==================== fir_mac_seq
**fir_mac_seq: placement density heat map**

Scale: 4 px per um. The die is cut into 9 by 9 equal tiles; white is low, dark blue is high, 0 to 100% covered.
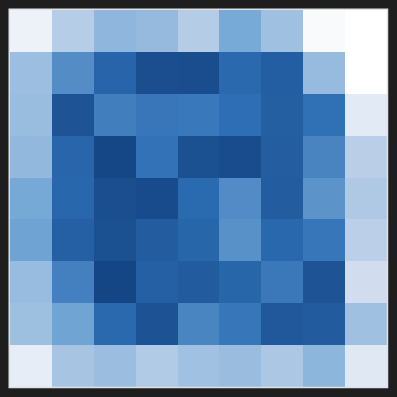

--- src/rtl/fir_mac_seq.sv ---
// Sequential FIR filter that uses one multiply-accumulate unit.
// Each accepted sample takes NTAPS MAC cycles and one output cycle.
module fir_mac_seq #(
    parameter int NTAPS = 4,
    parameter int XW    = 8,
    parameter int CW    = 4,
    parameter int YW    = 16,
    parameter int SHIFT = 0
) (
    input  logic          clk,
    input  logic          reset,
    input  logic [XW-1:0] x_in,
    input  logic          x_valid,
    output logic          x_ready,
    input  logic [CW-1:0] coef_in,
    input  logic          coef_load,
    output logic [YW-1:0] y_out,
    output logic          y_valid,
    output logic          busy
);

    localparam int KW = $clog2(NTAPS);
    localparam int PW = XW + CW;
    localparam int AW = XW + CW + $clog2(NTAPS);
    localparam int SW = ((AW > YW) ? AW : YW) + 1;
    localparam logic [KW-1:0] K_LAST = KW'(NTAPS - 1);
    localparam logic [YW-1:0] Y_MAX  = {1'b0, {(YW-1){1'b1}}};
    localparam logic [YW-1:0] Y_MIN  = {1'b1, {(YW-1){1'b0}}};

    typedef enum logic [1:0] {
        IDLE = 2'd0,
        CALC = 2'd1,
        OUT  = 2'd2
    } state_t;

    state_t                state_reg, state_next;
    logic [KW-1:0]         k_reg;
    logic signed [AW-1:0]  acc_reg;
    logic [YW-1:0]         y_reg;
    logic                  y_valid_reg;

    logic signed [XW-1:0]  d_vec [NTAPS];
    logic signed [CW-1:0]  c_vec [NTAPS];

    logic                  accept;
    logic                  coef_shift;
    logic signed [XW-1:0]  d_sel;
    logic signed [CW-1:0]  c_sel;
    logic signed [PW-1:0]  d_ext, c_ext, prod;
    logic signed [AW-1:0]  acc_shifted;
    logic signed [SW-1:0]  acc_wide, y_max_wide, y_min_wide;
    logic [YW-1:0]         y_next;

    assign x_ready    = (state_reg == IDLE) && !coef_load;
    assign accept     = x_valid && x_ready;
    assign coef_shift = (state_reg == IDLE) && coef_load;
    assign busy       = (state_reg != IDLE);
    assign y_out      = y_reg;
    assign y_valid    = y_valid_reg;

    // Delay line and coefficient chain: one register pair per tap.
    genvar gi;
    generate
        for (gi = 0; gi < NTAPS; gi++) begin : g_tap
            logic signed [XW-1:0] d_reg, d_src;
            logic signed [CW-1:0] c_reg, c_src;

            if (gi == 0) begin : g_head
                assign d_src = x_in;
                assign c_src = coef_in;
            end else begin : g_body
                assign d_src = d_vec[gi-1];
                assign c_src = c_vec[gi-1];
            end

            always_ff @(posedge clk) begin
                if (reset) begin
                    d_reg <= '0;
                    c_reg <= (gi == 0) ? CW'(1) : CW'(0);
                end else begin
                    if (accept)
                        d_reg <= d_src;
                    if (coef_shift)
                        c_reg <= c_src;
                end
            end

            assign d_vec[gi] = d_reg;
            assign c_vec[gi] = c_reg;
        end
    endgenerate

    always_comb begin
        state_next = state_reg;
        case (state_reg)
            IDLE:    if (accept) state_next = CALC;
            CALC:    if (k_reg == K_LAST) state_next = OUT;
            OUT:     state_next = IDLE;
            default: state_next = IDLE;
        endcase
    end

    assign d_sel = d_vec[k_reg];
    assign c_sel = c_vec[k_reg];
    assign d_ext = {{CW{d_sel[XW-1]}}, d_sel};
    assign c_ext = {{XW{c_sel[CW-1]}}, c_sel};
    assign prod  = d_ext * c_ext;

    // Compare in a width that holds both the shifted accumulator and the output limits.
    assign acc_shifted = acc_reg >>> SHIFT;
    assign acc_wide    = {{(SW-AW){acc_shifted[AW-1]}}, acc_shifted};
    assign y_max_wide  = {{(SW-YW+1){1'b0}}, {(YW-1){1'b1}}};
    assign y_min_wide  = {{(SW-YW+1){1'b1}}, {(YW-1){1'b0}}};

    always_comb begin
        y_next = acc_wide[YW-1:0];
        if (acc_wide > y_max_wide)
            y_next = Y_MAX;
        else if (acc_wide < y_min_wide)
            y_next = Y_MIN;
    end

    always_ff @(posedge clk) begin
        if (reset) begin
            state_reg   <= IDLE;
            k_reg       <= '0;
            acc_reg     <= '0;
            y_reg       <= '0;
            y_valid_reg <= 1'b0;
        end else begin
            state_reg   <= state_next;
            y_valid_reg <= (state_reg == OUT);
            if (accept) begin
                k_reg   <= '0;
                acc_reg <= '0;
            end else if (state_reg == CALC) begin
                k_reg   <= (k_reg == K_LAST) ? '0 : k_reg + KW'(1);
                acc_reg <= acc_reg + {{(AW-PW){prod[PW-1]}}, prod};
            end
            if (state_reg == OUT)
                y_reg <= y_next;
        end
    end

endmodule

--- config.mk ---
export PLATFORM = sky130hd
export DESIGN_NAME = fir_mac_seq
export DESIGN_NICKNAME = d
export VERILOG_FILES = /design/src/rtl/fir_mac_seq.sv
export SDC_FILE = /design/constraint.sdc
export NUM_CORES = 1
export LEC_CHECK = 0
export CAP_MARGIN = 20
export CORE_MARGIN = 4
export CORE_UTILIZATION = 64
export DETAILED_ROUTE_END_ITERATION = 10
export PLACE_DENSITY_LB_ADDON = 0.12
export SYNTH_ARGS = -nofsm -noshare
export SYNTH_HDL_FRONTEND = slang
export SYNTH_SLANG_ARGS = --single-unit
--- constraint.sdc ---
create_clock -name clk -period 18.1 [get_ports clk]
set_input_delay 3.62 -clock clk [delete_from_list [all_inputs] [get_ports clk]]
set_output_delay 3.62 -clock clk [all_outputs]
set_load 0.03 [all_outputs]
==================== mem_copy_engine
File: src/rtl/mem_copy_engine.sv
// Block-copy bus master: copies `count` words from src_addr to dst_addr,
// spending one read cycle and one write cycle on each word.
module mem_copy_engine #(
    parameter int WORD_SIZE  = 32,
    parameter int ADDR_WIDTH = 16
) (
    input  logic                  clk,
    input  logic                  rst,
    input  logic                  start,
    input  logic [ADDR_WIDTH-1:0] src_addr,
    input  logic [ADDR_WIDTH-1:0] dst_addr,
    input  logic [ADDR_WIDTH-1:0] count,
    output logic                  busy,
    output logic                  done,
    output logic [ADDR_WIDTH-1:0] mem_addr,
    output logic [WORD_SIZE-1:0]  mem_data,
    input  logic [WORD_SIZE-1:0]  mem_in,
    output logic                  mem_rd,
    output logic                  mem_wr,
    output logic                  mem_en
);
    typedef enum logic [1:0] {S_IDLE, S_READ, S_WRITE, S_DONE} state_t;

    state_t                r_state;
    logic [ADDR_WIDTH-1:0] r_src_ptr;
    logic [ADDR_WIDTH-1:0] r_dst_ptr;
    logic [ADDR_WIDTH-1:0] r_remaining;
    logic [ADDR_WIDTH-1:0] r_mem_addr;
    logic [WORD_SIZE-1:0]  r_buf;
    logic                  r_busy;
    logic                  r_done;
    logic                  r_mem_rd;
    logic                  r_mem_wr;
    logic                  r_mem_en;
    logic [ADDR_WIDTH-1:0] w_src_next;
    logic [ADDR_WIDTH-1:0] w_dst_next;

    assign w_src_next = r_src_ptr + ADDR_WIDTH'(1);
    assign w_dst_next = r_dst_ptr + ADDR_WIDTH'(1);

    // Outputs are registered with the state they belong to; r_buf doubles
    // as the write-data register and is zero outside WRITE.
    always_ff @(posedge clk) begin
        if (rst) begin
            r_state     <= S_IDLE;
            r_src_ptr   <= '0;
            r_dst_ptr   <= '0;
            r_remaining <= '0;
            r_mem_addr  <= '0;
            r_buf       <= '0;
            r_busy      <= 1'b0;
            r_done      <= 1'b0;
            r_mem_rd    <= 1'b0;
            r_mem_wr    <= 1'b0;
            r_mem_en    <= 1'b0;
        end else begin
            r_done     <= 1'b0;
            r_mem_rd   <= 1'b0;
            r_mem_wr   <= 1'b0;
            r_mem_en   <= 1'b0;
            r_mem_addr <= '0;
            r_buf      <= '0;
            case (r_state)
                S_IDLE: begin
                    if (start) begin
                        r_busy <= 1'b1;
                        if (count == '0) begin
                            r_state <= S_DONE;
                            r_done  <= 1'b1;
                        end else begin
                            r_src_ptr   <= src_addr;
                            r_dst_ptr   <= dst_addr;
                            r_remaining <= count;
                            r_state     <= S_READ;
                            r_mem_en    <= 1'b1;
                            r_mem_rd    <= 1'b1;
                            r_mem_addr  <= src_addr;
                        end
                    end
                end
                S_READ: begin
                    r_buf      <= mem_in;
                    r_state    <= S_WRITE;
                    r_mem_en   <= 1'b1;
                    r_mem_wr   <= 1'b1;
                    r_mem_addr <= r_dst_ptr;
                end
                S_WRITE: begin
                    r_src_ptr   <= w_src_next;
                    r_dst_ptr   <= w_dst_next;
                    r_remaining <= r_remaining - ADDR_WIDTH'(1);
                    if (r_remaining == ADDR_WIDTH'(1)) begin
                        r_state <= S_DONE;
                        r_done  <= 1'b1;
                    end else begin
                        r_state    <= S_READ;
                        r_mem_en   <= 1'b1;
                        r_mem_rd   <= 1'b1;
                        r_mem_addr <= w_src_next;
                    end
                end
                S_DONE: begin
                    r_state <= S_IDLE;
                    r_busy  <= 1'b0;
                end
                default: begin
                    r_state <= S_IDLE;
                    r_busy  <= 1'b0;
                end
            endcase
        end
    end

    assign busy     = r_busy;
    assign done     = r_done;
    assign mem_addr = r_mem_addr;
    assign mem_data = r_buf;
    assign mem_rd   = r_mem_rd;
    assign mem_wr   = r_mem_wr;
    assign mem_en   = r_mem_en;
endmodule

File: config.mk
export PLATFORM = sky130hd
export DESIGN_NAME = mem_copy_engine
export DESIGN_NICKNAME = d
export VERILOG_FILES = /design/src/rtl/mem_copy_engine.sv
export SDC_FILE = /design/constraint.sdc
export NUM_CORES = 1
export LEC_CHECK = 0
export ABC_CLOCK_PERIOD_IN_PS = 2540
export CAP_MARGIN = 20
export CORE_MARGIN = 5
export CORE_UTILIZATION = 40
export CTS_CLUSTER_SIZE = 16
export DETAILED_ROUTE_END_ITERATION = 10
export PLACE_DENSITY_LB_ADDON = 0.08
export REMOVE_ABC_BUFFERS = 1
export SYNTH_ARGS = -nofsm -noshare
export SYNTH_HDL_FRONTEND = slang
export SYNTH_SLANG_ARGS = --single-unit
File: constraint.sdc
create_clock -name clk -period 2.54 [get_ports clk]
set_clock_uncertainty 0.15 [all_clocks]
set_input_delay 0.635 -clock clk [delete_from_list [all_inputs] [get_ports clk]]
set_output_delay 0.635 -clock clk [all_outputs]
set_load 0.005 [all_outputs]

==> layout pictures side by side <==
Clock wiring as the flow saved it.
Plate I
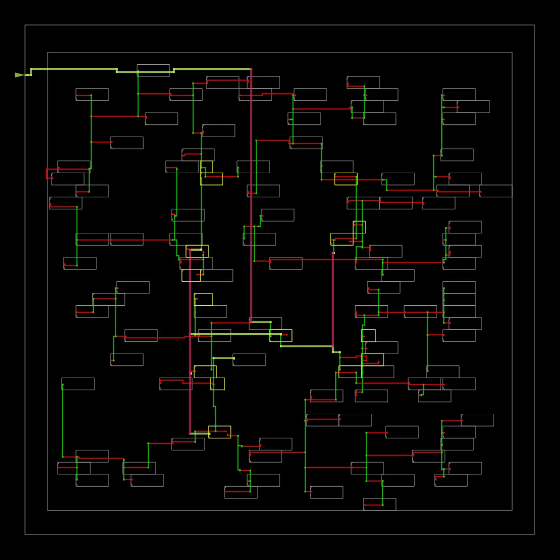
Plate II
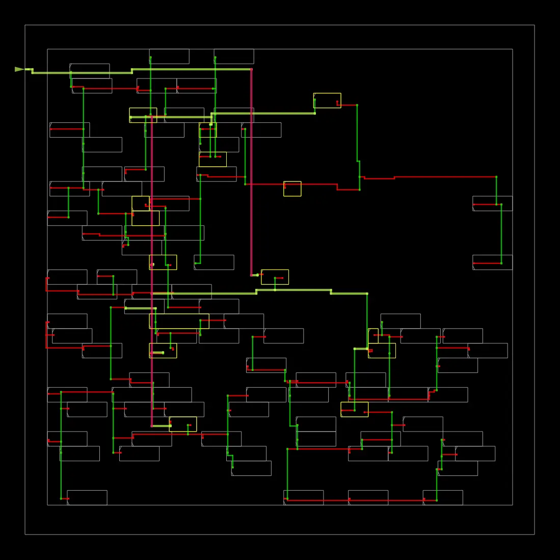
| from | picture |
|---|---|
| mem_copy_engine | Plate I |
| fir_mac_seq | Plate II |
- most sequential cells: Plate I

**fir_mac_seq: routed metal, one color a layer**

Scale: 4 px per um.
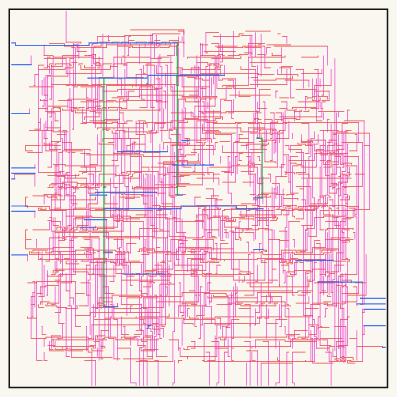
Green is met4, wire length 111 um. Magenta is met2, wire length 5090 um. Blue is met3, wire length 277 um. Red is met1, wire length 4110 um.
wire per inst: 14.0 um
Total GRT Usage: 0.232
vias post-DR: 3806
Post-Route WL: 9590 um

About 'placement density heat map' of fir_mac_seq:
38% of the tiles are over 75% full. The emptiest ninth of the die: upper right. The densest ninth of the die: center. 2.5% of the tiles are nearly empty. The fullest tile reaches 92%.
Core Footprint: 0.00725 sq mm
floorplan core density: 0.656
Final Util: 0.735

==> run notes, fir_mac_seq <==
run results: xor/xnor share of the synthesized area=0.0381, worst rel slew slack=0.377, most common logic cells in the final layout=159 x nand2_1, 88 x a21oi_1, 82 x dfxtp_1, 36 x ha_1, 33 x clkdlybuf4s50_1, EDFF count, synth=0, ANT nets after route=0, Ys Warns=0, register share after synthesis=0.345, cts hold-fix bufs=0, FP Rows=31, yosys cell count=564, CP max FO=3, Placement Cell Area=0.00511 sq mm, status=finished, final reports clean, tool warnings=28, most used flip-flop cell=dfxtp_1, RR Endpoint=acc_reg[13]$_SDFFE_PP0N_, Syn Nets=~630, Pint=0.000280 W, dpl hpwl=6950 um, Crit-path slowest cell=clkdlybuf4s50_1, CTS Sinks=82, Commonest cells post-synth=159 x nand2_1, 88 x a21oi_1, 82 x dfxtp_1, worst slack at placement=roughly 9.5 ns, Syn Std Cell Area=around 0.0048 sq mm
fir_mac_seq: final cells by class:
type	count	area (sq um)	share of cell area
clock inverter	5	61.3	0.0115
tap	99	124	0.0232
clock buffer	10	138	0.0258
multi-input combinational	437	2930	0.549
timing repair buffer	38	385	0.0723
sequential	82	1640	0.308
inverter	15	56.3	0.0106
fir_mac_seq: per-layer routing:
layer  vias up  wire length, um  global-route usage
li1       1922                -                   -
met1      1825             4110               0.266
met2        50             5090               0.428
met3         9              276              0.0441
met4         0              111              0.0758
met5         -                0                   0
**mem_copy_engine: sequential cells grouped by signal name**

Scale: 4 px per um.
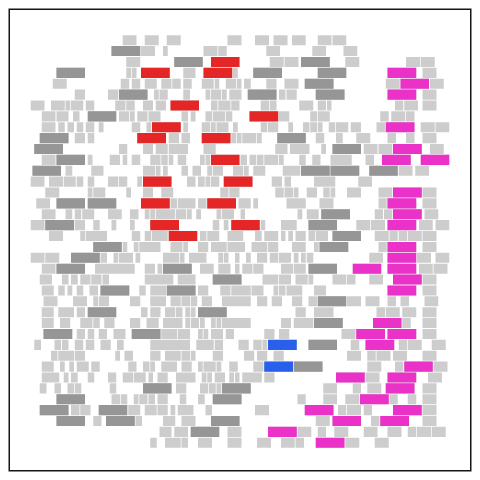
Red is r_src_ptr, sequential cells 16. Blue is r_state, sequential cells 2. Magenta is mem_data, sequential cells 32, where a column on the right.

**mem_copy_engine: placement density heat map**

Scale: 3 px per um. The die is cut into 11 by 11 equal tiles; white is low, dark blue is high, 0 to 100% covered.
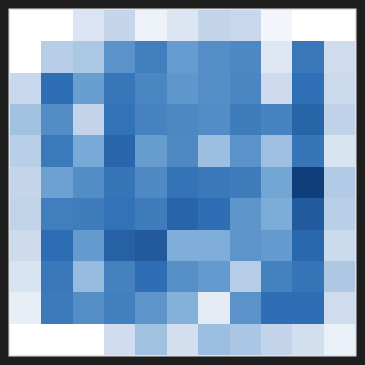
The fullest tile reaches 94%. 9.9% of the tiles are over 75% full. The mean over all tiles is 48%. 6.6% of the tiles are nearly empty. The densest ninth of the die: center.
Core Footprint: 0.0108 sq mm
Final Util: 0.596

==> run notes, mem_copy_engine <==
run results: tool warnings=27, FP Rows=38, MaxCap Viol Count=0, fin crit period=2.50 ns, Setup Fix Bufs, Post-CTS=5, clock buffers=9, Via density=5.55, Crit-path slowest cell=or4_4, P_clk=0.000976 W, yosys cell count=500, Power Dens Cells=553 mW/mm^2, ANT nets after route=0, critical path's top delay family=buffers and inverters, Pint=0.00252 W, CP Capture Type=register, sequential cell area share=0.319, WL met1=6250 um, register share of total power=0.513, Ports=around 140, clock power share=0.273, xor/xnor share of the synthesized area=0.0338, register area=0.00206 sq mm, top-count cell post-synth=dfxtp_1, EDFF count, synth=0, worst vdd ir=0.263 mV, Total Neg Setup Slack=0 ns, Slew Limit Fails=0, flop count=103, Die W=115 um, DR WL met3=1060 um, Post-Route WL=13800 um, Final setup viols=0, clk buf depth=2, Placement Cell Area=0.00613 sq mm, vias in the first global route=4350, DRT iter0 DRCs=281, met2 WL=around 6400 um, cts hold-fix bufs=0, Pwr top=registers, Layout Cells excl Fill=a little over 800, most frequent logic cell in the layout=clkdlybuf4s50_1, Critical Path AT=~2.6 ns, MI comb area=0.00224 sq mm, largest family of logic cells by area=simple AND/OR/NAND/NOR gates, hold crit path type=register to register, post_cts resized=28, initial antenna violation count=0, worst rel slew slack=0.650, leakage power total=2.52 nW, dpl hpwl=a little under 10000 um, crit path buf inv count=4, # port buffers=135, status=finished, final reports clean, met1 GRT Util=0.278, Ys Warns=0, largest area contributor in the netlist=dfxtp_1, Least-Margin Pin Slew=around 0.53 ns, drt pass-1 iters=5, Sw Pwr=roughly 0.0011 W, worst slack at placement=-0.640 ns, Non-Clock Inverter Count=7, CTS Sinks=103, Total GRT Usage=0.208
mem_copy_engine: final timing paths:
check | startpoint | end | slack [ns] | cells past startpoint
hold / removal | busy$_SDFFE_PP0P_ | busy$_SDFFE_PP0P_ | 0.34 | 2
hold reg to reg | busy$_SDFFE_PP0P_ | busy$_SDFFE_PP0P_ | 0.34 | 2
setup reg to reg | r_remaining[11]$_SDFFE_PP0P_ | mem_addr[11]$_SDFF_PP0_ | 0.15 | 5
setup / recovery | count[10] | mem_en$_SDFF_PP0_ | 0.04 | 9

==================== fp_norm_seq
**fp_norm_seq: M4 wires**

Scale: 6 px per um. Supply wires on this layer in gray. Cells faint in the background.
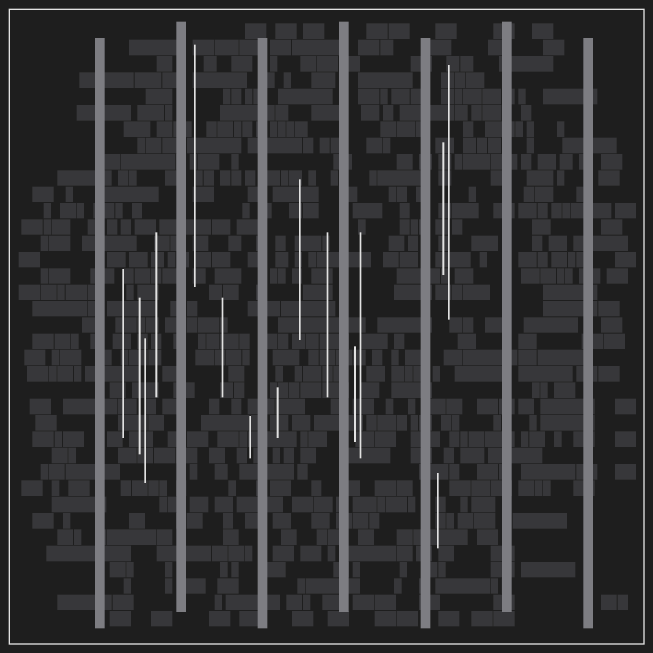

File: src/rtl/fp_norm_seq.sv
// fp_norm_seq: multi-cycle post-add normalizer (LZD, stepped left shift, exponent adjust, flags)
// Valid/ready on both sides; one transaction in flight, results held in DONE until consumed.
module fp_norm_seq #(
    parameter int MANT_W     = 24,
    parameter int EXP_W      = 8,
    parameter int LZ_W       = 5,
    parameter int SHIFT_STEP = 8
) (
    input  logic              clk,
    input  logic              rst_n,
    input  logic              in_valid_i,
    output logic              in_ready_o,
    input  logic              in_carry_i,
    input  logic [MANT_W-1:0] in_mant_i,
    input  logic [EXP_W-1:0]  in_exp_i,
    input  logic              in_sign_i,
    output logic              out_valid_o,
    input  logic              out_ready_i,
    output logic [MANT_W-1:0] out_mant_o,
    output logic [EXP_W-1:0]  out_exp_o,
    output logic              out_sign_o,
    output logic [LZ_W-1:0]   out_lz_o,
    output logic              out_zero_o,
    output logic              out_ovf_o,
    output logic              out_unf_o,
    output logic              busy_o
);
    typedef enum logic [1:0] {IDLE, DETECT, SHIFT, DONE} state_t;

    state_t            state_q, state_d;
    logic [MANT_W-1:0] mant_q, mant_d;
    logic [EXP_W-1:0]  exp_q, exp_d;
    logic [LZ_W-1:0]   lz_q, lz_d, rem_q, rem_d;
    logic              sign_q, sign_d, carry_q, carry_d;
    logic              zero_q, zero_d, ovf_q, ovf_d, unf_q, unf_d;
    logic [LZ_W-1:0]   lz_c, step_c;
    logic [EXP_W-1:0]  exp_inc_c;

    // Highest set bit wins because the scan runs from LSB upward; all-zero yields MANT_W.
    always_comb begin
        lz_c = LZ_W'(MANT_W);
        for (int i = 0; i < MANT_W; i++)
            if (mant_q[i]) lz_c = LZ_W'(MANT_W - 1 - i);
    end

    assign step_c    = (rem_q < LZ_W'(SHIFT_STEP)) ? rem_q : LZ_W'(SHIFT_STEP);
    assign exp_inc_c = exp_q + EXP_W'(1);

    always_comb begin
        state_d = state_q;
        mant_d  = mant_q;
        exp_d   = exp_q;
        lz_d    = lz_q;
        rem_d   = rem_q;
        sign_d  = sign_q;
        carry_d = carry_q;
        zero_d  = zero_q;
        ovf_d   = ovf_q;
        unf_d   = unf_q;
        case (state_q)
            IDLE: if (in_valid_i) begin
                state_d = DETECT;
                mant_d  = in_mant_i;
                exp_d   = in_exp_i;
                sign_d  = in_sign_i;
                carry_d = in_carry_i;
                lz_d    = '0;
                rem_d   = '0;
                zero_d  = 1'b0;
                ovf_d   = 1'b0;
                unf_d   = 1'b0;
            end
            DETECT: begin
                state_d = DONE;
                if (carry_q && exp_inc_c == '1) begin
                    ovf_d  = 1'b1;
                    exp_d  = '1;
                    mant_d = '0;
                end else if (carry_q) begin
                    mant_d = {1'b1, mant_q[MANT_W-1:1]};
                    exp_d  = exp_inc_c;
                end else if (mant_q == '0) begin
                    zero_d = 1'b1;
                    exp_d  = '0;
                end else if (EXP_W'(lz_c) >= exp_q) begin
                    unf_d  = 1'b1;
                    mant_d = '0;
                    exp_d  = '0;
                end else if (lz_c != '0) begin
                    state_d = SHIFT;
                    exp_d   = exp_q - EXP_W'(lz_c);
                    lz_d    = lz_c;
                    rem_d   = lz_c;
                end
            end
            SHIFT: begin
                mant_d  = mant_q << step_c;
                rem_d   = rem_q - step_c;
                state_d = (rem_q == step_c) ? DONE : SHIFT;
            end
            DONE: state_d = out_ready_i ? IDLE : DONE;
            default: state_d = IDLE;
        endcase
    end

    always_ff @(posedge clk or negedge rst_n) begin
        if (!rst_n) begin
            state_q <= IDLE;
            mant_q  <= '0;
            exp_q   <= '0;
            lz_q    <= '0;
            rem_q   <= '0;
            sign_q  <= 1'b0;
            carry_q <= 1'b0;
            zero_q  <= 1'b0;
            ovf_q   <= 1'b0;
            unf_q   <= 1'b0;
        end else begin
            state_q <= state_d;
            mant_q  <= mant_d;
            exp_q   <= exp_d;
            lz_q    <= lz_d;
            rem_q   <= rem_d;
            sign_q  <= sign_d;
            carry_q <= carry_d;
            zero_q  <= zero_d;
            ovf_q   <= ovf_d;
            unf_q   <= unf_d;
        end
    end

    assign in_ready_o  = (state_q == IDLE);
    assign busy_o      = (state_q != IDLE);
    assign out_valid_o = (state_q == DONE);
    assign out_mant_o  = mant_q;
    assign out_exp_o   = exp_q;
    assign out_sign_o  = sign_q;
    assign out_lz_o    = lz_q;
    assign out_zero_o  = zero_q;
    assign out_ovf_o   = ovf_q;
    assign out_unf_o   = unf_q;
endmodule

File: config.mk
export PLATFORM = sky130hd
export DESIGN_NAME = fp_norm_seq
export DESIGN_NICKNAME = d
export VERILOG_FILES = /design/src/rtl/fp_norm_seq.sv
export SDC_FILE = /design/constraint.sdc
export NUM_CORES = 1
export LEC_CHECK = 0
export CORE_MARGIN = 1
export CORE_UTILIZATION = 45
export CTS_CLUSTER_DIAMETER = 60
export DETAILED_ROUTE_END_ITERATION = 10
export PLACE_DENSITY = 0.69
export SLEW_MARGIN = 5
export SYNTH_ARGS = -nofsm -noshare
export SYNTH_HDL_FRONTEND = slang
export SYNTH_SLANG_ARGS = --single-unit
export TNS_END_PERCENT = 20
File: constraint.sdc
create_clock -name clk -period 5.5 [get_ports clk]
set_input_delay 0.55 -clock clk [delete_from_list [all_inputs] [get_ports clk]]
set_output_delay 0.55 -clock clk [all_outputs]
set_load 0.1 [all_outputs]
==================== booth_divider
<file path="src/rtl/fp_div_pkg.sv">
// Shared constants and state encoding for the sequential signed divider.
package fp_div_pkg;
    localparam int DIV_W = 25;
    localparam int CNT_W = $clog2(DIV_W);

    typedef enum logic [1:0] {
        IDLE,
        PREP,
        ITER,
        FIX
    } state_t;
endpackage

</file>
<file path="src/rtl/div_abs_neg.sv">
// Conditional two's-complement negate, used for magnitudes and sign fix-up.
module div_abs_neg #(
    parameter int W = 25
) (
    input  logic [W-1:0] i_val,
    input  logic         i_neg,
    output logic [W-1:0] o_val
);
    assign o_val = i_neg ? (~i_val + 1'b1) : i_val;
endmodule

</file>
<file path="src/rtl/booth_divider.sv">
// Signed radix-2 restoring divider: one quotient bit per clock on magnitudes,
// sign fix-up and divide-by-zero / overflow overrides in the final cycle.
module booth_divider
    import fp_div_pkg::*;
#(
    parameter int W = DIV_W
) (
    input  logic         clk,
    input  logic         rst_n,
    input  logic         start,
    input  logic [W-1:0] dividend,
    input  logic [W-1:0] divisor,
    output logic         busy,
    output logic         done,
    output logic [W-1:0] quotient,
    output logic [W-1:0] remainder,
    output logic         div_by_zero,
    output logic         overflow
);
    state_t             r_state;
    state_t             w_next;
    logic [W-1:0]       r_a;
    logic [W-1:0]       r_b;
    logic [W-1:0]       r_dvd;
    logic [W-1:0]       r_dsr;
    logic [W:0]         r_rem;
    logic [CNT_W-1:0]   r_cnt;
    logic               r_sq;
    logic               r_sr;
    logic [W-1:0]       r_q;
    logic [W-1:0]       r_r;
    logic               r_done;
    logic               r_dz;
    logic               r_ov;

    logic [W-1:0]       w_abs_a;
    logic [W-1:0]       w_abs_b;
    logic [W-1:0]       w_q_fix;
    logic [W-1:0]       w_r_fix;
    logic [W:0]         w_shift;
    logic [W:0]         w_trial;
    logic               w_ov;
    logic               w_rem_unused;

    div_abs_neg #(.W(W)) u_abs_a (.i_val(r_a), .i_neg(r_a[W-1]), .o_val(w_abs_a));
    div_abs_neg #(.W(W)) u_abs_b (.i_val(r_b), .i_neg(r_b[W-1]), .o_val(w_abs_b));
    div_abs_neg #(.W(W)) u_fix_q (.i_val(r_dvd), .i_neg(r_sq), .o_val(w_q_fix));
    div_abs_neg #(.W(W)) u_fix_r (.i_val(r_rem[W-1:0]), .i_neg(r_sr), .o_val(w_r_fix));

    // Kept remainder is always below the divisor magnitude, so its top bit stays 0
    assign w_rem_unused = r_rem[W];
    assign w_shift      = {r_rem[W-1:0], r_dvd[W-1]};
    assign w_trial      = w_shift - {1'b0, r_dsr};
    assign w_ov         = (r_a == {1'b1, {(W-1){1'b0}}}) && (r_b == '1);

    always_ff @(posedge clk or negedge rst_n) begin
        if (!rst_n) r_state <= IDLE;
        else        r_state <= w_next;
    end

    always_comb begin
        w_next = r_state;
        unique case (r_state)
            IDLE:    if (start) w_next = PREP;
            PREP:    w_next = ITER;
            ITER:    if (r_cnt == '0) w_next = FIX;
            FIX:     w_next = IDLE;
            default: w_next = IDLE;
        endcase
    end

    always_ff @(posedge clk or negedge rst_n) begin
        if (!rst_n) begin
            r_a    <= '0;
            r_b    <= '0;
            r_dvd  <= '0;
            r_dsr  <= '0;
            r_rem  <= '0;
            r_cnt  <= '0;
            r_sq   <= 1'b0;
            r_sr   <= 1'b0;
            r_q    <= '0;
            r_r    <= '0;
            r_done <= 1'b0;
            r_dz   <= 1'b0;
            r_ov   <= 1'b0;
        end else begin
            r_done <= 1'b0;
            unique case (r_state)
                IDLE: begin
                    if (start) begin
                        r_a  <= dividend;
                        r_b  <= divisor;
                        r_dz <= 1'b0;
                        r_ov <= 1'b0;
                    end
                end
                PREP: begin
                    r_dvd <= w_abs_a;
                    r_dsr <= w_abs_b;
                    r_rem <= '0;
                    r_sq  <= r_a[W-1] ^ r_b[W-1];
                    r_sr  <= r_a[W-1];
                    r_dz  <= (r_b == '0);
                    r_ov  <= w_ov;
                    r_cnt <= CNT_W'(W-1);
                end
                ITER: begin
                    r_rem <= w_trial[W] ? w_shift : w_trial;
                    r_dvd <= {r_dvd[W-2:0], ~w_trial[W]};
                    r_cnt <= r_cnt - 1'b1;
                end
                FIX: begin
                    r_done <= 1'b1;
                    if (r_dz) begin
                        r_q <= '1;
                        r_r <= r_a;
                    end else if (r_ov) begin
                        r_q <= r_a;
                        r_r <= '0;
                    end else begin
                        r_q <= w_q_fix;
                        r_r <= w_r_fix;
                    end
                end
                default: ;
            endcase
        end
    end

    assign busy        = (r_state != IDLE) | r_done;
    assign done        = r_done;
    assign quotient    = r_q;
    assign remainder   = r_r;
    assign div_by_zero = r_dz;
    assign overflow    = r_ov;
endmodule

</file>
<file path="config.mk">
export PLATFORM = sky130hd
export DESIGN_NAME = booth_divider
export DESIGN_NICKNAME = d
export VERILOG_FILES = /design/src/rtl/fp_div_pkg.sv /design/src/rtl/div_abs_neg.sv /design/src/rtl/booth_divider.sv
export SDC_FILE = /design/constraint.sdc
export NUM_CORES = 1
export LEC_CHECK = 0
export CAP_MARGIN = 30
export CORE_ASPECT_RATIO = 1.4
export CORE_MARGIN = 4
export CORE_UTILIZATION = 55
export CTS_CLUSTER_SIZE = 28
export DETAILED_ROUTE_END_ITERATION = 10
export PLACE_DENSITY = 0.83
export RECOVER_POWER = 25
export SETUP_SLACK_MARGIN = 0.05
export SYNTH_ARGS = -nofsm -noshare
export SYNTH_HDL_FRONTEND = slang
export SYNTH_SLANG_ARGS = --single-unit
</file>
<file path="constraint.sdc">
create_clock -name clk -period 6.9 [get_ports clk]
set_input_delay 1.38 -clock clk [delete_from_list [all_inputs] [get_ports clk]]
set_output_delay 1.38 -clock clk [all_outputs]
set_load 0.02 [all_outputs]
</file>
==================== mem_access_stage
--- config.mk ---
export PLATFORM = sky130hd
export DESIGN_NAME = mem_access_stage
export DESIGN_NICKNAME = d
export VERILOG_FILES = /design/src/rtl/mem_access_stage.sv
export SDC_FILE = /design/constraint.sdc
export NUM_CORES = 1
export LEC_CHECK = 0
export CAP_MARGIN = 25
export CORE_ASPECT_RATIO = 1.1
export CORE_MARGIN = 3
export CORE_UTILIZATION = 51
export CTS_CLUSTER_DIAMETER = 120
export CTS_CLUSTER_SIZE = 24
export DETAILED_ROUTE_END_ITERATION = 10
export GPL_TIMING_DRIVEN = 0
export PLACE_DENSITY = 0.95
export SKIP_CTS_REPAIR_TIMING = 1
export SYNTH_ARGS = -nofsm -noshare
export SYNTH_HDL_FRONTEND = slang
export SYNTH_SLANG_ARGS = --single-unit
--- constraint.sdc ---
create_clock -name clk -period 5.4 [get_ports clk]
set_input_delay 1.62 -clock clk [delete_from_list [all_inputs] [get_ports clk]]
set_output_delay 1.62 -clock clk [all_outputs]
set_load 0.01 [all_outputs]
--- src/rtl/mem_access_stage.sv ---
// Memory-access pipeline stage: issues data-memory loads/stores over a valid/ready
// request channel, then aligns and extends load data before handing off to write_back.
module mem_access_stage #(
  parameter int XLEN = 32
) (
  input  logic            clk,
  input  logic            reset,
  input  logic            in_valid,
  output logic            in_ready,
  input  logic [XLEN-1:0] in_alu_result,
  input  logic [XLEN-1:0] in_store_data,
  input  logic [4:0]      in_dest_reg,
  input  logic [6:0]      in_opcode,
  input  logic [2:0]      in_funct3,
  output logic            dmem_req_valid,
  input  logic            dmem_req_ready,
  output logic [XLEN-1:0] dmem_req_addr,
  output logic            dmem_req_we,
  output logic [3:0]      dmem_req_be,
  output logic [XLEN-1:0] dmem_req_wdata,
  input  logic            dmem_resp_valid,
  input  logic [XLEN-1:0] dmem_resp_data,
  output logic            out_valid,
  output logic [XLEN-1:0] out_alu_result,
  output logic [XLEN-1:0] out_loaded_data,
  output logic [4:0]      out_dest_reg,
  output logic [6:0]      out_opcode,
  output logic            out_misaligned
);

  localparam logic [6:0] OP_LOAD  = 7'b0000011;
  localparam logic [6:0] OP_STORE = 7'b0100011;
  localparam logic [6:0] OP_LUI   = 7'b0110111;

  typedef enum logic [1:0] {IDLE, REQ, WAIT} state_t;

  state_t          state;
  logic [XLEN-1:0] alu_q;
  logic [4:0]      rd_q;
  logic [6:0]      op_q;
  logic [2:0]      f3_q;
  logic [1:0]      off_q;

  logic            is_load, is_store, size_bad, misaligned;
  logic [3:0]      st_be;
  logic [XLEN-1:0] st_wdata;
  logic [XLEN-1:0] shifted, ld_ext;

  assign in_ready = (state == IDLE);

  // NOTE: every always_comb output gets a default first so no path can infer a latch.
  always_comb begin
    is_load  = (in_opcode == OP_LOAD);
    is_store = (in_opcode == OP_STORE);
    case (in_funct3[1:0])
      2'b00:   size_bad = 1'b0;
      2'b01:   size_bad = in_alu_result[0];
      2'b10:   size_bad = |in_alu_result[1:0];
      default: size_bad = 1'b1;
    endcase
    misaligned = (is_load || is_store) && size_bad;

    // Replicate store data across lanes; byte enables pick the lanes actually written.
    st_be    = 4'b1111;
    st_wdata = in_store_data;
    case (in_funct3[1:0])
      2'b00: begin
        st_be    = 4'b0001 << in_alu_result[1:0];
        st_wdata = {4{in_store_data[7:0]}};
      end
      2'b01: begin
        st_be    = 4'b0011 << {in_alu_result[1], 1'b0};
        st_wdata = {2{in_store_data[15:0]}};
      end
      default: ;
    endcase
  end

  always_comb begin
    shifted = dmem_resp_data >> {off_q, 3'b000};
    case (f3_q)
      3'b000:  ld_ext = {{24{shifted[7]}}, shifted[7:0]};
      3'b001:  ld_ext = {{16{shifted[15]}}, shifted[15:0]};
      3'b100:  ld_ext = {24'd0, shifted[7:0]};
      3'b101:  ld_ext = {16'd0, shifted[15:0]};
      default: ld_ext = shifted;
    endcase
  end

  // NOTE: state and registered outputs use non-blocking assignments so every flop
  // updates from pre-edge values regardless of statement order.
  always_ff @(posedge clk) begin
    if (reset) begin
      state           <= IDLE;
      alu_q           <= '0;
      rd_q            <= '0;
      op_q            <= '0;
      f3_q            <= '0;
      off_q           <= '0;
      dmem_req_valid  <= 1'b0;
      dmem_req_addr   <= '0;
      dmem_req_we     <= 1'b0;
      dmem_req_be     <= '0;
      dmem_req_wdata  <= '0;
      out_valid       <= 1'b0;
      out_alu_result  <= '0;
      out_loaded_data <= '0;
      out_dest_reg    <= '0;
      out_opcode      <= '0;
      out_misaligned  <= 1'b0;
    end else begin
      out_valid <= 1'b0;
      case (state)
        IDLE: if (in_valid) begin
          alu_q <= in_alu_result;
          rd_q  <= in_dest_reg;
          op_q  <= in_opcode;
          f3_q  <= in_funct3;
          off_q <= in_alu_result[1:0];
          if (!(is_load || is_store) || misaligned) begin
            // Complete immediately: nothing to fetch or write.
            out_valid       <= 1'b1;
            out_alu_result  <= in_alu_result;
            out_opcode      <= in_opcode;
            out_misaligned  <= misaligned;
            out_dest_reg    <= misaligned ? 5'd0 : in_dest_reg;
            out_loaded_data <= (in_opcode == OP_LUI) ? in_alu_result : '0;
          end else begin
            state          <= REQ;
            dmem_req_valid <= 1'b1;
            dmem_req_addr  <= {in_alu_result[XLEN-1:2], 2'b00};
            dmem_req_we    <= is_store;
            dmem_req_be    <= is_store ? st_be : 4'b0000;
            dmem_req_wdata <= is_store ? st_wdata : '0;
          end
        end
        REQ: if (dmem_req_ready) begin
          dmem_req_valid <= 1'b0;
          if (dmem_req_we) begin
            state           <= IDLE;
            out_valid       <= 1'b1;
            out_alu_result  <= alu_q;
            out_opcode      <= op_q;
            out_dest_reg    <= rd_q;
            out_misaligned  <= 1'b0;
            out_loaded_data <= '0;
          end else begin
            state <= WAIT;
          end
        end
        WAIT: if (dmem_resp_valid) begin
          state           <= IDLE;
          out_valid       <= 1'b1;
          out_alu_result  <= alu_q;
          out_opcode      <= op_q;
          out_dest_reg    <= rd_q;
          out_misaligned  <= 1'b0;
          out_loaded_data <= ld_ext;
        end
        default: state <= IDLE;
      endcase
    end
  end

endmodule

**mem_access_stage: M4 wires**

Scale: 4 px per um. Supply wires on this layer in gray. Cells faint in the background.
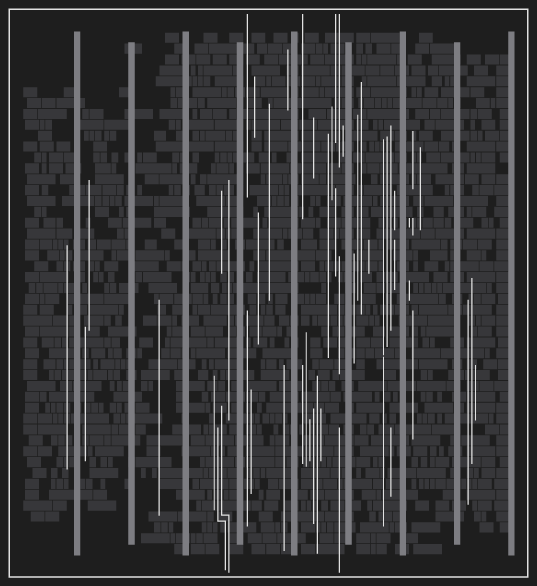
The wires run mostly vertical. The layer carries 1690 um of wire. The layer holds 5.4% of the routed length.
Post-Route WL: 31500 um
vias post-DR: 9138

==> run notes, mem_access_stage <==
run results: status=finished, final reports clean, Hold Crit Start=dmem_req_wdata[15]$_SDFFE_PP0P_, endpoint of the worst hold path=dmem_req_wdata[15]$_SDFFE_PP0P_, Max Used Layer=met4, ratio of cells with drive above 1 in the final layout=0.0684, WS Path Type=input pin to register, CP max FO=10, hold depth=2, ANT nets after route=0, H-tree depth=4, dpl hpwl=23700 um, Top cell area share=0.458, crit path buf inv count=2, EDFF count, synth=0, clk buf depth=2, wire per inst=20.8 um, # port buffers=259, Die Ht=around 140 um, final net count=1423, Placement Cell Area=0.0114 sq mm, Least-Margin Pin Slew=between 0.8 and 0.9 ns, WP data required=5.76 ns, total gr overflow=0, DRT iter0 DRCs=~1100, ys async rst share=0, fin area=0.0120 sq mm, CTS clock-pin slew for the worst setup and hold paths=~0.070 ns, most used flip-flop cell=dfxtp_1, fin crit period=3.93 ns, Crit-path slowest cell=nor2_1, RR Endpoint=out_loaded_data[19]$_SDFFE_PP0P_, area grow syn2layout=40.5%
mem_access_stage: layout make-up:
cell class	count	area (sq um)	area share
well taps	200	250	0.0209
plain buffers	90	418	0.0349
clock inverters	13	150	0.0125
repair buffers	259	2590	0.217
inverters	9	33.8	0.00282
flip-flops and latches	195	3900	0.326
multi-input cells	731	4170	0.348
clock buffers	19	453	0.0378
mem_access_stage: worst min-delay path: stages, from the launching register on:
cell and delay, ns:
dfxtp_1 0.31, nand2_1 0.05, a21oi_1 0.05
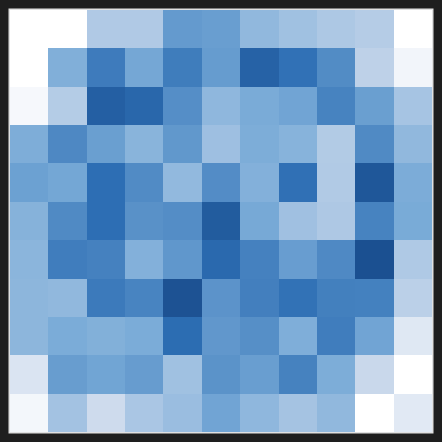
**Above:** fp_norm_seq (placement density heat map).
Scale: 4 px per um. The die is cut into 11 by 11 equal tiles; white is low, dark blue is high, 0 to 100% covered.
The mean over all tiles is 49%. 5.0% of the tiles are nearly empty. The fullest tile reaches 87%. 9.1% of the tiles are over 75% full.

About 'M4 wires' of fp_norm_seq:
15 nets have wire on it. The layer carries 359 um of wire. The layer holds 2.4% of the routed length. The longest straight run is 42.2 um.

==> run notes, fp_norm_seq <==
run results: status=finished, final reports clean, Least-Margin Pin Slew=around 1.2 ns, CTS Sinks=49, # DRC=0, initial antenna violation count=0, Hold Slack=0.347 ns, DRT iter0 DRCs=467, CTS clock-pin slew for the worst setup and hold paths=between 0.1 and 0.15 ns, Root Buffer Master=clkbuf_8, largest class=combinational gates, Ports=around 82, most common logic cells in the final layout=80 x clkdlybuf4s50_1, 66 x nand2_1, 62 x nor2_1, 49 x dfrtp_1, 34 x a21oi_1, Worst path depth=13, Die Ht=106 um, Die W=around 110 um, total gr overflow=0, reg2reg start=out_mant_o[1]$_DFFE_PN0P_, Top cells by area=dfrtp_1 25%, mux2i_1 5.4%, nand2_1 5.1%, vias in the first global route=4789, grt met2 use=0.435, Taps Inserted=between 100 and 150, crit-path max cell delay=0.56 ns, most frequent logic cell in the layout=clkdlybuf4s50_1, largest net degree at the start of global routing=about 50, Placer Congestion=0.941, H-tree depth=2, MI comb area=0.00320 sq mm, most used flip-flop cell=dfrtp_1, crit path buf inv count=1, Layout Cells excl Fill=768, Ys Warns=0, Total GRT Usage=0.279, final net count=between 600 and 700, RR Endpoint=out_mant_o[12]$_DFFE_PN0P_, worst slack at placement=0.735 ns
-- fp_norm_seq: logic make-up (layout without fill, tap and decap cells) --
kind of cell / count (synthesis) / after routing / share of synthesized area
AND-OR/OR-AND: 212 / 212 / 0.319
AND/OR/NAND/NOR: 197 / 197 / 0.194
buffers and inverters: 86 / 112 / 0.0822
flip-flops: 49 / 49 / 0.254
multiplexers: 38 / 38 / 0.0968
adder cells (fa/ha/maj): 13 / 13 / 0.0353
XOR/XNOR: 10 / 10 / 0.0182
other: 1 / 1 / 0.000777
**booth_divider: clock wiring as the flow saved it**

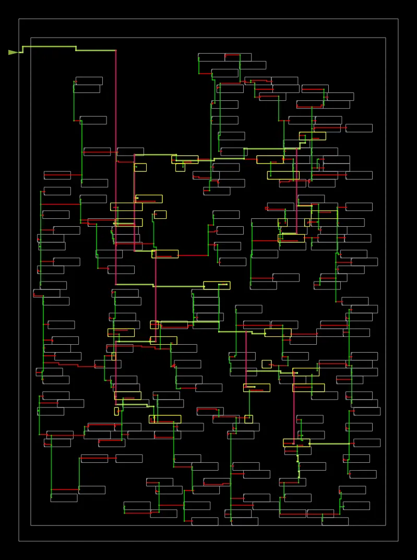
clock buffers: 19
flop count: 187
Clock Latency Late Sink: 0.44 ns
Worst Skew: 0.00712 ns

==> run notes, booth_divider <==
run results: status=finished, violations left, violated checks=capacitance limit, slew limit, Comb area share=0.483, non-clock buffer count=118, Taps Inserted=around 260, met3 GRT Util=0.0394, placed instance count=1577, Compound-Gate Fraction of Synth Area=0.204, floorplan core density=0.565, post_cts resized=0, Num CTS Buffers=17, Worst R2R Setup Slack=2.49 ns, Yosys cell types=71, vias in the first global route=9894, Top cell area share=0.400, fillcell total=1674, DR WL met3=1590 um, MI comb area=0.00649 sq mm, grt met2 use=0.452, Critical Path AT=4.69 ns, endpoint of the worst hold path=remainder[19]$_DFFE_PN0P_, final net count=1430, Least-Margin Pin Slew=approximately 3.2 ns, Max Clk Rate=0.226 GHz, Die Ht=181 um, Post-Syn Instances=1287, Syn Nets=1377, fin area=0.0134 sq mm, Syn Std Cell Area=0.0117 sq mm, Final setup viols=0, xor/xnor share of the synthesized area=0.0778, worst rel slew slack=-1.10, RSZ-0062 raised after global routing=no, Commonest cells post-synth=187 x dfrtp_1, 132 x nand2_1, 108 x a21oi_1, met1 GRT Util=0.323, initial antenna violation count=0, fin crit period=roughly 4.4 ns, Slew Limit Fails=around 250, MaxCap Viol Count=4, ClkCell Share=0.0444, Setup crit start=rst_n, Non-Clock Inverter Count=53, post-route clock period utilization=0.642, # port buffers=106, Worst path depth=2, Ports=107, Total GRT Usage=0.267, Total Neg Setup Slack=0 ns, vias post-DR=between 10000 and 15000, register area=0.00468 sq mm, tool warnings=31, crit-path max cell delay=approximately 1.8 ns, Core Footprint=0.0207 sq mm
==> booth_divider: flip-flops by register name, indices dropped and copies added (netlist names) <==
signal	cells
div_by_zero	1
done	1
overflow	1
quotient	25
r_a	25
r_b	25
r_cnt	5
r_dsr	25
r_dvd	25
r_rem	25
r_sq	1
r_sr	1
r_state	2
remainder	25

==================== updown_mod_counter
**updown_mod_counter: drive-strength map**

Scale: 6 px per um.
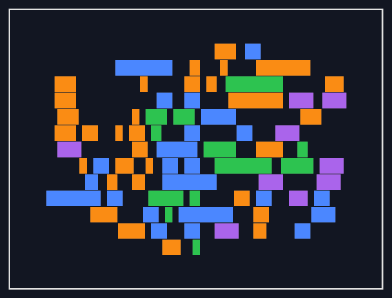

===== config.mk =====
export PLATFORM = sky130hd
export DESIGN_NAME = updown_mod_counter
export DESIGN_NICKNAME = d
export VERILOG_FILES = /design/src/rtl/updown_mod_counter.sv
export SDC_FILE = /design/constraint.sdc
export NUM_CORES = 1
export LEC_CHECK = 0
export CELL_PAD_IN_SITES_DETAIL_PLACEMENT = 1
export CELL_PAD_IN_SITES_GLOBAL_PLACEMENT = 2
export CORE_ASPECT_RATIO = 0.7
export CORE_MARGIN = 5
export CORE_UTILIZATION = 21
export CTS_CLUSTER_SIZE = 20
export DETAILED_ROUTE_END_ITERATION = 12
export PLACE_DENSITY = 0.76
export RECOVER_POWER = 100
export SETUP_SLACK_MARGIN = 0.1
export SYNTH_ARGS = -nofsm -noshare
export SYNTH_HDL_FRONTEND = slang
export SYNTH_SLANG_ARGS = --single-unit

===== constraint.sdc =====
create_clock -name clk -period 1.75 [get_ports clk]
set_clock_uncertainty 0.1 [all_clocks]
set_input_delay 0.525 -clock clk [delete_from_list [all_inputs] [get_ports clk]]
set_output_delay 0.525 -clock clk [all_outputs]
set_load 0.03 [all_outputs]

===== src/rtl/updown_mod_counter.sv =====
// updown_mod_counter
//   Parametrised up/down modulo counter with synchronous clear, parallel
//   load, wrap/saturate mode and a registered one-cycle limit flag.
//   Successor of the 3-bit T-flip-flop up-counter: with WIDTH=3, MODULO=8,
//   wrap mode and only count_up driven it produces the same sequence.
//
//   Optional build macro: COUNTER_PRESCALE_EN
//     When defined, qualified step requests pass through a PRESCALE:1
//     divider, so the counter moves once per PRESCALE requests.
//
// Parameters
//   WIDTH    counter width, 1..32
//   MODULO   count range 0..MODULO-1, 2..2**WIDTH
//   PRESCALE request divider ratio (prescale build only), 2..256
//
// Ports
//   clk        rising-edge clock
//   resetn     asynchronous active-low reset
//   clear      synchronous clear (highest priority)
//   load       synchronous parallel load of load_val (clamped to MODULO-1)
//   load_val   load value
//   count_up   increment request
//   count_down decrement request (both requests together = hold)
//   sat_mode   0 = wrap at limits, 1 = saturate at limits
//   count      registered count
//   limit      registered flag: previous step wrapped or was blocked
//   at_max     count == MODULO-1 (combinational)
//   at_zero    count == 0 (combinational)
module updown_mod_counter #(
  parameter int              WIDTH    = 3,
  parameter longint unsigned MODULO   = 8,
  parameter int              PRESCALE = 4
) (
  input  logic             clk,
  input  logic             resetn,
  input  logic             clear,
  input  logic             load,
  input  logic [WIDTH-1:0] load_val,
  input  logic             count_up,
  input  logic             count_down,
  input  logic             sat_mode,
  output logic [WIDTH-1:0] count,
  output logic             limit,
  output logic             at_max,
  output logic             at_zero
);

  // Terminal value held one bit wider so MODULO = 2**WIDTH compares cleanly.
  localparam longint unsigned MAX_L = MODULO - 1;
  localparam logic [WIDTH:0]   MAX_V = MAX_L[WIDTH:0];
  localparam logic [WIDTH-1:0] MAX_W = MAX_L[WIDTH-1:0];

  logic [WIDTH:0]   cnt_x, ld_x;
  logic [WIDTH-1:0] nxt_cnt;
  logic             nxt_lim;
  logic             step_up, step_dn, step_req, step_fire;

  assign cnt_x    = {1'b0, count};
  assign ld_x     = {1'b0, load_val};
  assign step_up  = count_up & ~count_down;
  assign step_dn  = count_down & ~count_up;
  assign step_req = step_up | step_dn;

  assign at_max  = (cnt_x == MAX_V);
  assign at_zero = (count == '0);

`ifdef COUNTER_PRESCALE_EN
  localparam int            PS_W   = (PRESCALE > 2) ? $clog2(PRESCALE) : 1;
  localparam logic [PS_W-1:0] PS_TOP = PS_W'(PRESCALE - 1);

  logic [PS_W-1:0] ps_q, ps_d;

  // Only qualified requests advance the divider; direction is irrelevant.
  assign step_fire = step_req && (ps_q == PS_TOP);

  always_comb begin
    ps_d = ps_q;
    if (clear || load)  ps_d = '0;
    else if (step_fire) ps_d = '0;
    else if (step_req)  ps_d = ps_q + PS_W'(1);
  end

  always_ff @(posedge clk or negedge resetn) begin
    if (!resetn) ps_q <= '0;
    else         ps_q <= ps_d;
  end
`else
  assign step_fire = step_req;
`endif

  always_comb begin
    nxt_cnt = count;
    nxt_lim = 1'b0;
    if (clear) begin
      nxt_cnt = '0;
    end else if (load) begin
      nxt_cnt = (ld_x > MAX_V) ? MAX_W : load_val;
    end else if (step_fire && step_up) begin
      if (cnt_x < MAX_V) begin
        nxt_cnt = count + WIDTH'(1);
      end else begin
        nxt_lim = 1'b1;
        nxt_cnt = sat_mode ? count : '0;
      end
    end else if (step_fire && step_dn) begin
      if (count != '0) begin
        nxt_cnt = count - WIDTH'(1);
      end else begin
        nxt_lim = 1'b1;
        nxt_cnt = sat_mode ? count : MAX_W;
      end
    end
  end

  always_ff @(posedge clk or negedge resetn) begin
    if (!resetn) begin
      count <= '0;
      limit <= 1'b0;
    end else begin
      count <= nxt_cnt;
      limit <= nxt_lim;
    end
  end

endmodule


==================== out_port_ctrl
$ cat config.mk
export PLATFORM = sky130hd
export DESIGN_NAME = out_port_ctrl
export DESIGN_NICKNAME = d
export VERILOG_FILES = /design/src/rtl/out_pkg.sv /design/src/rtl/out_port_ctrl_sync_fifo.sv /design/src/rtl/out_port_ctrl.sv
export SDC_FILE = /design/constraint.sdc
export NUM_CORES = 1
export LEC_CHECK = 0
export ABC_CLOCK_PERIOD_IN_PS = 8900
export CAP_MARGIN = 5
export CORE_ASPECT_RATIO = 1.4
export CORE_UTILIZATION = 42
export CTS_CLUSTER_DIAMETER = 100
export CTS_CLUSTER_SIZE = 16
export DETAILED_ROUTE_END_ITERATION = 10
export PLACE_DENSITY = 0.68
export SETUP_SLACK_MARGIN = 0.3
export SLEW_MARGIN = 20
export SYNTH_ARGS = -nofsm -noshare
export SYNTH_HDL_FRONTEND = slang
export SYNTH_SLANG_ARGS = --single-unit
$ cat constraint.sdc
create_clock -name clock -period 8.9 [get_ports clock]
set_input_delay 0.89 -clock clock [delete_from_list [all_inputs] [get_ports clock]]
set_output_delay 0.89 -clock clock [all_outputs]
set_load 0.02 [all_outputs]
$ cat src/rtl/out_pkg.sv
// Shared types and default sizes for the CPU output-port capture controller.
package out_pkg;

   typedef enum logic [1:0] {
      IDLE,
      RUN,
      DRAIN,
      DONE
   } state_e;

   localparam int DEF_DATAWIDTH  = 25;
   localparam int DEF_DEPTH      = 8;
   localparam int DEF_COUNTWIDTH = 16;

endpackage

$ cat src/rtl/out_port_ctrl_sync_fifo.sv
// Synchronous FIFO with registered occupancy; pointers wrap naturally because DEPTH is a power of two.
module sync_fifo
   import out_pkg::*;
#(
   parameter int DATAWIDTH = DEF_DATAWIDTH,
   parameter int DEPTH     = DEF_DEPTH,
   localparam int PTRW     = $clog2(DEPTH),
   localparam int OCCW     = PTRW + 1
) (
   input  logic                 clock,
   input  logic                 reset,
   input  logic                 push,
   input  logic                 pop,
   input  logic [DATAWIDTH-1:0] wr_data,
   output logic [DATAWIDTH-1:0] rd_data,
   output logic                 full,
   output logic                 empty,
   output logic [OCCW-1:0]      occupancy
);

   logic [DATAWIDTH-1:0] mem_q [DEPTH];
   logic [DATAWIDTH-1:0] mem_d [DEPTH];
   logic [PTRW-1:0]      wr_ptr_q, wr_ptr_d;
   logic [PTRW-1:0]      rd_ptr_q, rd_ptr_d;
   logic [OCCW-1:0]      occ_q, occ_d;
   logic                 do_push, do_pop;

   assign full      = (occ_q == OCCW'(DEPTH));
   assign empty     = (occ_q == '0);
   assign occupancy = occ_q;
   assign rd_data   = mem_q[rd_ptr_q];

   // Full is judged on the registered occupancy, so a same-cycle pop never frees room for a push.
   assign do_push = push && !full;
   assign do_pop  = pop && !empty;

   always_comb begin
      mem_d    = mem_q;
      wr_ptr_d = wr_ptr_q;
      rd_ptr_d = rd_ptr_q;
      occ_d    = occ_q;
      if (do_push) begin
         mem_d[wr_ptr_q] = wr_data;
         wr_ptr_d        = wr_ptr_q + PTRW'(1);
      end
      if (do_pop) begin
         rd_ptr_d = rd_ptr_q + PTRW'(1);
      end
      case ({do_push, do_pop})
         2'b10:   occ_d = occ_q + OCCW'(1);
         2'b01:   occ_d = occ_q - OCCW'(1);
         default: occ_d = occ_q;
      endcase
   end

   always_ff @(posedge clock) begin
      if (reset) begin
         wr_ptr_q <= '0;
         rd_ptr_q <= '0;
         occ_q    <= '0;
      end else begin
         wr_ptr_q <= wr_ptr_d;
         rd_ptr_q <= rd_ptr_d;
         occ_q    <= occ_d;
      end
      mem_q <= mem_d;
   end

endmodule

$ cat src/rtl/out_port_ctrl.sv
// Captures CPU output words into a FIFO for the host, one session at a time,
// with an optional word limit, sticky drop flag and drain-then-done handshake.
module out_port_ctrl
   import out_pkg::*;
#(
   parameter int DATAWIDTH  = DEF_DATAWIDTH,
   parameter int DEPTH      = DEF_DEPTH,
   parameter int COUNTWIDTH = DEF_COUNTWIDTH
) (
   input  logic                  clock,
   input  logic                  reset,
   input  logic                  enable,
   input  logic [COUNTWIDTH-1:0] limit,
   input  logic                  outFlag,
   input  logic [DATAWIDTH-1:0]  out,
   output logic                  stall,
   output logic                  hostValid,
   output logic [DATAWIDTH-1:0]  hostData,
   input  logic                  hostReady,
   output logic [COUNTWIDTH-1:0] count,
   output logic                  overflow,
   output logic                  done
);

   localparam int OCCW = $clog2(DEPTH) + 1;

   state_e                state_q, state_d;
   logic [COUNTWIDTH-1:0] count_q, count_d, count_inc;
   logic                  overflow_q, overflow_d;
   logic                  fifo_full, fifo_empty;
   logic [OCCW-1:0]       fifo_occ;
   logic                  start, push_fire, drop, pop_fire;

   assign pop_fire = hostReady && !fifo_empty;

   sync_fifo #(
      .DATAWIDTH(DATAWIDTH),
      .DEPTH    (DEPTH)
   ) u_fifo (
      .clock    (clock),
      .reset    (reset),
      .push     (push_fire),
      .pop      (pop_fire),
      .wr_data  (out),
      .rd_data  (hostData),
      .full     (fifo_full),
      .empty    (fifo_empty),
      .occupancy(fifo_occ)
   );

   always_ff @(posedge clock) begin
      if (reset) begin
         state_q <= IDLE;
      end else begin
         state_q <= state_d;
      end
   end

   // The limit test uses the post-push count, so the session ends on the push that reaches it.
   always_comb begin
      state_d = state_q;
      case (state_q)
         IDLE:  if (enable) state_d = RUN;
         RUN:   if (!enable || (push_fire && (limit != '0) && (count_inc == limit))) state_d = DRAIN;
         DRAIN: if (fifo_empty) state_d = DONE;
         DONE:  if (!enable) state_d = IDLE;
         default: state_d = IDLE;
      endcase
   end

   always_comb begin
      start     = 1'b0;
      push_fire = 1'b0;
      drop      = 1'b0;
      done      = 1'b0;
      case (state_q)
         IDLE: start = enable;
         RUN: begin
            push_fire = outFlag && !fifo_full;
            drop      = outFlag && fifo_full;
         end
         DRAIN: done = 1'b0;
         DONE:  done = 1'b1;
         default: done = 1'b0;
      endcase
   end

   always_comb begin
      count_inc  = (count_q == '1) ? count_q : count_q + COUNTWIDTH'(1);
      count_d    = count_q;
      overflow_d = overflow_q;
      if (start) begin
         count_d    = '0;
         overflow_d = 1'b0;
      end else begin
         if (push_fire) count_d = count_inc;
         if (drop) overflow_d = 1'b1;
      end
   end

   always_ff @(posedge clock) begin
      if (reset) begin
         count_q    <= '0;
         overflow_q <= 1'b0;
      end else begin
         count_q    <= count_d;
         overflow_q <= overflow_d;
      end
   end

   assign stall     = (fifo_occ == OCCW'(DEPTH));
   assign hostValid = !fifo_empty;
   assign count     = count_q;
   assign overflow  = overflow_q;

endmodule

**updown_mod_counter: clock wiring as the flow saved it**

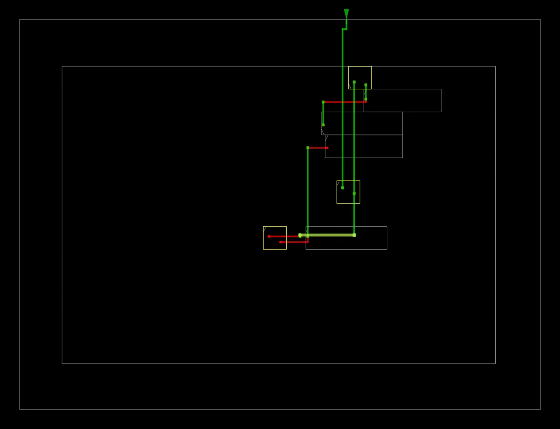
P_clk: 0.000113 W
CTS Sinks: 4
flop count: 4

**updown_mod_counter: routed metal, one color a layer**

Scale: 8 px per um.
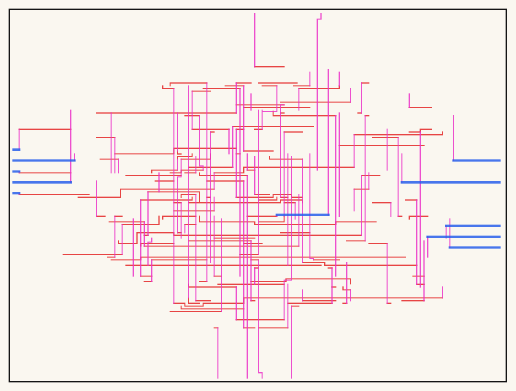
Magenta is met2, wire length 727 um. Red is met1, wire length 678 um. Blue is met3, wire length 63.0 um.

About 'drive-strength map' of updown_mod_counter:
Orange is drive 1 or less, cells 31. Blue is drive 3 to 4, cells 23. Green is drive 2, cells 12. Purple is drive 6 and up, cells 9.
area grow syn2layout: 103%
fin area: 803 sq um
non-clock buffer count: 32
final worst slack: -0.123 ns

==> run notes, updown_mod_counter <==
run results: CP max FO=3, EDFF count, synth=0, initial antenna violation count=0, Die Ht=46.4 um, busiest metal layer after global routing=met2, Ports=16, MI comb area=approximately 340 sq um, dpl hpwl=1200 um, Final Util=0.441, Post-Syn Instances=41, Critical Path AT=1.25 ns, MUX area fraction=0, met2 WL=727 um, crit start category=register, Clock Latency Late Sink=~0.23 ns, clk buf depth=2, Max Used Layer=met3, placed instance count=87, Antenna diodes=0, yosys synthesis chip area=approximately 400 sq um, WS Path Type=register to output pin, Die W=61.9 um, Least-Margin Pin Slew=0.316 ns, vias post-DR=~430, Final Hold Viols=0, violated checks=setup timing, Top cells by area=dfrtp_1 25%, ha_1 22%, a311oi_4 6.6%, Hold Slack=between 0.4 and 0.5 ns, Core Footprint=0.00182 sq mm, register share after synthesis=0.252, Syn Std Cell Area=397 sq um, Placement Cell Area=between 600 and 700 sq um, Combinational Power Share=0.552, Top cell area share=0.252, critical path, cell by cell=buf_6, inv_6, ha_4, and2b_1, buf_6, Power Dens Cells=609 mW/mm^2, post_cts resized=24, total gr overflow=0, most used flip-flop cell=dfrtp_1, final worst slack=-0.123 ns, Max Clk Rate=around 0.53 GHz, Sequential Power=about 0.00011 W, Pwr top=combinational logic, yosys cell count=41, R2R depth=7, Setup Fix Bufs, Post-CTS=4, Yosys cell types=23, register area=103 sq um, crit path to=at_zero, Syn Nets=around 58, worst slack at placement=-0.672 ns, first-pass GRT wire length=2330 um, xor/xnor share of the synthesized area=0.0442, grt met2 use=0.202, die area=0.00287 sq mm, status=finished, violations left, Final setup viols=4, tool warnings=33, worst vdd ir=0.251 mV, leakage power total=0.368 nW, Post-Route WL=approximately 1500 um, # DRC=0, drt pass-1 iters=4, ANT nets after route=0, post-route clock period utilization=1.07, most frequent CP cell=buf_6, largest net degree at the start of global routing=8
updown_mod_counter: area by class of cell:
cell class,instances,share of cell area
repair buffers,32,0.344
inverters,6,0.0374
clock buffers,3,0.0280
flip-flops and latches,4,0.128
multi-input cells,30,0.428
well taps,22,0.0343
updown_mod_counter: sequential cells by signal, indices dropped and copies added, names as in the netlist:
register	flops
count	3
limit	1
updown_mod_counter: worst max-delay path: cells and delay by family, from the launching register on:
family,cells,cell delay [ns]
adders and majority gates,1,0.14
buffers and inverters,3,0.32
and+or+nand+nor,1,0.16
DFF,1,0.40
**out_port_ctrl: clock wiring as the flow saved it**

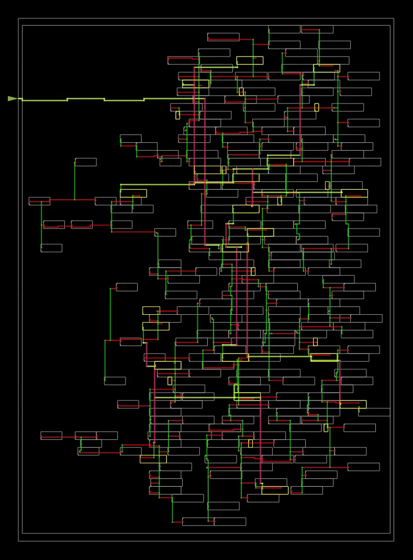
P_clk: 0.000755 W
Clock Latency Late Sink: 0.49 ns
Worst Skew: 0.00925 ns
clock buffers: 31
CTS Sinks: 229

**out_port_ctrl: placement density heat map**

Scale: 2 px per um. The die is cut into 13 by 18 equal tiles; white is low, dark blue is high, 0 to 100% covered.
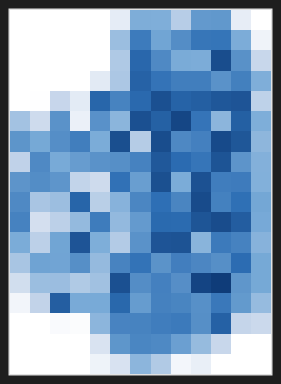
The mean over all tiles is 47%. 16% of the tiles are nearly empty. The densest ninth of the die: middle right. The emptiest ninth of the die: upper left. 17% of the tiles are over 75% full. The fullest tile reaches 95%.
Final Util: 0.510
floorplan core density: 0.430
Core Footprint: 0.0226 sq mm

==> run notes, out_port_ctrl <==
run results: status=finished, final reports clean, Hold Crit Start=overflow$_SDFFE_PP0P_, die area=0.0238 sq mm, CTS clock-pin slew for the worst setup and hold paths=0.07 ns, largest net degree at the start of global routing=between 50 and 60, ys async rst share=0, MUX area fraction=0.149, hold depth=2, Pint=0.00190 W, Crit-path slowest cell=dfxtp_2, WP data required=~8 ns, most frequent logic cell in the layout=edfxtp_1, final worst slack=approximately 5 ns, largest area contributor in the netlist=edfxtp_1, ys flops=around 230, Critical Path AT=2.94 ns, Ys Warns=0, post_cts resized=0, R2R depth=11, simple share=0.0726, ratio of cells with drive above 1 in the final layout=0.195, Least-Margin Pin Slew=0.938 ns, Layout Cells excl Fill=978, Num CTS Buffers=18, Final Hold Viols=0, Yosys cell types=between 50 and 60, CP max FO=34, met1 GRT Util=0.221, critical path's top delay family=buffers and inverters, Syn Std Cell Area=0.00972 sq mm, Syn Nets=between 600 and 700, DR WL met3=944 um, total gr overflow=0, Sw Share=0.263, most used flip-flop cell=edfxtp_1, Post-Syn Instances=573, worst vdd ir=0.118 mV, Sequential Power=0.00126 W, largest family of logic cells by area=multiplexers, Via density=5.47, fillcell total=1873, Placer Congestion=0.930, Synth Area in Adders=0.0149, H-tree depth=1, register share of total power=0.489, wire per inst=20.9 um, worst rel slew slack=0.370, Setup Fix Bufs, Post-CTS=0, clock power share=0.293, RSZ-0062 raised after global routing=no, MaxCap Viol Count=0, Compound-Gate Fraction of Synth Area=0.0377, yosys synthesis chip area=0.00972 sq mm, leakage power total=approximately 3.5 nW, crit start category=register, tool warnings=29
==> out_port_ctrl: sequential cells by signal (all words and copies together), names as in the netlist <==
signal / flops
u_fifo.occupancy: 4
overflow: 1
u_fifo.mem_q: 200
count: 16
state_q: 2
u_fifo.wr_ptr_q: 3
u_fifo.rd_ptr_q: 3
==> out_port_ctrl: area by class of cell <==
class	instances	area (sq um)	share of cell area
Clock buffer	31	520	0.0451
Sequential cell	229	6590	0.572
Clock inverter	1	16.3	0.00141
Inverter	11	41.3	0.00358
Timing Repair Buffer	102	1000	0.0870
Multi-Input combinational cell	303	2980	0.258
Tap cell	301	377	0.0327

==================== dmem_arbiter_flat
==> config.mk <==
export PLATFORM = sky130hd
export DESIGN_NAME = dmem_arbiter_flat
export DESIGN_NICKNAME = d
export VERILOG_FILES = /design/src/rtl/dmem_pkg.sv /design/src/rtl/dmem_arbiter_if.sv /design/src/rtl/dmem_arbiter_rr_arb2.sv /design/src/rtl/dmem_arbiter.sv /design/src/flat_wrapper.sv
export SDC_FILE = /design/constraint.sdc
export NUM_CORES = 1
export LEC_CHECK = 0
export ABC_AREA = 1
export CELL_PAD_IN_SITES_DETAIL_PLACEMENT = 0
export CELL_PAD_IN_SITES_GLOBAL_PLACEMENT = 1
export CORE_UTILIZATION = 23
export CTS_CLUSTER_DIAMETER = 30
export DETAILED_ROUTE_END_ITERATION = 12
export PLACE_DENSITY = 0.87
export SYNTH_ARGS = -nofsm -noshare
export SYNTH_HDL_FRONTEND = slang
export SYNTH_SLANG_ARGS = --single-unit
==> constraint.sdc <==
create_clock -name clk -period 1.2 [get_ports clk]
set_input_delay 0.3 -clock clk [delete_from_list [all_inputs] [get_ports clk]]
set_output_delay 0.3 -clock clk [all_outputs]
set_load 0.05 [all_outputs]
==> src/rtl/dmem_pkg.sv <==
// -----------------------------------------------------------------------------
// dmem_pkg
// Shared definitions for the data-memory arbiter: memory geometry, requester
// port identifiers and the response-tag record carried alongside each command.
// No ports (package).
// -----------------------------------------------------------------------------
package dmem_pkg;

    localparam int DEPTH  = 50;
    localparam int ADDR_W = 6;
    localparam int DATA_W = 8;

    localparam logic PORT_CPU = 1'b0;
    localparam logic PORT_DMA = 1'b1;

    // Response tag travels two stages so it lines up with the memory's
    // registered read data.
    localparam int TAG_W = 4;

    typedef struct packed {
        logic valid;
        logic port;
        logic is_read;
        logic err;
    } rsp_tag_t;

endpackage

==> src/rtl/dmem_arbiter_if.sv <==
// -----------------------------------------------------------------------------
// dmem_arbiter_if
// Bundle of both requester ports and the memory command/read-data path.
//   pN_req/we/addr/wdata : request payload, held until granted
//   pN_gnt               : accept this cycle
//   pN_rvalid/rdata/err  : completion strobes, two cycles after accept
//   mem_*                : registered command to the single-ported memory,
//                          mem_rdata is the memory's registered data_out
// Modports: slave = arbiter side, master = requesters + memory side.
// -----------------------------------------------------------------------------
interface dmem_arbiter_if;
    import dmem_pkg::*;

    logic              p0_req;
    logic              p0_we;
    logic [ADDR_W-1:0] p0_addr;
    logic [DATA_W-1:0] p0_wdata;
    logic              p0_gnt;
    logic              p0_rvalid;
    logic [DATA_W-1:0] p0_rdata;
    logic              p0_err;

    logic              p1_req;
    logic              p1_we;
    logic [ADDR_W-1:0] p1_addr;
    logic [DATA_W-1:0] p1_wdata;
    logic              p1_gnt;
    logic              p1_rvalid;
    logic [DATA_W-1:0] p1_rdata;
    logic              p1_err;

    logic              mem_write;
    logic              mem_read;
    logic [ADDR_W-1:0] mem_addr;
    logic [DATA_W-1:0] mem_wdata;
    logic [DATA_W-1:0] mem_rdata;

    modport slave (
        input  p0_req, p0_we, p0_addr, p0_wdata,
        input  p1_req, p1_we, p1_addr, p1_wdata,
        input  mem_rdata,
        output p0_gnt, p0_rvalid, p0_rdata, p0_err,
        output p1_gnt, p1_rvalid, p1_rdata, p1_err,
        output mem_write, mem_read, mem_addr, mem_wdata
    );

    modport master (
        output p0_req, p0_we, p0_addr, p0_wdata,
        output p1_req, p1_we, p1_addr, p1_wdata,
        output mem_rdata,
        input  p0_gnt, p0_rvalid, p0_rdata, p0_err,
        input  p1_gnt, p1_rvalid, p1_rdata, p1_err,
        input  mem_write, mem_read, mem_addr, mem_wdata
    );

endinterface

==> src/rtl/dmem_arbiter_rr_arb2.sv <==
// -----------------------------------------------------------------------------
// rr_arb2
// Two-requester round-robin grant.
//   clk, reset : clock, synchronous active-high reset
//   req[1:0]   : request per port (bit index = port id)
//   accept     : a grant was taken this cycle; moves the priority pointer
//   gnt[1:0]   : one-hot (or zero) grant, combinational
// last_gnt resets to the DMA port so the CPU port wins the first tie.
// -----------------------------------------------------------------------------
module rr_arb2
    import dmem_pkg::*;
(
    input  logic       clk,
    input  logic       reset,
    input  logic [1:0] req,
    input  logic       accept,
    output logic [1:0] gnt
);

    logic last_gnt;

    always_ff @(posedge clk) begin
        if (reset) begin
            last_gnt <= PORT_DMA;
        end else if (accept) begin
            last_gnt <= gnt[1];
        end
    end

    always_comb begin
        gnt = 2'b00;
        if (!reset) begin
            if (req[0] && req[1]) begin
                gnt = (last_gnt == PORT_DMA) ? 2'b01 : 2'b10;
            end else begin
                gnt = req;
            end
        end
    end

endmodule

==> src/rtl/dmem_arbiter.sv <==
// -----------------------------------------------------------------------------
// dmem_arbiter
// Shares the single-ported 50 x 8 data memory between the CPU load/store port
// (port 0) and the debug/DMA loader (port 1). Round-robin grant, one registered
// command stage, and a two-stage response tag that steers the memory's
// registered read data back to the owning port.
//   clk, reset : clock, synchronous active-high reset
//   bus        : dmem_arbiter_if.slave (both requester ports + memory side)
// Optional build macro DMEM_ARB_BOUNDS_CHECK_EN: accepted transfers with
// address >= DEPTH issue no memory command and complete with pN_err (reads
// also return rvalid with zero data). Without it addresses pass through and
// pN_err stays 0.
// Widths on the interface come from dmem_pkg; keep the parameters at their
// defaults.
// -----------------------------------------------------------------------------
module dmem_arbiter #(
    parameter int DEPTH  = dmem_pkg::DEPTH,
    parameter int ADDR_W = dmem_pkg::ADDR_W,
    parameter int DATA_W = dmem_pkg::DATA_W
) (
    input  logic           clk,
    input  logic           reset,
    dmem_arbiter_if.slave  bus
);
    import dmem_pkg::*;

`ifdef DMEM_ARB_BOUNDS_CHECK_EN
    localparam bit BOUNDS_EN = 1'b1;
`else
    localparam bit BOUNDS_EN = 1'b0;
`endif

    logic [1:0]        req;
    logic [1:0]        gnt;
    logic              accept;
    logic              sel;
    logic              sel_we;
    logic [ADDR_W-1:0] sel_addr;
    logic [DATA_W-1:0] sel_wdata;
    logic              oob;
    rsp_tag_t          tag_s1;
    rsp_tag_t          tag_s2;

    assign req = {bus.p1_req, bus.p0_req};

    rr_arb2 u_rr_arb2 (
        .clk    (clk),
        .reset  (reset),
        .req    (req),
        .accept (accept),
        .gnt    (gnt)
    );

    assign accept     = |gnt;
    assign sel        = gnt[1];
    assign bus.p0_gnt = gnt[0];
    assign bus.p1_gnt = gnt[1];

    always_comb begin
        if (sel == PORT_DMA) begin
            sel_we    = bus.p1_we;
            sel_addr  = bus.p1_addr;
            sel_wdata = bus.p1_wdata;
        end else begin
            sel_we    = bus.p0_we;
            sel_addr  = bus.p0_addr;
            sel_wdata = bus.p0_wdata;
        end
    end

    assign oob = BOUNDS_EN && (sel_addr >= ADDR_W'(DEPTH));

    // Command stage. Out-of-range transfers leave addr/wdata untouched so the
    // memory pins only move for commands it actually executes.
    always_ff @(posedge clk) begin
        if (reset) begin
            bus.mem_write <= 1'b0;
            bus.mem_read  <= 1'b0;
            bus.mem_addr  <= '0;
            bus.mem_wdata <= '0;
        end else begin
            bus.mem_write <= accept && sel_we && !oob;
            bus.mem_read  <= accept && !sel_we && !oob;
            if (accept && !oob) begin
                bus.mem_addr  <= sel_addr;
                bus.mem_wdata <= sel_wdata;
            end
        end
    end

    // Stage 1 sits with the command, stage 2 with mem_rdata.
    always_ff @(posedge clk) begin
        if (reset) begin
            tag_s1 <= '0;
            tag_s2 <= '0;
        end else begin
            tag_s1.valid   <= accept;
            tag_s1.port    <= sel;
            tag_s1.is_read <= !sel_we;
            tag_s1.err     <= oob;
            tag_s2         <= tag_s1;
        end
    end

    always_comb begin
        bus.p0_rvalid = 1'b0;
        bus.p0_rdata  = '0;
        bus.p0_err    = 1'b0;
        bus.p1_rvalid = 1'b0;
        bus.p1_rdata  = '0;
        bus.p1_err    = 1'b0;
        if (!reset && tag_s2.valid) begin
            if (tag_s2.port == PORT_CPU) begin
                bus.p0_rvalid = tag_s2.is_read;
                bus.p0_err    = tag_s2.err;
                if (tag_s2.is_read && !tag_s2.err) begin
                    bus.p0_rdata = bus.mem_rdata;
                end
            end else begin
                bus.p1_rvalid = tag_s2.is_read;
                bus.p1_err    = tag_s2.err;
                if (tag_s2.is_read && !tag_s2.err) begin
                    bus.p1_rdata = bus.mem_rdata;
                end
            end
        end
    end

endmodule

==> src/flat_wrapper.sv <==
// flat-port wrapper written by rule: the top's interface ports become plain ports
module dmem_arbiter_flat import dmem_pkg::*;
#(
    parameter int DEPTH  = dmem_pkg::DEPTH,
    parameter int ADDR_W = dmem_pkg::ADDR_W,
    parameter int DATA_W = dmem_pkg::DATA_W
)
  (clk, reset, bus_p0_req, bus_p0_we, bus_p0_addr, bus_p0_wdata, bus_p1_req, bus_p1_we, bus_p1_addr, bus_p1_wdata, bus_mem_rdata, bus_p0_gnt, bus_p0_rvalid, bus_p0_rdata, bus_p0_err, bus_p1_gnt, bus_p1_rvalid, bus_p1_rdata, bus_p1_err, bus_mem_write, bus_mem_read, bus_mem_addr, bus_mem_wdata);
  dmem_arbiter_if bus_i ();
  input  logic clk;
  input  logic reset;
  input wire logic [$bits(bus_i.p0_req)-1:0] bus_p0_req;
  input wire logic [$bits(bus_i.p0_we)-1:0] bus_p0_we;
  input wire logic [$bits(bus_i.p0_addr)-1:0] bus_p0_addr;
  input wire logic [$bits(bus_i.p0_wdata)-1:0] bus_p0_wdata;
  input wire logic [$bits(bus_i.p1_req)-1:0] bus_p1_req;
  input wire logic [$bits(bus_i.p1_we)-1:0] bus_p1_we;
  input wire logic [$bits(bus_i.p1_addr)-1:0] bus_p1_addr;
  input wire logic [$bits(bus_i.p1_wdata)-1:0] bus_p1_wdata;
  input wire logic [$bits(bus_i.mem_rdata)-1:0] bus_mem_rdata;
  output wire logic [$bits(bus_i.p0_gnt)-1:0] bus_p0_gnt;
  output wire logic [$bits(bus_i.p0_rvalid)-1:0] bus_p0_rvalid;
  output wire logic [$bits(bus_i.p0_rdata)-1:0] bus_p0_rdata;
  output wire logic [$bits(bus_i.p0_err)-1:0] bus_p0_err;
  output wire logic [$bits(bus_i.p1_gnt)-1:0] bus_p1_gnt;
  output wire logic [$bits(bus_i.p1_rvalid)-1:0] bus_p1_rvalid;
  output wire logic [$bits(bus_i.p1_rdata)-1:0] bus_p1_rdata;
  output wire logic [$bits(bus_i.p1_err)-1:0] bus_p1_err;
  output wire logic [$bits(bus_i.mem_write)-1:0] bus_mem_write;
  output wire logic [$bits(bus_i.mem_read)-1:0] bus_mem_read;
  output wire logic [$bits(bus_i.mem_addr)-1:0] bus_mem_addr;
  output wire logic [$bits(bus_i.mem_wdata)-1:0] bus_mem_wdata;
  assign bus_i.p0_req = bus_p0_req;
  assign bus_i.p0_we = bus_p0_we;
  assign bus_i.p0_addr = bus_p0_addr;
  assign bus_i.p0_wdata = bus_p0_wdata;
  assign bus_i.p1_req = bus_p1_req;
  assign bus_i.p1_we = bus_p1_we;
  assign bus_i.p1_addr = bus_p1_addr;
  assign bus_i.p1_wdata = bus_p1_wdata;
  assign bus_i.mem_rdata = bus_mem_rdata;
  assign bus_p0_gnt = bus_i.p0_gnt;
  assign bus_p0_rvalid = bus_i.p0_rvalid;
  assign bus_p0_rdata = bus_i.p0_rdata;
  assign bus_p0_err = bus_i.p0_err;
  assign bus_p1_gnt = bus_i.p1_gnt;
  assign bus_p1_rvalid = bus_i.p1_rvalid;
  assign bus_p1_rdata = bus_i.p1_rdata;
  assign bus_p1_err = bus_i.p1_err;
  assign bus_mem_write = bus_i.mem_write;
  assign bus_mem_read = bus_i.mem_read;
  assign bus_mem_addr = bus_i.mem_addr;
  assign bus_mem_wdata = bus_i.mem_wdata;
  dmem_arbiter #(.DEPTH(DEPTH), .ADDR_W(ADDR_W), .DATA_W(DATA_W)) u_core (.clk(clk), .reset(reset), .bus(bus_i));
endmodule
==================== predicate_writeback_queue
`src/rtl/predicate_writeback_queue.sv`:
```
// ---------------------------------------------------------------------------
// predicate_writeback_queue
//
// Collects predicate results from two producers and writes them, in order,
// into the predicate register file through its single write port.
//
// Producers: the compare unit drives port 0 and the predicate-logic unit
// drives port 1. When both ports fire in the same cycle, port 1 is the
// younger write. Accepted requests go into a small circular FIFO. One entry
// per cycle moves from the FIFO head into a registered output stage
// (wr_en/wr_addr/wr_data). The register file commits that write on the
// negedge inside the same cycle.
//
// Issue logic uses the pending mask to hold back readers of any predicate
// that still has a write queued or sitting in the output stage.
//
// Ports:
//   clk          single clock; all state changes on posedge
//   reset        synchronous, active-high; overrides everything else
//   flush        synchronous discard of queued and staged writes
//   req0_*       port 0 request (valid, target predicate, value)
//   req1_*       port 1 request (valid, target predicate, value)
//   in_ready     both ports may enqueue this cycle (from registered count)
//   wr_en        registered write strobe to the register file
//   wr_addr      registered write address
//   wr_data      registered write data
//   pending      bit i set while any queued or staged write targets pred i
//   count        FIFO occupancy 0..DEPTH, output stage not included
//
// DEPTH_BITS must be at least 1, so the FIFO holds at least two entries.
// ---------------------------------------------------------------------------
module predicate_writeback_queue #(
    parameter int REG_BITS   = 2,
    parameter int DEPTH_BITS = 2
) (
    input  logic                     clk,
    input  logic                     reset,
    input  logic                     flush,
    input  logic                     req0_valid,
    input  logic [REG_BITS-1:0]      req0_addr,
    input  logic                     req0_data,
    input  logic                     req1_valid,
    input  logic [REG_BITS-1:0]      req1_addr,
    input  logic                     req1_data,
    output logic                     in_ready,
    output logic                     wr_en,
    output logic [REG_BITS-1:0]      wr_addr,
    output logic                     wr_data,
    output logic [(1<<REG_BITS)-1:0] pending,
    output logic [DEPTH_BITS:0]      count
);

    localparam int DEPTH = 1 << DEPTH_BITS;
    localparam int PTR_W = DEPTH_BITS;
    localparam int CNT_W = DEPTH_BITS + 1;

    // Two free slots must be guaranteed before a cycle where both ports may
    // write. Because this limit is taken from the registered count alone,
    // there is no combinational path from req*_valid to in_ready.
    localparam logic [DEPTH_BITS:0]   READY_LIMIT = CNT_W'(DEPTH - 2);
    localparam logic [DEPTH_BITS:0]   MAX_COUNT   = CNT_W'(DEPTH);
    localparam logic [DEPTH_BITS-1:0] PTR_ONE     = PTR_W'(1);

    logic                  accept0;
    logic                  accept1;
    logic                  dequeue;
    logic [DEPTH_BITS-1:0] head;
    logic [DEPTH_BITS-1:0] tail;
    logic [DEPTH_BITS-1:0] slot1_idx;
    logic [DEPTH_BITS-1:0] head_next;
    logic [DEPTH_BITS-1:0] tail_next;
    logic [DEPTH_BITS:0]   count_next;
    logic [REG_BITS-1:0]   slot_addr [DEPTH];
    logic                  slot_data [DEPTH];
    logic [DEPTH-1:0]      slot_live;

    assign in_ready = (count <= READY_LIMIT);

    // Acceptance and pointer arithmetic.
    // Port 0 always takes the tail slot when it fires. Port 1 takes the
    // next slot when port 0 also fires, so it lands behind port 0 and its
    // write reaches the register file last. On a same-address collision the
    // port 1 value is therefore the one left in the file.
    always_comb begin
        accept0    = req0_valid && in_ready && !flush;
        accept1    = req1_valid && in_ready && !flush;
        dequeue    = (count != '0);
        slot1_idx  = accept0 ? (tail + PTR_ONE) : tail;
        head_next  = dequeue ? (head + PTR_ONE) : head;
        tail_next  = tail + PTR_W'(accept0) + PTR_W'(accept1);
        count_next = count + CNT_W'(accept0) + CNT_W'(accept1) - CNT_W'(dequeue);
    end

    // Pointer and occupancy registers.
    // Reset and flush both return the queue to empty, with the pointers
    // back at slot 0.
    always_ff @(posedge clk) begin
        if (reset || flush) begin
            head  <= '0;
            tail  <= '0;
            count <= '0;
        end else begin
            head  <= head_next;
            tail  <= tail_next;
            count <= count_next;
        end
    end

    // FIFO storage.
    // This storage needs no reset: an entry only becomes meaningful once
    // the count covers it. Under the in_ready rule the writes can never
    // land on a slot that is still live, including the head slot being
    // drained in the same cycle.
    always_ff @(posedge clk) begin
        if (!reset) begin
            if (accept0) begin
                slot_addr[tail] <= req0_addr;
                slot_data[tail] <= req0_data;
            end
            if (accept1) begin
                slot_addr[slot1_idx] <= req1_addr;
                slot_data[slot1_idx] <= req1_data;
            end
        end
    end

    // Output stage.
    // When the FIFO is empty the strobe drops, but the address and data
    // keep their last values. A flush kills only the strobe.
    always_ff @(posedge clk) begin
        if (reset) begin
            wr_en   <= 1'b0;
            wr_addr <= '0;
            wr_data <= 1'b0;
        end else if (flush) begin
            wr_en <= 1'b0;
        end else begin
            wr_en <= dequeue;
            if (dequeue) begin
                wr_addr <= slot_addr[head];
                wr_data <= slot_data[head];
            end
        end
    end

    // Live-slot mask.
    // A slot is live when its distance from the head, taken modulo DEPTH,
    // is below the occupancy. That holds whether or not the live region
    // wraps past the end of the array.
    always_comb begin
        slot_live = '0;
        for (int i = 0; i < DEPTH; i++) begin
            slot_live[i] = ({1'b0, PTR_W'(i) - head} < count);
        end
    end

    // Pending mask.
    // This is the OR of every live slot's target predicate plus the output
    // stage while it is strobing. A predicate therefore clears the cycle
    // after its last write leaves the output stage.
    always_comb begin
        pending = '0;
        for (int i = 0; i < DEPTH; i++) begin
            if (slot_live[i]) begin
                pending[slot_addr[i]] = 1'b1;
            end
        end
        if (wr_en) begin
            pending[wr_addr] = 1'b1;
        end
    end

    // Occupancy must never exceed the number of physical slots.
    assert property (@(posedge clk) disable iff (reset) count <= MAX_COUNT);

endmodule

```
`config.mk`:
```
export PLATFORM = sky130hd
export DESIGN_NAME = predicate_writeback_queue
export DESIGN_NICKNAME = d
export VERILOG_FILES = /design/src/rtl/predicate_writeback_queue.sv
export SDC_FILE = /design/constraint.sdc
export NUM_CORES = 1
export LEC_CHECK = 0
export ABC_AREA = 0
export CORE_UTILIZATION = 40
export CTS_CLUSTER_SIZE = 16
export DETAILED_ROUTE_END_ITERATION = 10
export SETUP_SLACK_MARGIN = 0.5
export SLEW_MARGIN = 20
export SYNTH_ARGS = -nofsm -noshare
export SYNTH_HDL_FRONTEND = slang
export SYNTH_SLANG_ARGS = --single-unit
```
`constraint.sdc`:
```
create_clock -name clk -period 2.9 [get_ports clk]
set_clock_uncertainty 0.15 [all_clocks]
set_input_delay 0.58 -clock clk [delete_from_list [all_inputs] [get_ports clk]]
set_output_delay 0.58 -clock clk [all_outputs]
set_load 0.02 [all_outputs]
```
==================== icache_linefill_responder_flat
`src/rtl/icache_linefill_responder_if.sv`:
```
// Channel bundle for the I-cache line-fill responder: miss requests in, memory beats, line responses out.
// slave is the responder's view; master is the view of the surrounding MSHR, memory and consumer.
interface icache_linefill_responder_if #(
    parameter int DATA_WIDTH      = 256,
    parameter int BEAT_WIDTH      = 64,
    parameter int ADDR_WIDTH      = 32,
    parameter int TXNID_WIDTH     = 5,
    parameter int ENTRY_IDX_WIDTH = 3,
    parameter int OPCODE_WIDTH    = 2
);
    logic                       downstream_txreq_vld;
    logic                       downstream_txreq_rdy;
    logic [ADDR_WIDTH-1:0]      downstream_txreq_addr;
    logic [TXNID_WIDTH-1:0]     downstream_txreq_txnid;
    logic [ENTRY_IDX_WIDTH-1:0] downstream_txreq_entry_idx;
    logic                       downstream_txreq_lineA;
    logic [OPCODE_WIDTH-1:0]    downstream_txreq_opcode;

    logic                       mem_req_vld;
    logic                       mem_req_rdy;
    logic [ADDR_WIDTH-1:0]      mem_req_addr;
    logic                       mem_rsp_vld;
    logic [BEAT_WIDTH-1:0]      mem_rsp_data;

    logic                       downstream_rxdat_vld;
    logic                       downstream_rxdat_rdy;
    logic [DATA_WIDTH-1:0]      downstream_rxdat_data;
    logic [TXNID_WIDTH-1:0]     downstream_rxdat_txnid;
    logic [ENTRY_IDX_WIDTH-1:0] downstream_rxdat_entry_idx;
    logic                       downstream_rxdat_lineA;
    logic [OPCODE_WIDTH-1:0]    downstream_rxdat_opcode;

    modport slave (
        input  downstream_txreq_vld, downstream_txreq_addr, downstream_txreq_txnid,
               downstream_txreq_entry_idx, downstream_txreq_lineA, downstream_txreq_opcode,
               mem_req_rdy, mem_rsp_vld, mem_rsp_data, downstream_rxdat_rdy,
        output downstream_txreq_rdy, mem_req_vld, mem_req_addr,
               downstream_rxdat_vld, downstream_rxdat_data, downstream_rxdat_txnid,
               downstream_rxdat_entry_idx, downstream_rxdat_lineA, downstream_rxdat_opcode
    );

    modport master (
        output downstream_txreq_vld, downstream_txreq_addr, downstream_txreq_txnid,
               downstream_txreq_entry_idx, downstream_txreq_lineA, downstream_txreq_opcode,
               mem_req_rdy, mem_rsp_vld, mem_rsp_data, downstream_rxdat_rdy,
        input  downstream_txreq_rdy, mem_req_vld, mem_req_addr,
               downstream_rxdat_vld, downstream_rxdat_data, downstream_rxdat_txnid,
               downstream_rxdat_entry_idx, downstream_rxdat_lineA, downstream_rxdat_opcode
    );
endinterface

```
`src/rtl/icache_linefill_responder.sv`:
```
// Queues I-cache miss requests, fetches each line beat by beat from memory and returns the assembled line.
// Optional ICACHE_LINEFILL_B2B_EN: go straight from RESP to the next FILL when another request is queued.
module icache_linefill_responder #(
    parameter int DATA_WIDTH      = 256,
    parameter int BEAT_WIDTH      = 64,
    parameter int ADDR_WIDTH      = 32,
    parameter int TXNID_WIDTH     = 5,
    parameter int ENTRY_IDX_WIDTH = 3,
    parameter int OPCODE_WIDTH    = 2,
    parameter int FIFO_DEPTH      = 4
) (
    input logic                        clk,
    input logic                        rst_n,
    icache_linefill_responder_if.slave bus
);
    localparam int BEATS      = DATA_WIDTH / BEAT_WIDTH;
    localparam int CNT_W      = $clog2(BEATS) + 1;
    localparam int BEAT_IDX_W = $clog2(BEATS);
    localparam int PTR_W      = $clog2(FIFO_DEPTH) + 1;
    localparam int IDX_W      = $clog2(FIFO_DEPTH);
    localparam int LINE_BYTES = DATA_WIDTH / 8;
    localparam int BEAT_SHIFT = $clog2(BEAT_WIDTH / 8);

    typedef enum logic [1:0] {IDLE, FILL, RESP} state_t;

    state_t state_q, state_d;

    logic [ADDR_WIDTH-1:0]      fifo_addr  [FIFO_DEPTH];
    logic [TXNID_WIDTH-1:0]     fifo_txnid [FIFO_DEPTH];
    logic [ENTRY_IDX_WIDTH-1:0] fifo_entry [FIFO_DEPTH];
    logic                       fifo_linea [FIFO_DEPTH];
    logic [OPCODE_WIDTH-1:0]    fifo_opcode[FIFO_DEPTH];

    logic [PTR_W-1:0] wr_ptr, rd_ptr, rd_ptr_nxt;
    logic [IDX_W-1:0] head_idx;
    logic             fifo_full, fifo_empty, push, pop, start_fill, mem_req_fire;

    logic [CNT_W-1:0]                  issue_cnt, rsp_cnt;
    logic [BEATS-1:0][BEAT_WIDTH-1:0]  line_buf;
    logic [ADDR_WIDTH-1:0]             line_base;
    logic [TXNID_WIDTH-1:0]            cur_txnid;
    logic [ENTRY_IDX_WIDTH-1:0]        cur_entry;
    logic                              cur_linea;
    logic [OPCODE_WIDTH-1:0]           cur_opcode;

    // Pointers carry one extra wrap bit so full and empty differ only in the MSB.
    assign fifo_empty = (wr_ptr == rd_ptr);
    assign fifo_full  = (wr_ptr[PTR_W-1] != rd_ptr[PTR_W-1]) &&
                        (wr_ptr[IDX_W-1:0] == rd_ptr[IDX_W-1:0]);
    assign push       = bus.downstream_txreq_vld && !fifo_full;
    assign rd_ptr_nxt = pop ? rd_ptr + PTR_W'(1) : rd_ptr;
    assign head_idx   = rd_ptr_nxt[IDX_W-1:0];

`ifdef ICACHE_LINEFILL_B2B_EN
    logic [PTR_W-1:0] fifo_count;
    assign fifo_count = wr_ptr - rd_ptr;
`endif

    assign bus.downstream_txreq_rdy = !fifo_full;
    assign bus.mem_req_vld          = (state_q == FILL) && (issue_cnt < CNT_W'(BEATS));
    assign bus.mem_req_addr         = line_base + (ADDR_WIDTH'(issue_cnt) << BEAT_SHIFT);
    assign mem_req_fire             = bus.mem_req_vld && bus.mem_req_rdy;

    assign bus.downstream_rxdat_vld       = (state_q == RESP);
    assign bus.downstream_rxdat_data      = line_buf;
    assign bus.downstream_rxdat_txnid     = cur_txnid;
    assign bus.downstream_rxdat_entry_idx = cur_entry;
    assign bus.downstream_rxdat_lineA     = cur_linea;
    assign bus.downstream_rxdat_opcode    = cur_opcode;

    always_comb begin
        state_d    = state_q;
        start_fill = 1'b0;
        pop        = 1'b0;
        unique case (state_q)
            IDLE: begin
                if (!fifo_empty) begin
                    state_d    = FILL;
                    start_fill = 1'b1;
                end
            end
            FILL: begin
                if (bus.mem_rsp_vld && rsp_cnt == CNT_W'(BEATS - 1)) begin
                    state_d = RESP;
                end
            end
            RESP: begin
                if (bus.downstream_rxdat_rdy) begin
                    pop     = 1'b1;
                    state_d = IDLE;
`ifdef ICACHE_LINEFILL_B2B_EN
                    // A request pushed this very cycle is not yet readable, so it waits for IDLE.
                    if (fifo_count > PTR_W'(1)) begin
                        state_d    = FILL;
                        start_fill = 1'b1;
                    end
`endif
                end
            end
            default: state_d = IDLE;
        endcase
    end

    always_ff @(posedge clk) begin
        if (push) begin
            fifo_addr  [wr_ptr[IDX_W-1:0]] <= bus.downstream_txreq_addr;
            fifo_txnid [wr_ptr[IDX_W-1:0]] <= bus.downstream_txreq_txnid;
            fifo_entry [wr_ptr[IDX_W-1:0]] <= bus.downstream_txreq_entry_idx;
            fifo_linea [wr_ptr[IDX_W-1:0]] <= bus.downstream_txreq_lineA;
            fifo_opcode[wr_ptr[IDX_W-1:0]] <= bus.downstream_txreq_opcode;
        end
    end

    // The head request is latched at fill start, so the response fields stay put while the FIFO moves.
    always_ff @(posedge clk or negedge rst_n) begin
        if (!rst_n) begin
            state_q    <= IDLE;
            wr_ptr     <= '0;
            rd_ptr     <= '0;
            issue_cnt  <= '0;
            rsp_cnt    <= '0;
            line_buf   <= '0;
            line_base  <= '0;
            cur_txnid  <= '0;
            cur_entry  <= '0;
            cur_linea  <= 1'b0;
            cur_opcode <= '0;
        end else begin
            state_q <= state_d;
            rd_ptr  <= rd_ptr_nxt;
            if (push) begin
                wr_ptr <= wr_ptr + PTR_W'(1);
            end
            if (start_fill) begin
                issue_cnt  <= '0;
                rsp_cnt    <= '0;
                line_buf   <= '0;
                line_base  <= fifo_addr[head_idx] & ~ADDR_WIDTH'(LINE_BYTES - 1);
                cur_txnid  <= fifo_txnid[head_idx];
                cur_entry  <= fifo_entry[head_idx];
                cur_linea  <= fifo_linea[head_idx];
                cur_opcode <= fifo_opcode[head_idx];
            end else if (state_q == FILL) begin
                if (mem_req_fire) begin
                    issue_cnt <= issue_cnt + CNT_W'(1);
                end
                if (bus.mem_rsp_vld) begin
                    line_buf[rsp_cnt[BEAT_IDX_W-1:0]] <= bus.mem_rsp_data;
                    rsp_cnt                           <= rsp_cnt + CNT_W'(1);
                end
            end
        end
    end
endmodule

```
`src/flat_wrapper.sv`:
```
// flat-port wrapper written by rule: the top's interface ports become plain ports
module icache_linefill_responder_flat 
#(
    parameter int DATA_WIDTH      = 256,
    parameter int BEAT_WIDTH      = 64,
    parameter int ADDR_WIDTH      = 32,
    parameter int TXNID_WIDTH     = 5,
    parameter int ENTRY_IDX_WIDTH = 3,
    parameter int OPCODE_WIDTH    = 2,
    parameter int FIFO_DEPTH      = 4
)
  (clk, rst_n, bus_downstream_txreq_vld, bus_downstream_txreq_addr, bus_downstream_txreq_txnid, bus_downstream_txreq_entry_idx, bus_downstream_txreq_lineA, bus_downstream_txreq_opcode, bus_mem_req_rdy, bus_mem_rsp_vld, bus_mem_rsp_data, bus_downstream_rxdat_rdy, bus_downstream_txreq_rdy, bus_mem_req_vld, bus_mem_req_addr, bus_downstream_rxdat_vld, bus_downstream_rxdat_data, bus_downstream_rxdat_txnid, bus_downstream_rxdat_entry_idx, bus_downstream_rxdat_lineA, bus_downstream_rxdat_opcode);
  icache_linefill_responder_if #(.DATA_WIDTH(DATA_WIDTH), .BEAT_WIDTH(BEAT_WIDTH), .ADDR_WIDTH(ADDR_WIDTH), .TXNID_WIDTH(TXNID_WIDTH), .ENTRY_IDX_WIDTH(ENTRY_IDX_WIDTH), .OPCODE_WIDTH(OPCODE_WIDTH)) bus_i ();
  input logic clk;
  input logic rst_n;
  input wire logic [$bits(bus_i.downstream_txreq_vld)-1:0] bus_downstream_txreq_vld;
  input wire logic [$bits(bus_i.downstream_txreq_addr)-1:0] bus_downstream_txreq_addr;
  input wire logic [$bits(bus_i.downstream_txreq_txnid)-1:0] bus_downstream_txreq_txnid;
  input wire logic [$bits(bus_i.downstream_txreq_entry_idx)-1:0] bus_downstream_txreq_entry_idx;
  input wire logic [$bits(bus_i.downstream_txreq_lineA)-1:0] bus_downstream_txreq_lineA;
  input wire logic [$bits(bus_i.downstream_txreq_opcode)-1:0] bus_downstream_txreq_opcode;
  input wire logic [$bits(bus_i.mem_req_rdy)-1:0] bus_mem_req_rdy;
  input wire logic [$bits(bus_i.mem_rsp_vld)-1:0] bus_mem_rsp_vld;
  input wire logic [$bits(bus_i.mem_rsp_data)-1:0] bus_mem_rsp_data;
  input wire logic [$bits(bus_i.downstream_rxdat_rdy)-1:0] bus_downstream_rxdat_rdy;
  output wire logic [$bits(bus_i.downstream_txreq_rdy)-1:0] bus_downstream_txreq_rdy;
  output wire logic [$bits(bus_i.mem_req_vld)-1:0] bus_mem_req_vld;
  output wire logic [$bits(bus_i.mem_req_addr)-1:0] bus_mem_req_addr;
  output wire logic [$bits(bus_i.downstream_rxdat_vld)-1:0] bus_downstream_rxdat_vld;
  output wire logic [$bits(bus_i.downstream_rxdat_data)-1:0] bus_downstream_rxdat_data;
  output wire logic [$bits(bus_i.downstream_rxdat_txnid)-1:0] bus_downstream_rxdat_txnid;
  output wire logic [$bits(bus_i.downstream_rxdat_entry_idx)-1:0] bus_downstream_rxdat_entry_idx;
  output wire logic [$bits(bus_i.downstream_rxdat_lineA)-1:0] bus_downstream_rxdat_lineA;
  output wire logic [$bits(bus_i.downstream_rxdat_opcode)-1:0] bus_downstream_rxdat_opcode;
  assign bus_i.downstream_txreq_vld = bus_downstream_txreq_vld;
  assign bus_i.downstream_txreq_addr = bus_downstream_txreq_addr;
  assign bus_i.downstream_txreq_txnid = bus_downstream_txreq_txnid;
  assign bus_i.downstream_txreq_entry_idx = bus_downstream_txreq_entry_idx;
  assign bus_i.downstream_txreq_lineA = bus_downstream_txreq_lineA;
  assign bus_i.downstream_txreq_opcode = bus_downstream_txreq_opcode;
  assign bus_i.mem_req_rdy = bus_mem_req_rdy;
  assign bus_i.mem_rsp_vld = bus_mem_rsp_vld;
  assign bus_i.mem_rsp_data = bus_mem_rsp_data;
  assign bus_i.downstream_rxdat_rdy = bus_downstream_rxdat_rdy;
  assign bus_downstream_txreq_rdy = bus_i.downstream_txreq_rdy;
  assign bus_mem_req_vld = bus_i.mem_req_vld;
  assign bus_mem_req_addr = bus_i.mem_req_addr;
  assign bus_downstream_rxdat_vld = bus_i.downstream_rxdat_vld;
  assign bus_downstream_rxdat_data = bus_i.downstream_rxdat_data;
  assign bus_downstream_rxdat_txnid = bus_i.downstream_rxdat_txnid;
  assign bus_downstream_rxdat_entry_idx = bus_i.downstream_rxdat_entry_idx;
  assign bus_downstream_rxdat_lineA = bus_i.downstream_rxdat_lineA;
  assign bus_downstream_rxdat_opcode = bus_i.downstream_rxdat_opcode;
  icache_linefill_responder #(.DATA_WIDTH(DATA_WIDTH), .BEAT_WIDTH(BEAT_WIDTH), .ADDR_WIDTH(ADDR_WIDTH), .TXNID_WIDTH(TXNID_WIDTH), .ENTRY_IDX_WIDTH(ENTRY_IDX_WIDTH), .OPCODE_WIDTH(OPCODE_WIDTH), .FIFO_DEPTH(FIFO_DEPTH)) u_core (.clk(clk), .rst_n(rst_n), .bus(bus_i));
endmodule
```
`config.mk`:
```
export PLATFORM = sky130hd
export DESIGN_NAME = icache_linefill_responder_flat
export DESIGN_NICKNAME = d
export VERILOG_FILES = /design/src/rtl/icache_linefill_responder_if.sv /design/src/rtl/icache_linefill_responder.sv /design/src/flat_wrapper.sv
export SDC_FILE = /design/constraint.sdc
export NUM_CORES = 1
export LEC_CHECK = 0
export CAP_MARGIN = 25
export CORE_MARGIN = 2
export CORE_UTILIZATION = 30
export CTS_BUF_LIST = sky130_fd_sc_hd__clkbuf_16
export DETAILED_ROUTE_END_ITERATION = 12
export DONT_BUFFER_PORTS = 1
export SETUP_SLACK_MARGIN = 0.3
export SLEW_MARGIN = 25
export SYNTH_ARGS = -nofsm -noshare
export SYNTH_HDL_FRONTEND = slang
export SYNTH_SLANG_ARGS = --single-unit
```
`constraint.sdc`:
```
create_clock -name clk -period 2.63 [get_ports clk]
set_clock_uncertainty 0.05 [all_clocks]
set_input_delay 0.789 -clock clk [delete_from_list [all_inputs] [get_ports clk]]
set_output_delay 0.789 -clock clk [all_outputs]
set_load 0.1 [all_outputs]
```

==> gallery <==
Routed metal, one color a layer.
(a)
Scale: 6 px per um.
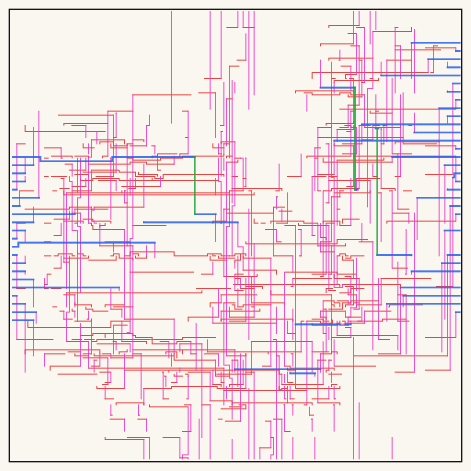
(b)
Scale: 2 px per um.
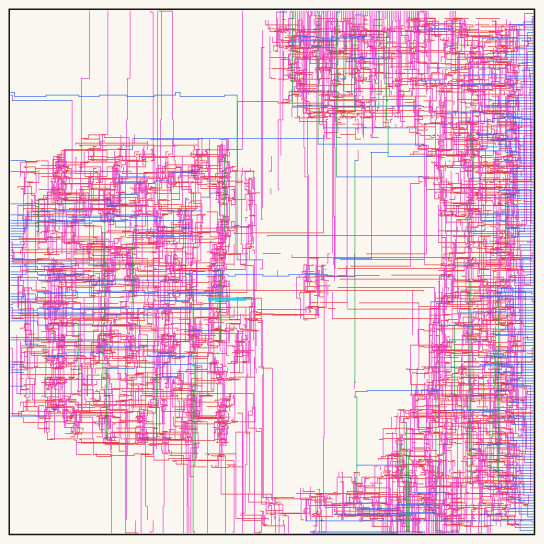
(c)
Scale: 8 px per um.
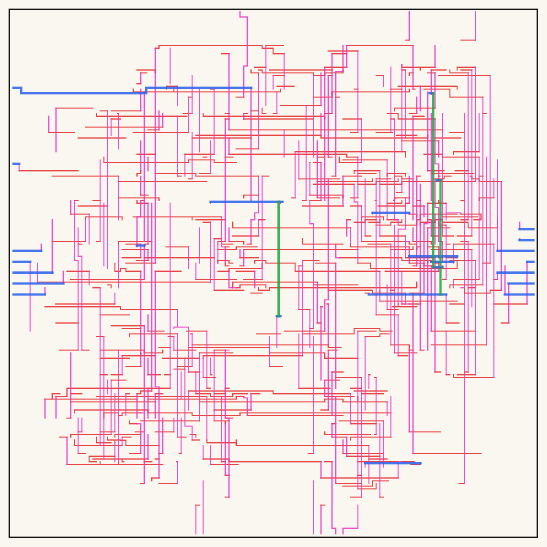
The one with the smallest die is (c).
The one with the most wire is (b).
(a) -> dmem_arbiter_flat
(c) -> predicate_writeback_queue
(b) -> icache_linefill_responder_flat

Key to (c):
Blue is met3, wire length 113 um. Green is met4, wire length 50.3 um. Magenta is met2, wire length 1890 um. Red is met1, wire length 1650 um.

**icache_linefill_responder_flat: clock wiring as the flow saved it**

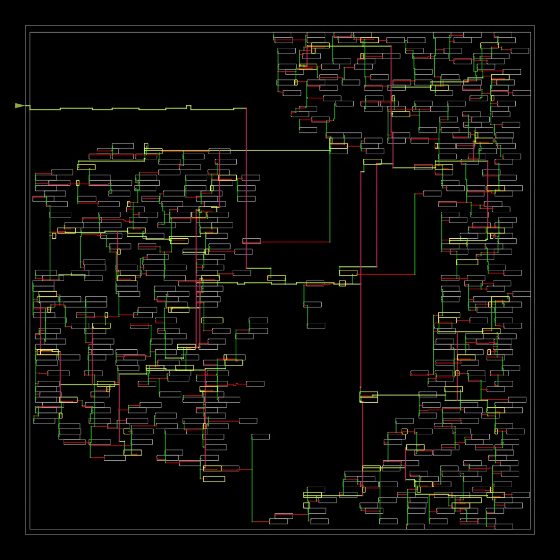
Num CTS Buffers: 51
CTS Sinks: 460
Clock Latency Late Sink: 0.59 ns

**icache_linefill_responder_flat: sequential cells grouped by signal name**

Scale: 2 px per um.
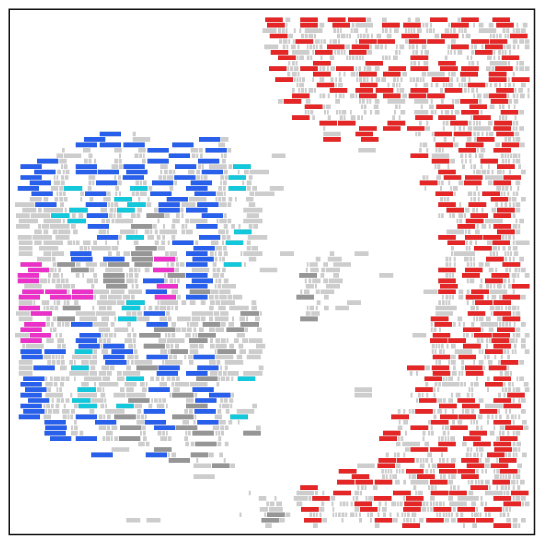
Blue is u_core.fifo_addr, sequential cells 108. Magenta is u_core.fifo_txnid, sequential cells 20. Cyan is u_core.line_base, sequential cells 27. Red is u_core.bus.downstream_rxdat_data, sequential cells 256.
register area: 0.0123 sq mm
sequential cell area share: 0.463

==> run notes, icache_linefill_responder_flat <==
run results: status=finished, violations left, violated checks=hold timing, slew limit, setup timing, ClkCell Share=0.0624, total gr overflow=0, final net count=2401, crit path buf inv count=2, Final Hold Viols=45, fillcell total=just over 6000, ys async rst share=0.670, met1 GRT Util=0.205, # DRC=0, Total Neg Setup Slack=-14.25 ns, largest family of logic cells by area=simple AND/OR/NAND/NOR gates, Non-clock buffering overhead=0.137, Slew Limit Fails=162, Post-Syn Instances=1980, Hold Slack=-0.123 ns, Top cells by area=dfrtp_1 39%, edfxtp_1 23%, nand2_1 11%, Ys Warns=0, Least-Margin Pin Slew=1.80 ns, hold crit path type=input pin to asynchronous set/reset pin, DRT iter0 DRCs=1235, reg2reg start=u_core.rd_ptr[0]$_DFF_PN0_, comb_multi_in=approximately 1300, MUX area fraction=0.0219, Critical Path AT=roughly 2.5 ns, Worst path depth=8, vias in the first global route=~16000, Final setup viols=25, Placement Cell Area=between 0.02 and 0.025 sq mm, post_cts resized=between 50 and 60, final worst slack=-0.686 ns, worst slack at placement=-0.0861 ns, Post-Route WL=around 64000 um, MI comb area=0.00767 sq mm
-- icache_linefill_responder_flat: cell usage after synthesis, types with 2 or more instances --
cell,number
nor3_1,2
and2_1,9
mux2_2,38
nor2_1,49
o21ai_1,4
edfxtp_1,152
dfrtp_1,308
nand2b_1,39
a32o_1,38
o22ai_1,38
nor4_1,2
nand4_1,6
inv_1,47
ha_1,13
o21ai_0,36
buf_4,5
a21oi_1,297
xnor2_1,26
buf_2,75
and3_1,44
xor2_1,9
nand3_1,11
nand2_1,567
buf_1,5
a31oi_1,77
clkbuf_1,69
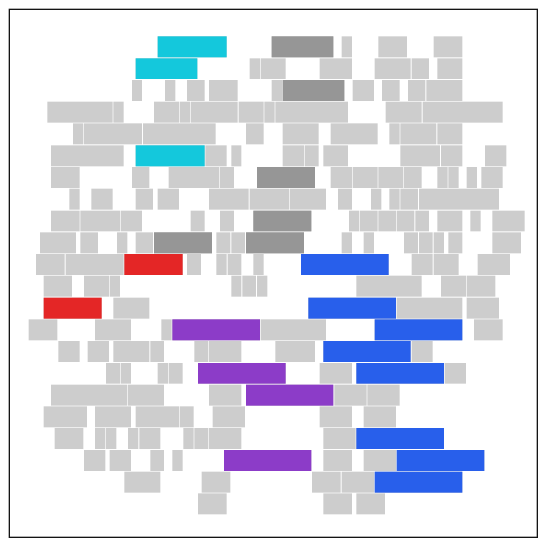
**Above:** predicate_writeback_queue (sequential cells grouped by signal name).
Scale: 8 px per um.
Blue is slot_addr, sequential cells 8. Cyan is count, sequential cells 3. Red is tail, sequential cells 2. Purple is slot_data, sequential cells 4.
Another 6 sequential cells are not colored.

==> run notes, predicate_writeback_queue <==
run results: Via density=around 5.5, met2 WL=1890 um, # DRC=0, MaxCap Viol Count=0, Die Ht=between 60 and 70 um, vias in the first global route=approximately 1300, Setup crit start=head[0]$_SDFFE_PP0N_, MI comb area=0.00109 sq mm, Clock Latency Late Sink=0.26 ns, die area=0.00433 sq mm, Total GRT Usage=0.196, Post-Route WL=roughly 3700 um, Die W=65.8 um, Syn Std Cell Area=0.00163 sq mm, crit path to=pending[0], DR WL met3=113 um, critical path's top delay family=AND-OR/OR-AND gates, Post-Syn Instances=159, Compound-Gate Fraction of Synth Area=0.177, RSZ-0062 raised after global routing=yes, simple share=0.144, cts hold-fix bufs=0, Commonest cells post-synth=18 x inv_1, 12 x edfxtp_1, 12 x mux2_1, Placement Cell Area=approximately 0.002 sq mm, most used flip-flop cell=edfxtp_1, max FFs per register=8, ratio of cells with drive above 1 in the final layout=0.311, Final setup viols=0, first-pass GRT wire length=between 6000 and 7000 um, initial antenna violation count=0, Top reg by flops=slot_addr, endpoint of the worst hold path=wr_data$_SDFFE_PP0P_, xor/xnor share of the synthesized area=0.0269, fillcell total=between 300 and 400, post-route clock period utilization=0.932, met1 GRT Util=0.248, largest class=combinational gates, drt pass-1 iters=4, MUX area fraction=0.124, Synth Area in Adders=0.114, largest net degree at the start of global routing=14, CP Capture Type=output pin, status=finished, final reports clean, tool warnings=33, total gr overflow=0
==> predicate_writeback_queue: cells in the final DEF (no fill, tap or decap), types with 4 or more instances in the layout <==
master and count:
edfxtp_1 12, dfxtp_1 6, buf_4 12, nor2_1 9
clkdlybuf4s50_1 17, o21ai_0 4, inv_2 4, ha_1 7
a31oi_1 4, nand3_1 4, o21ai_1 5, nand2_1 8
a21oi_1 4, inv_1 15, mux2_1 12
==> predicate_writeback_queue: worst min-delay path, stage by stage (launching register included) <==
cell and delay (ns):
dfxtp_1 0.33, o21ai_0 0.07, a21oi_1 0.06
**dmem_arbiter_flat: clock wiring as the flow saved it**

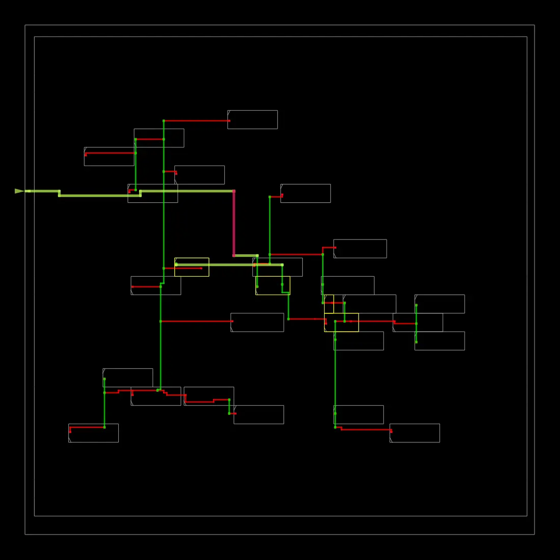
Num CTS Buffers: 3
clock buffers: 4
flop count: 23

==> run notes, dmem_arbiter_flat <==
run results: yosys cell count=190, Yosys cell types=15, Post-Route WL=around 4200 um, Ports=approximately 80, Crit-path slowest cell=dfxtp_2, reg2reg start=u_core.u_rr_arb2.last_gnt$_SDFFE_PP1P_, wire per inst=around 12 um, most used flip-flop cell=dfxtp_1, Syn Std Cell Area=0.00123 sq mm, DRT iter0 DRCs=40, EDFF count, synth=0, total gr overflow=0, Setup crit start=u_core.tag_s2[3]$_SDFF_PP0_, Worst path depth=6, register share after synthesis=0.374, status=finished, violations left, MI comb area=roughly 700 sq um, Non-clock buffering overhead=0.472, CTS clock-pin slew for the worst setup and hold paths=around 0.070 ns, most frequent logic cell in the layout=nand3_1, Antenna diodes=0, WS Path Type=register to output pin, Top reg by flops=u_core.bus.mem_wdata, fin area=between 0.002 and 0.003 sq mm, Total GRT Usage=0.157, # port buffers=a little under 80, final worst slack=-0.398 ns, vias in the first global route=1402, Comb area share=0.247, MaxCap Viol Count=0, Non-Clock Inverter Count=50, fin crit period=1.60 ns, floorplan core density=0.240, hold depth=2, register area=465 sq um, Hold Crit Start=u_core.tag_s1[3]$_SDFF_PP0_, Worst R2R Setup Slack=0.10 ns, cts hold-fix bufs=0, area grow syn2layout=131%, FP Rows=26, violated checks=setup timing, Hold Slack=0.397 ns, Max Clk Rate=0.626 GHz, Worst Skew=roughly 0.0077 ns, Die Ht=75.2 um, TritonCTS clock tree=built, Final setup viols=20, Via density=between 4 and 5, post_cts resized=19, CP max FO=5, dpl hpwl=3200 um, largest registers=u_core.bus.mem_wdata: 8 flops, u_core.bus.mem_addr: 6 flops, crit start category=register, top-count cell post-synth=inv_1, # DRC=0, ratio of cells with drive above 1 in the final layout=0.358, fillcell total=roughly 470, Commonest cells post-synth=48 x inv_1, 45 x nand3_1, 32 x nand2_1
## dmem_arbiter_flat: logic make-up after synthesis
| logic type | count (synthesis) | synth area share |
|---|---|---|
| compound gates | 2 | 0.0102 |
| buf+inv | 59 | 0.215 |
| flops | 23 | 0.374 |
| other cells | 1 | 0.00305 |
| simple gates | 105 | 0.397 |
## dmem_arbiter_flat: metal layers
| metal | track usage | vias up | wire length (um) |
|---|---|---|---|
| met1 | 0.174 | 679 | 1710 |
| met5 | 0 | - | 0 |
| met2 | 0.298 | 65 | 2100 |
| li1 | - | 752 | - |
| met3 | 0.0442 | 6 | 340 |
| met4 | 0.0329 | 0 | 47 |


==> gallery <==
M4 wires.
image #1
Scale: 3 px per um. Supply wires on this layer in gray. Cells faint in the background.
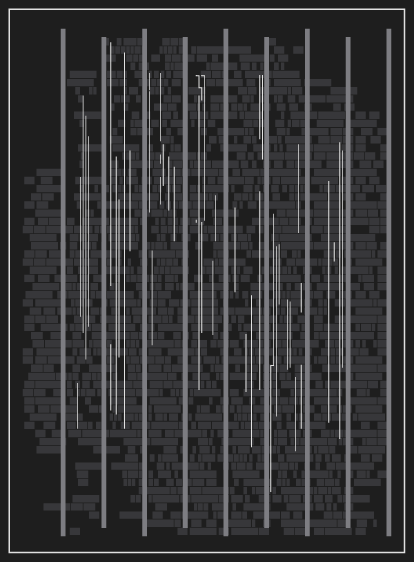
image #2
Scale: 6 px per um. Supply wires on this layer in gray. Cells faint in the background.
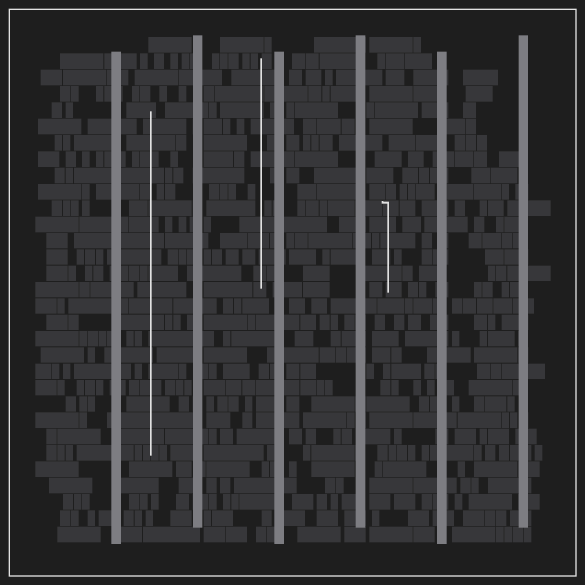
image #3
Scale: 2 px per um. Supply wires on this layer in gray. Cells faint in the background.
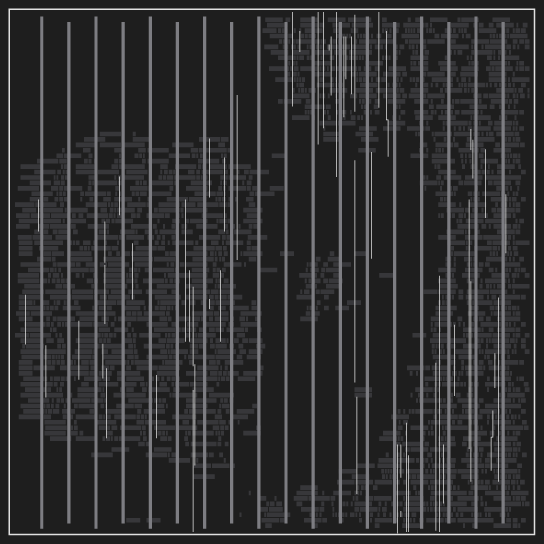
image #4
Scale: 4 px per um. Supply wires on this layer in gray. Cells faint in the background.
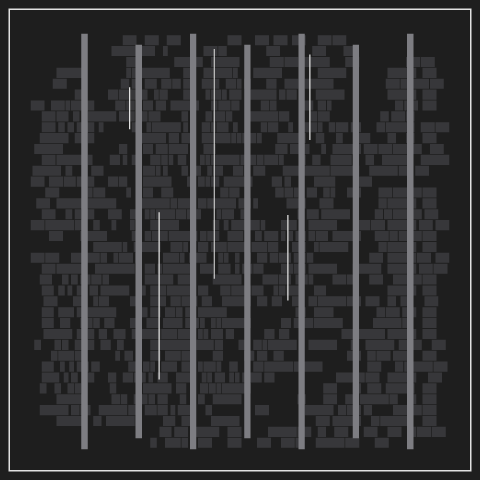
image #5
Scale: 3 px per um. Supply wires on this layer in gray. Cells faint in the background.
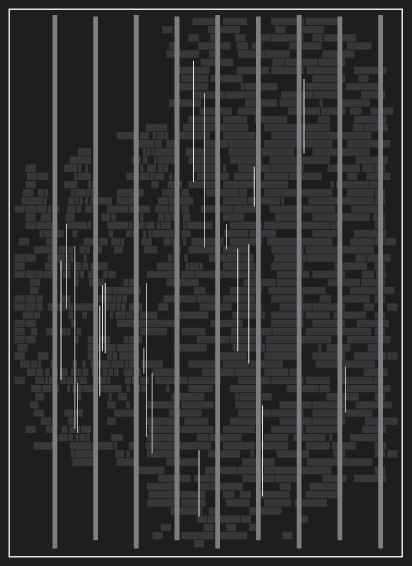
| picture | from |
|---|---|
| image #4 | mem_copy_engine |
| image #2 | fir_mac_seq |
| image #1 | booth_divider |
| image #5 | out_port_ctrl |
| image #3 | icache_linefill_responder_flat |


==> notes/layouts.md <==
Pictures saved along the way, in no particular order.

Clock wiring as the flow saved it.
panel A
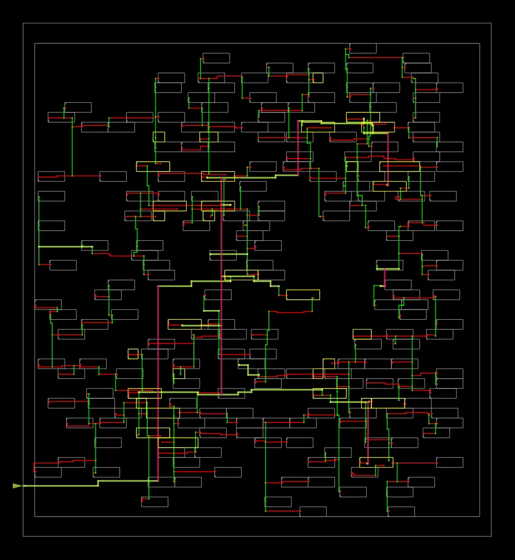
panel B
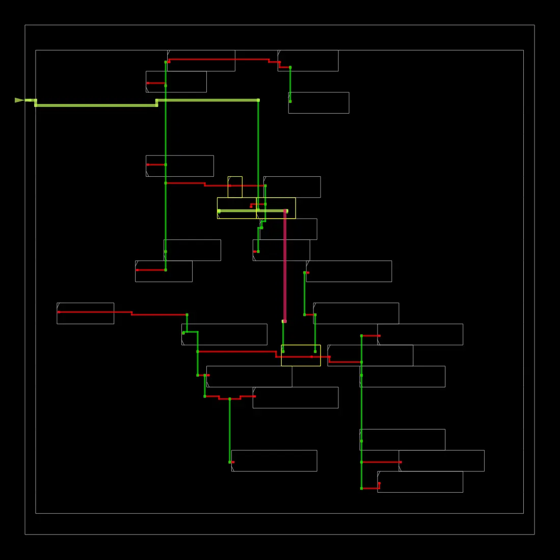
panel C
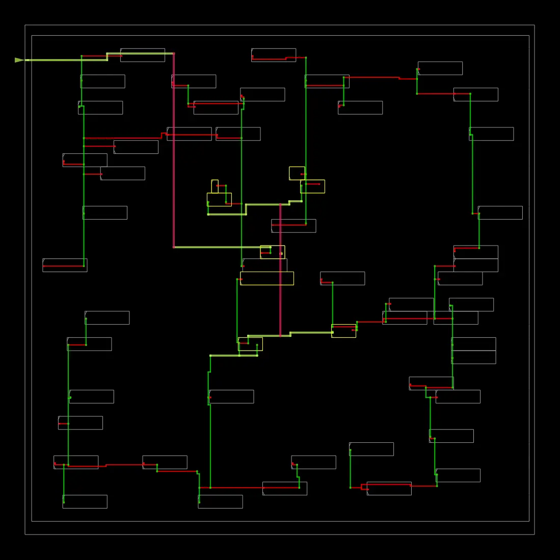
Panel B is predicate_writeback_queue.
Panel A is mem_access_stage.
Panel C is fp_norm_seq.

Power is estimated from default activity; no workload was simulated.
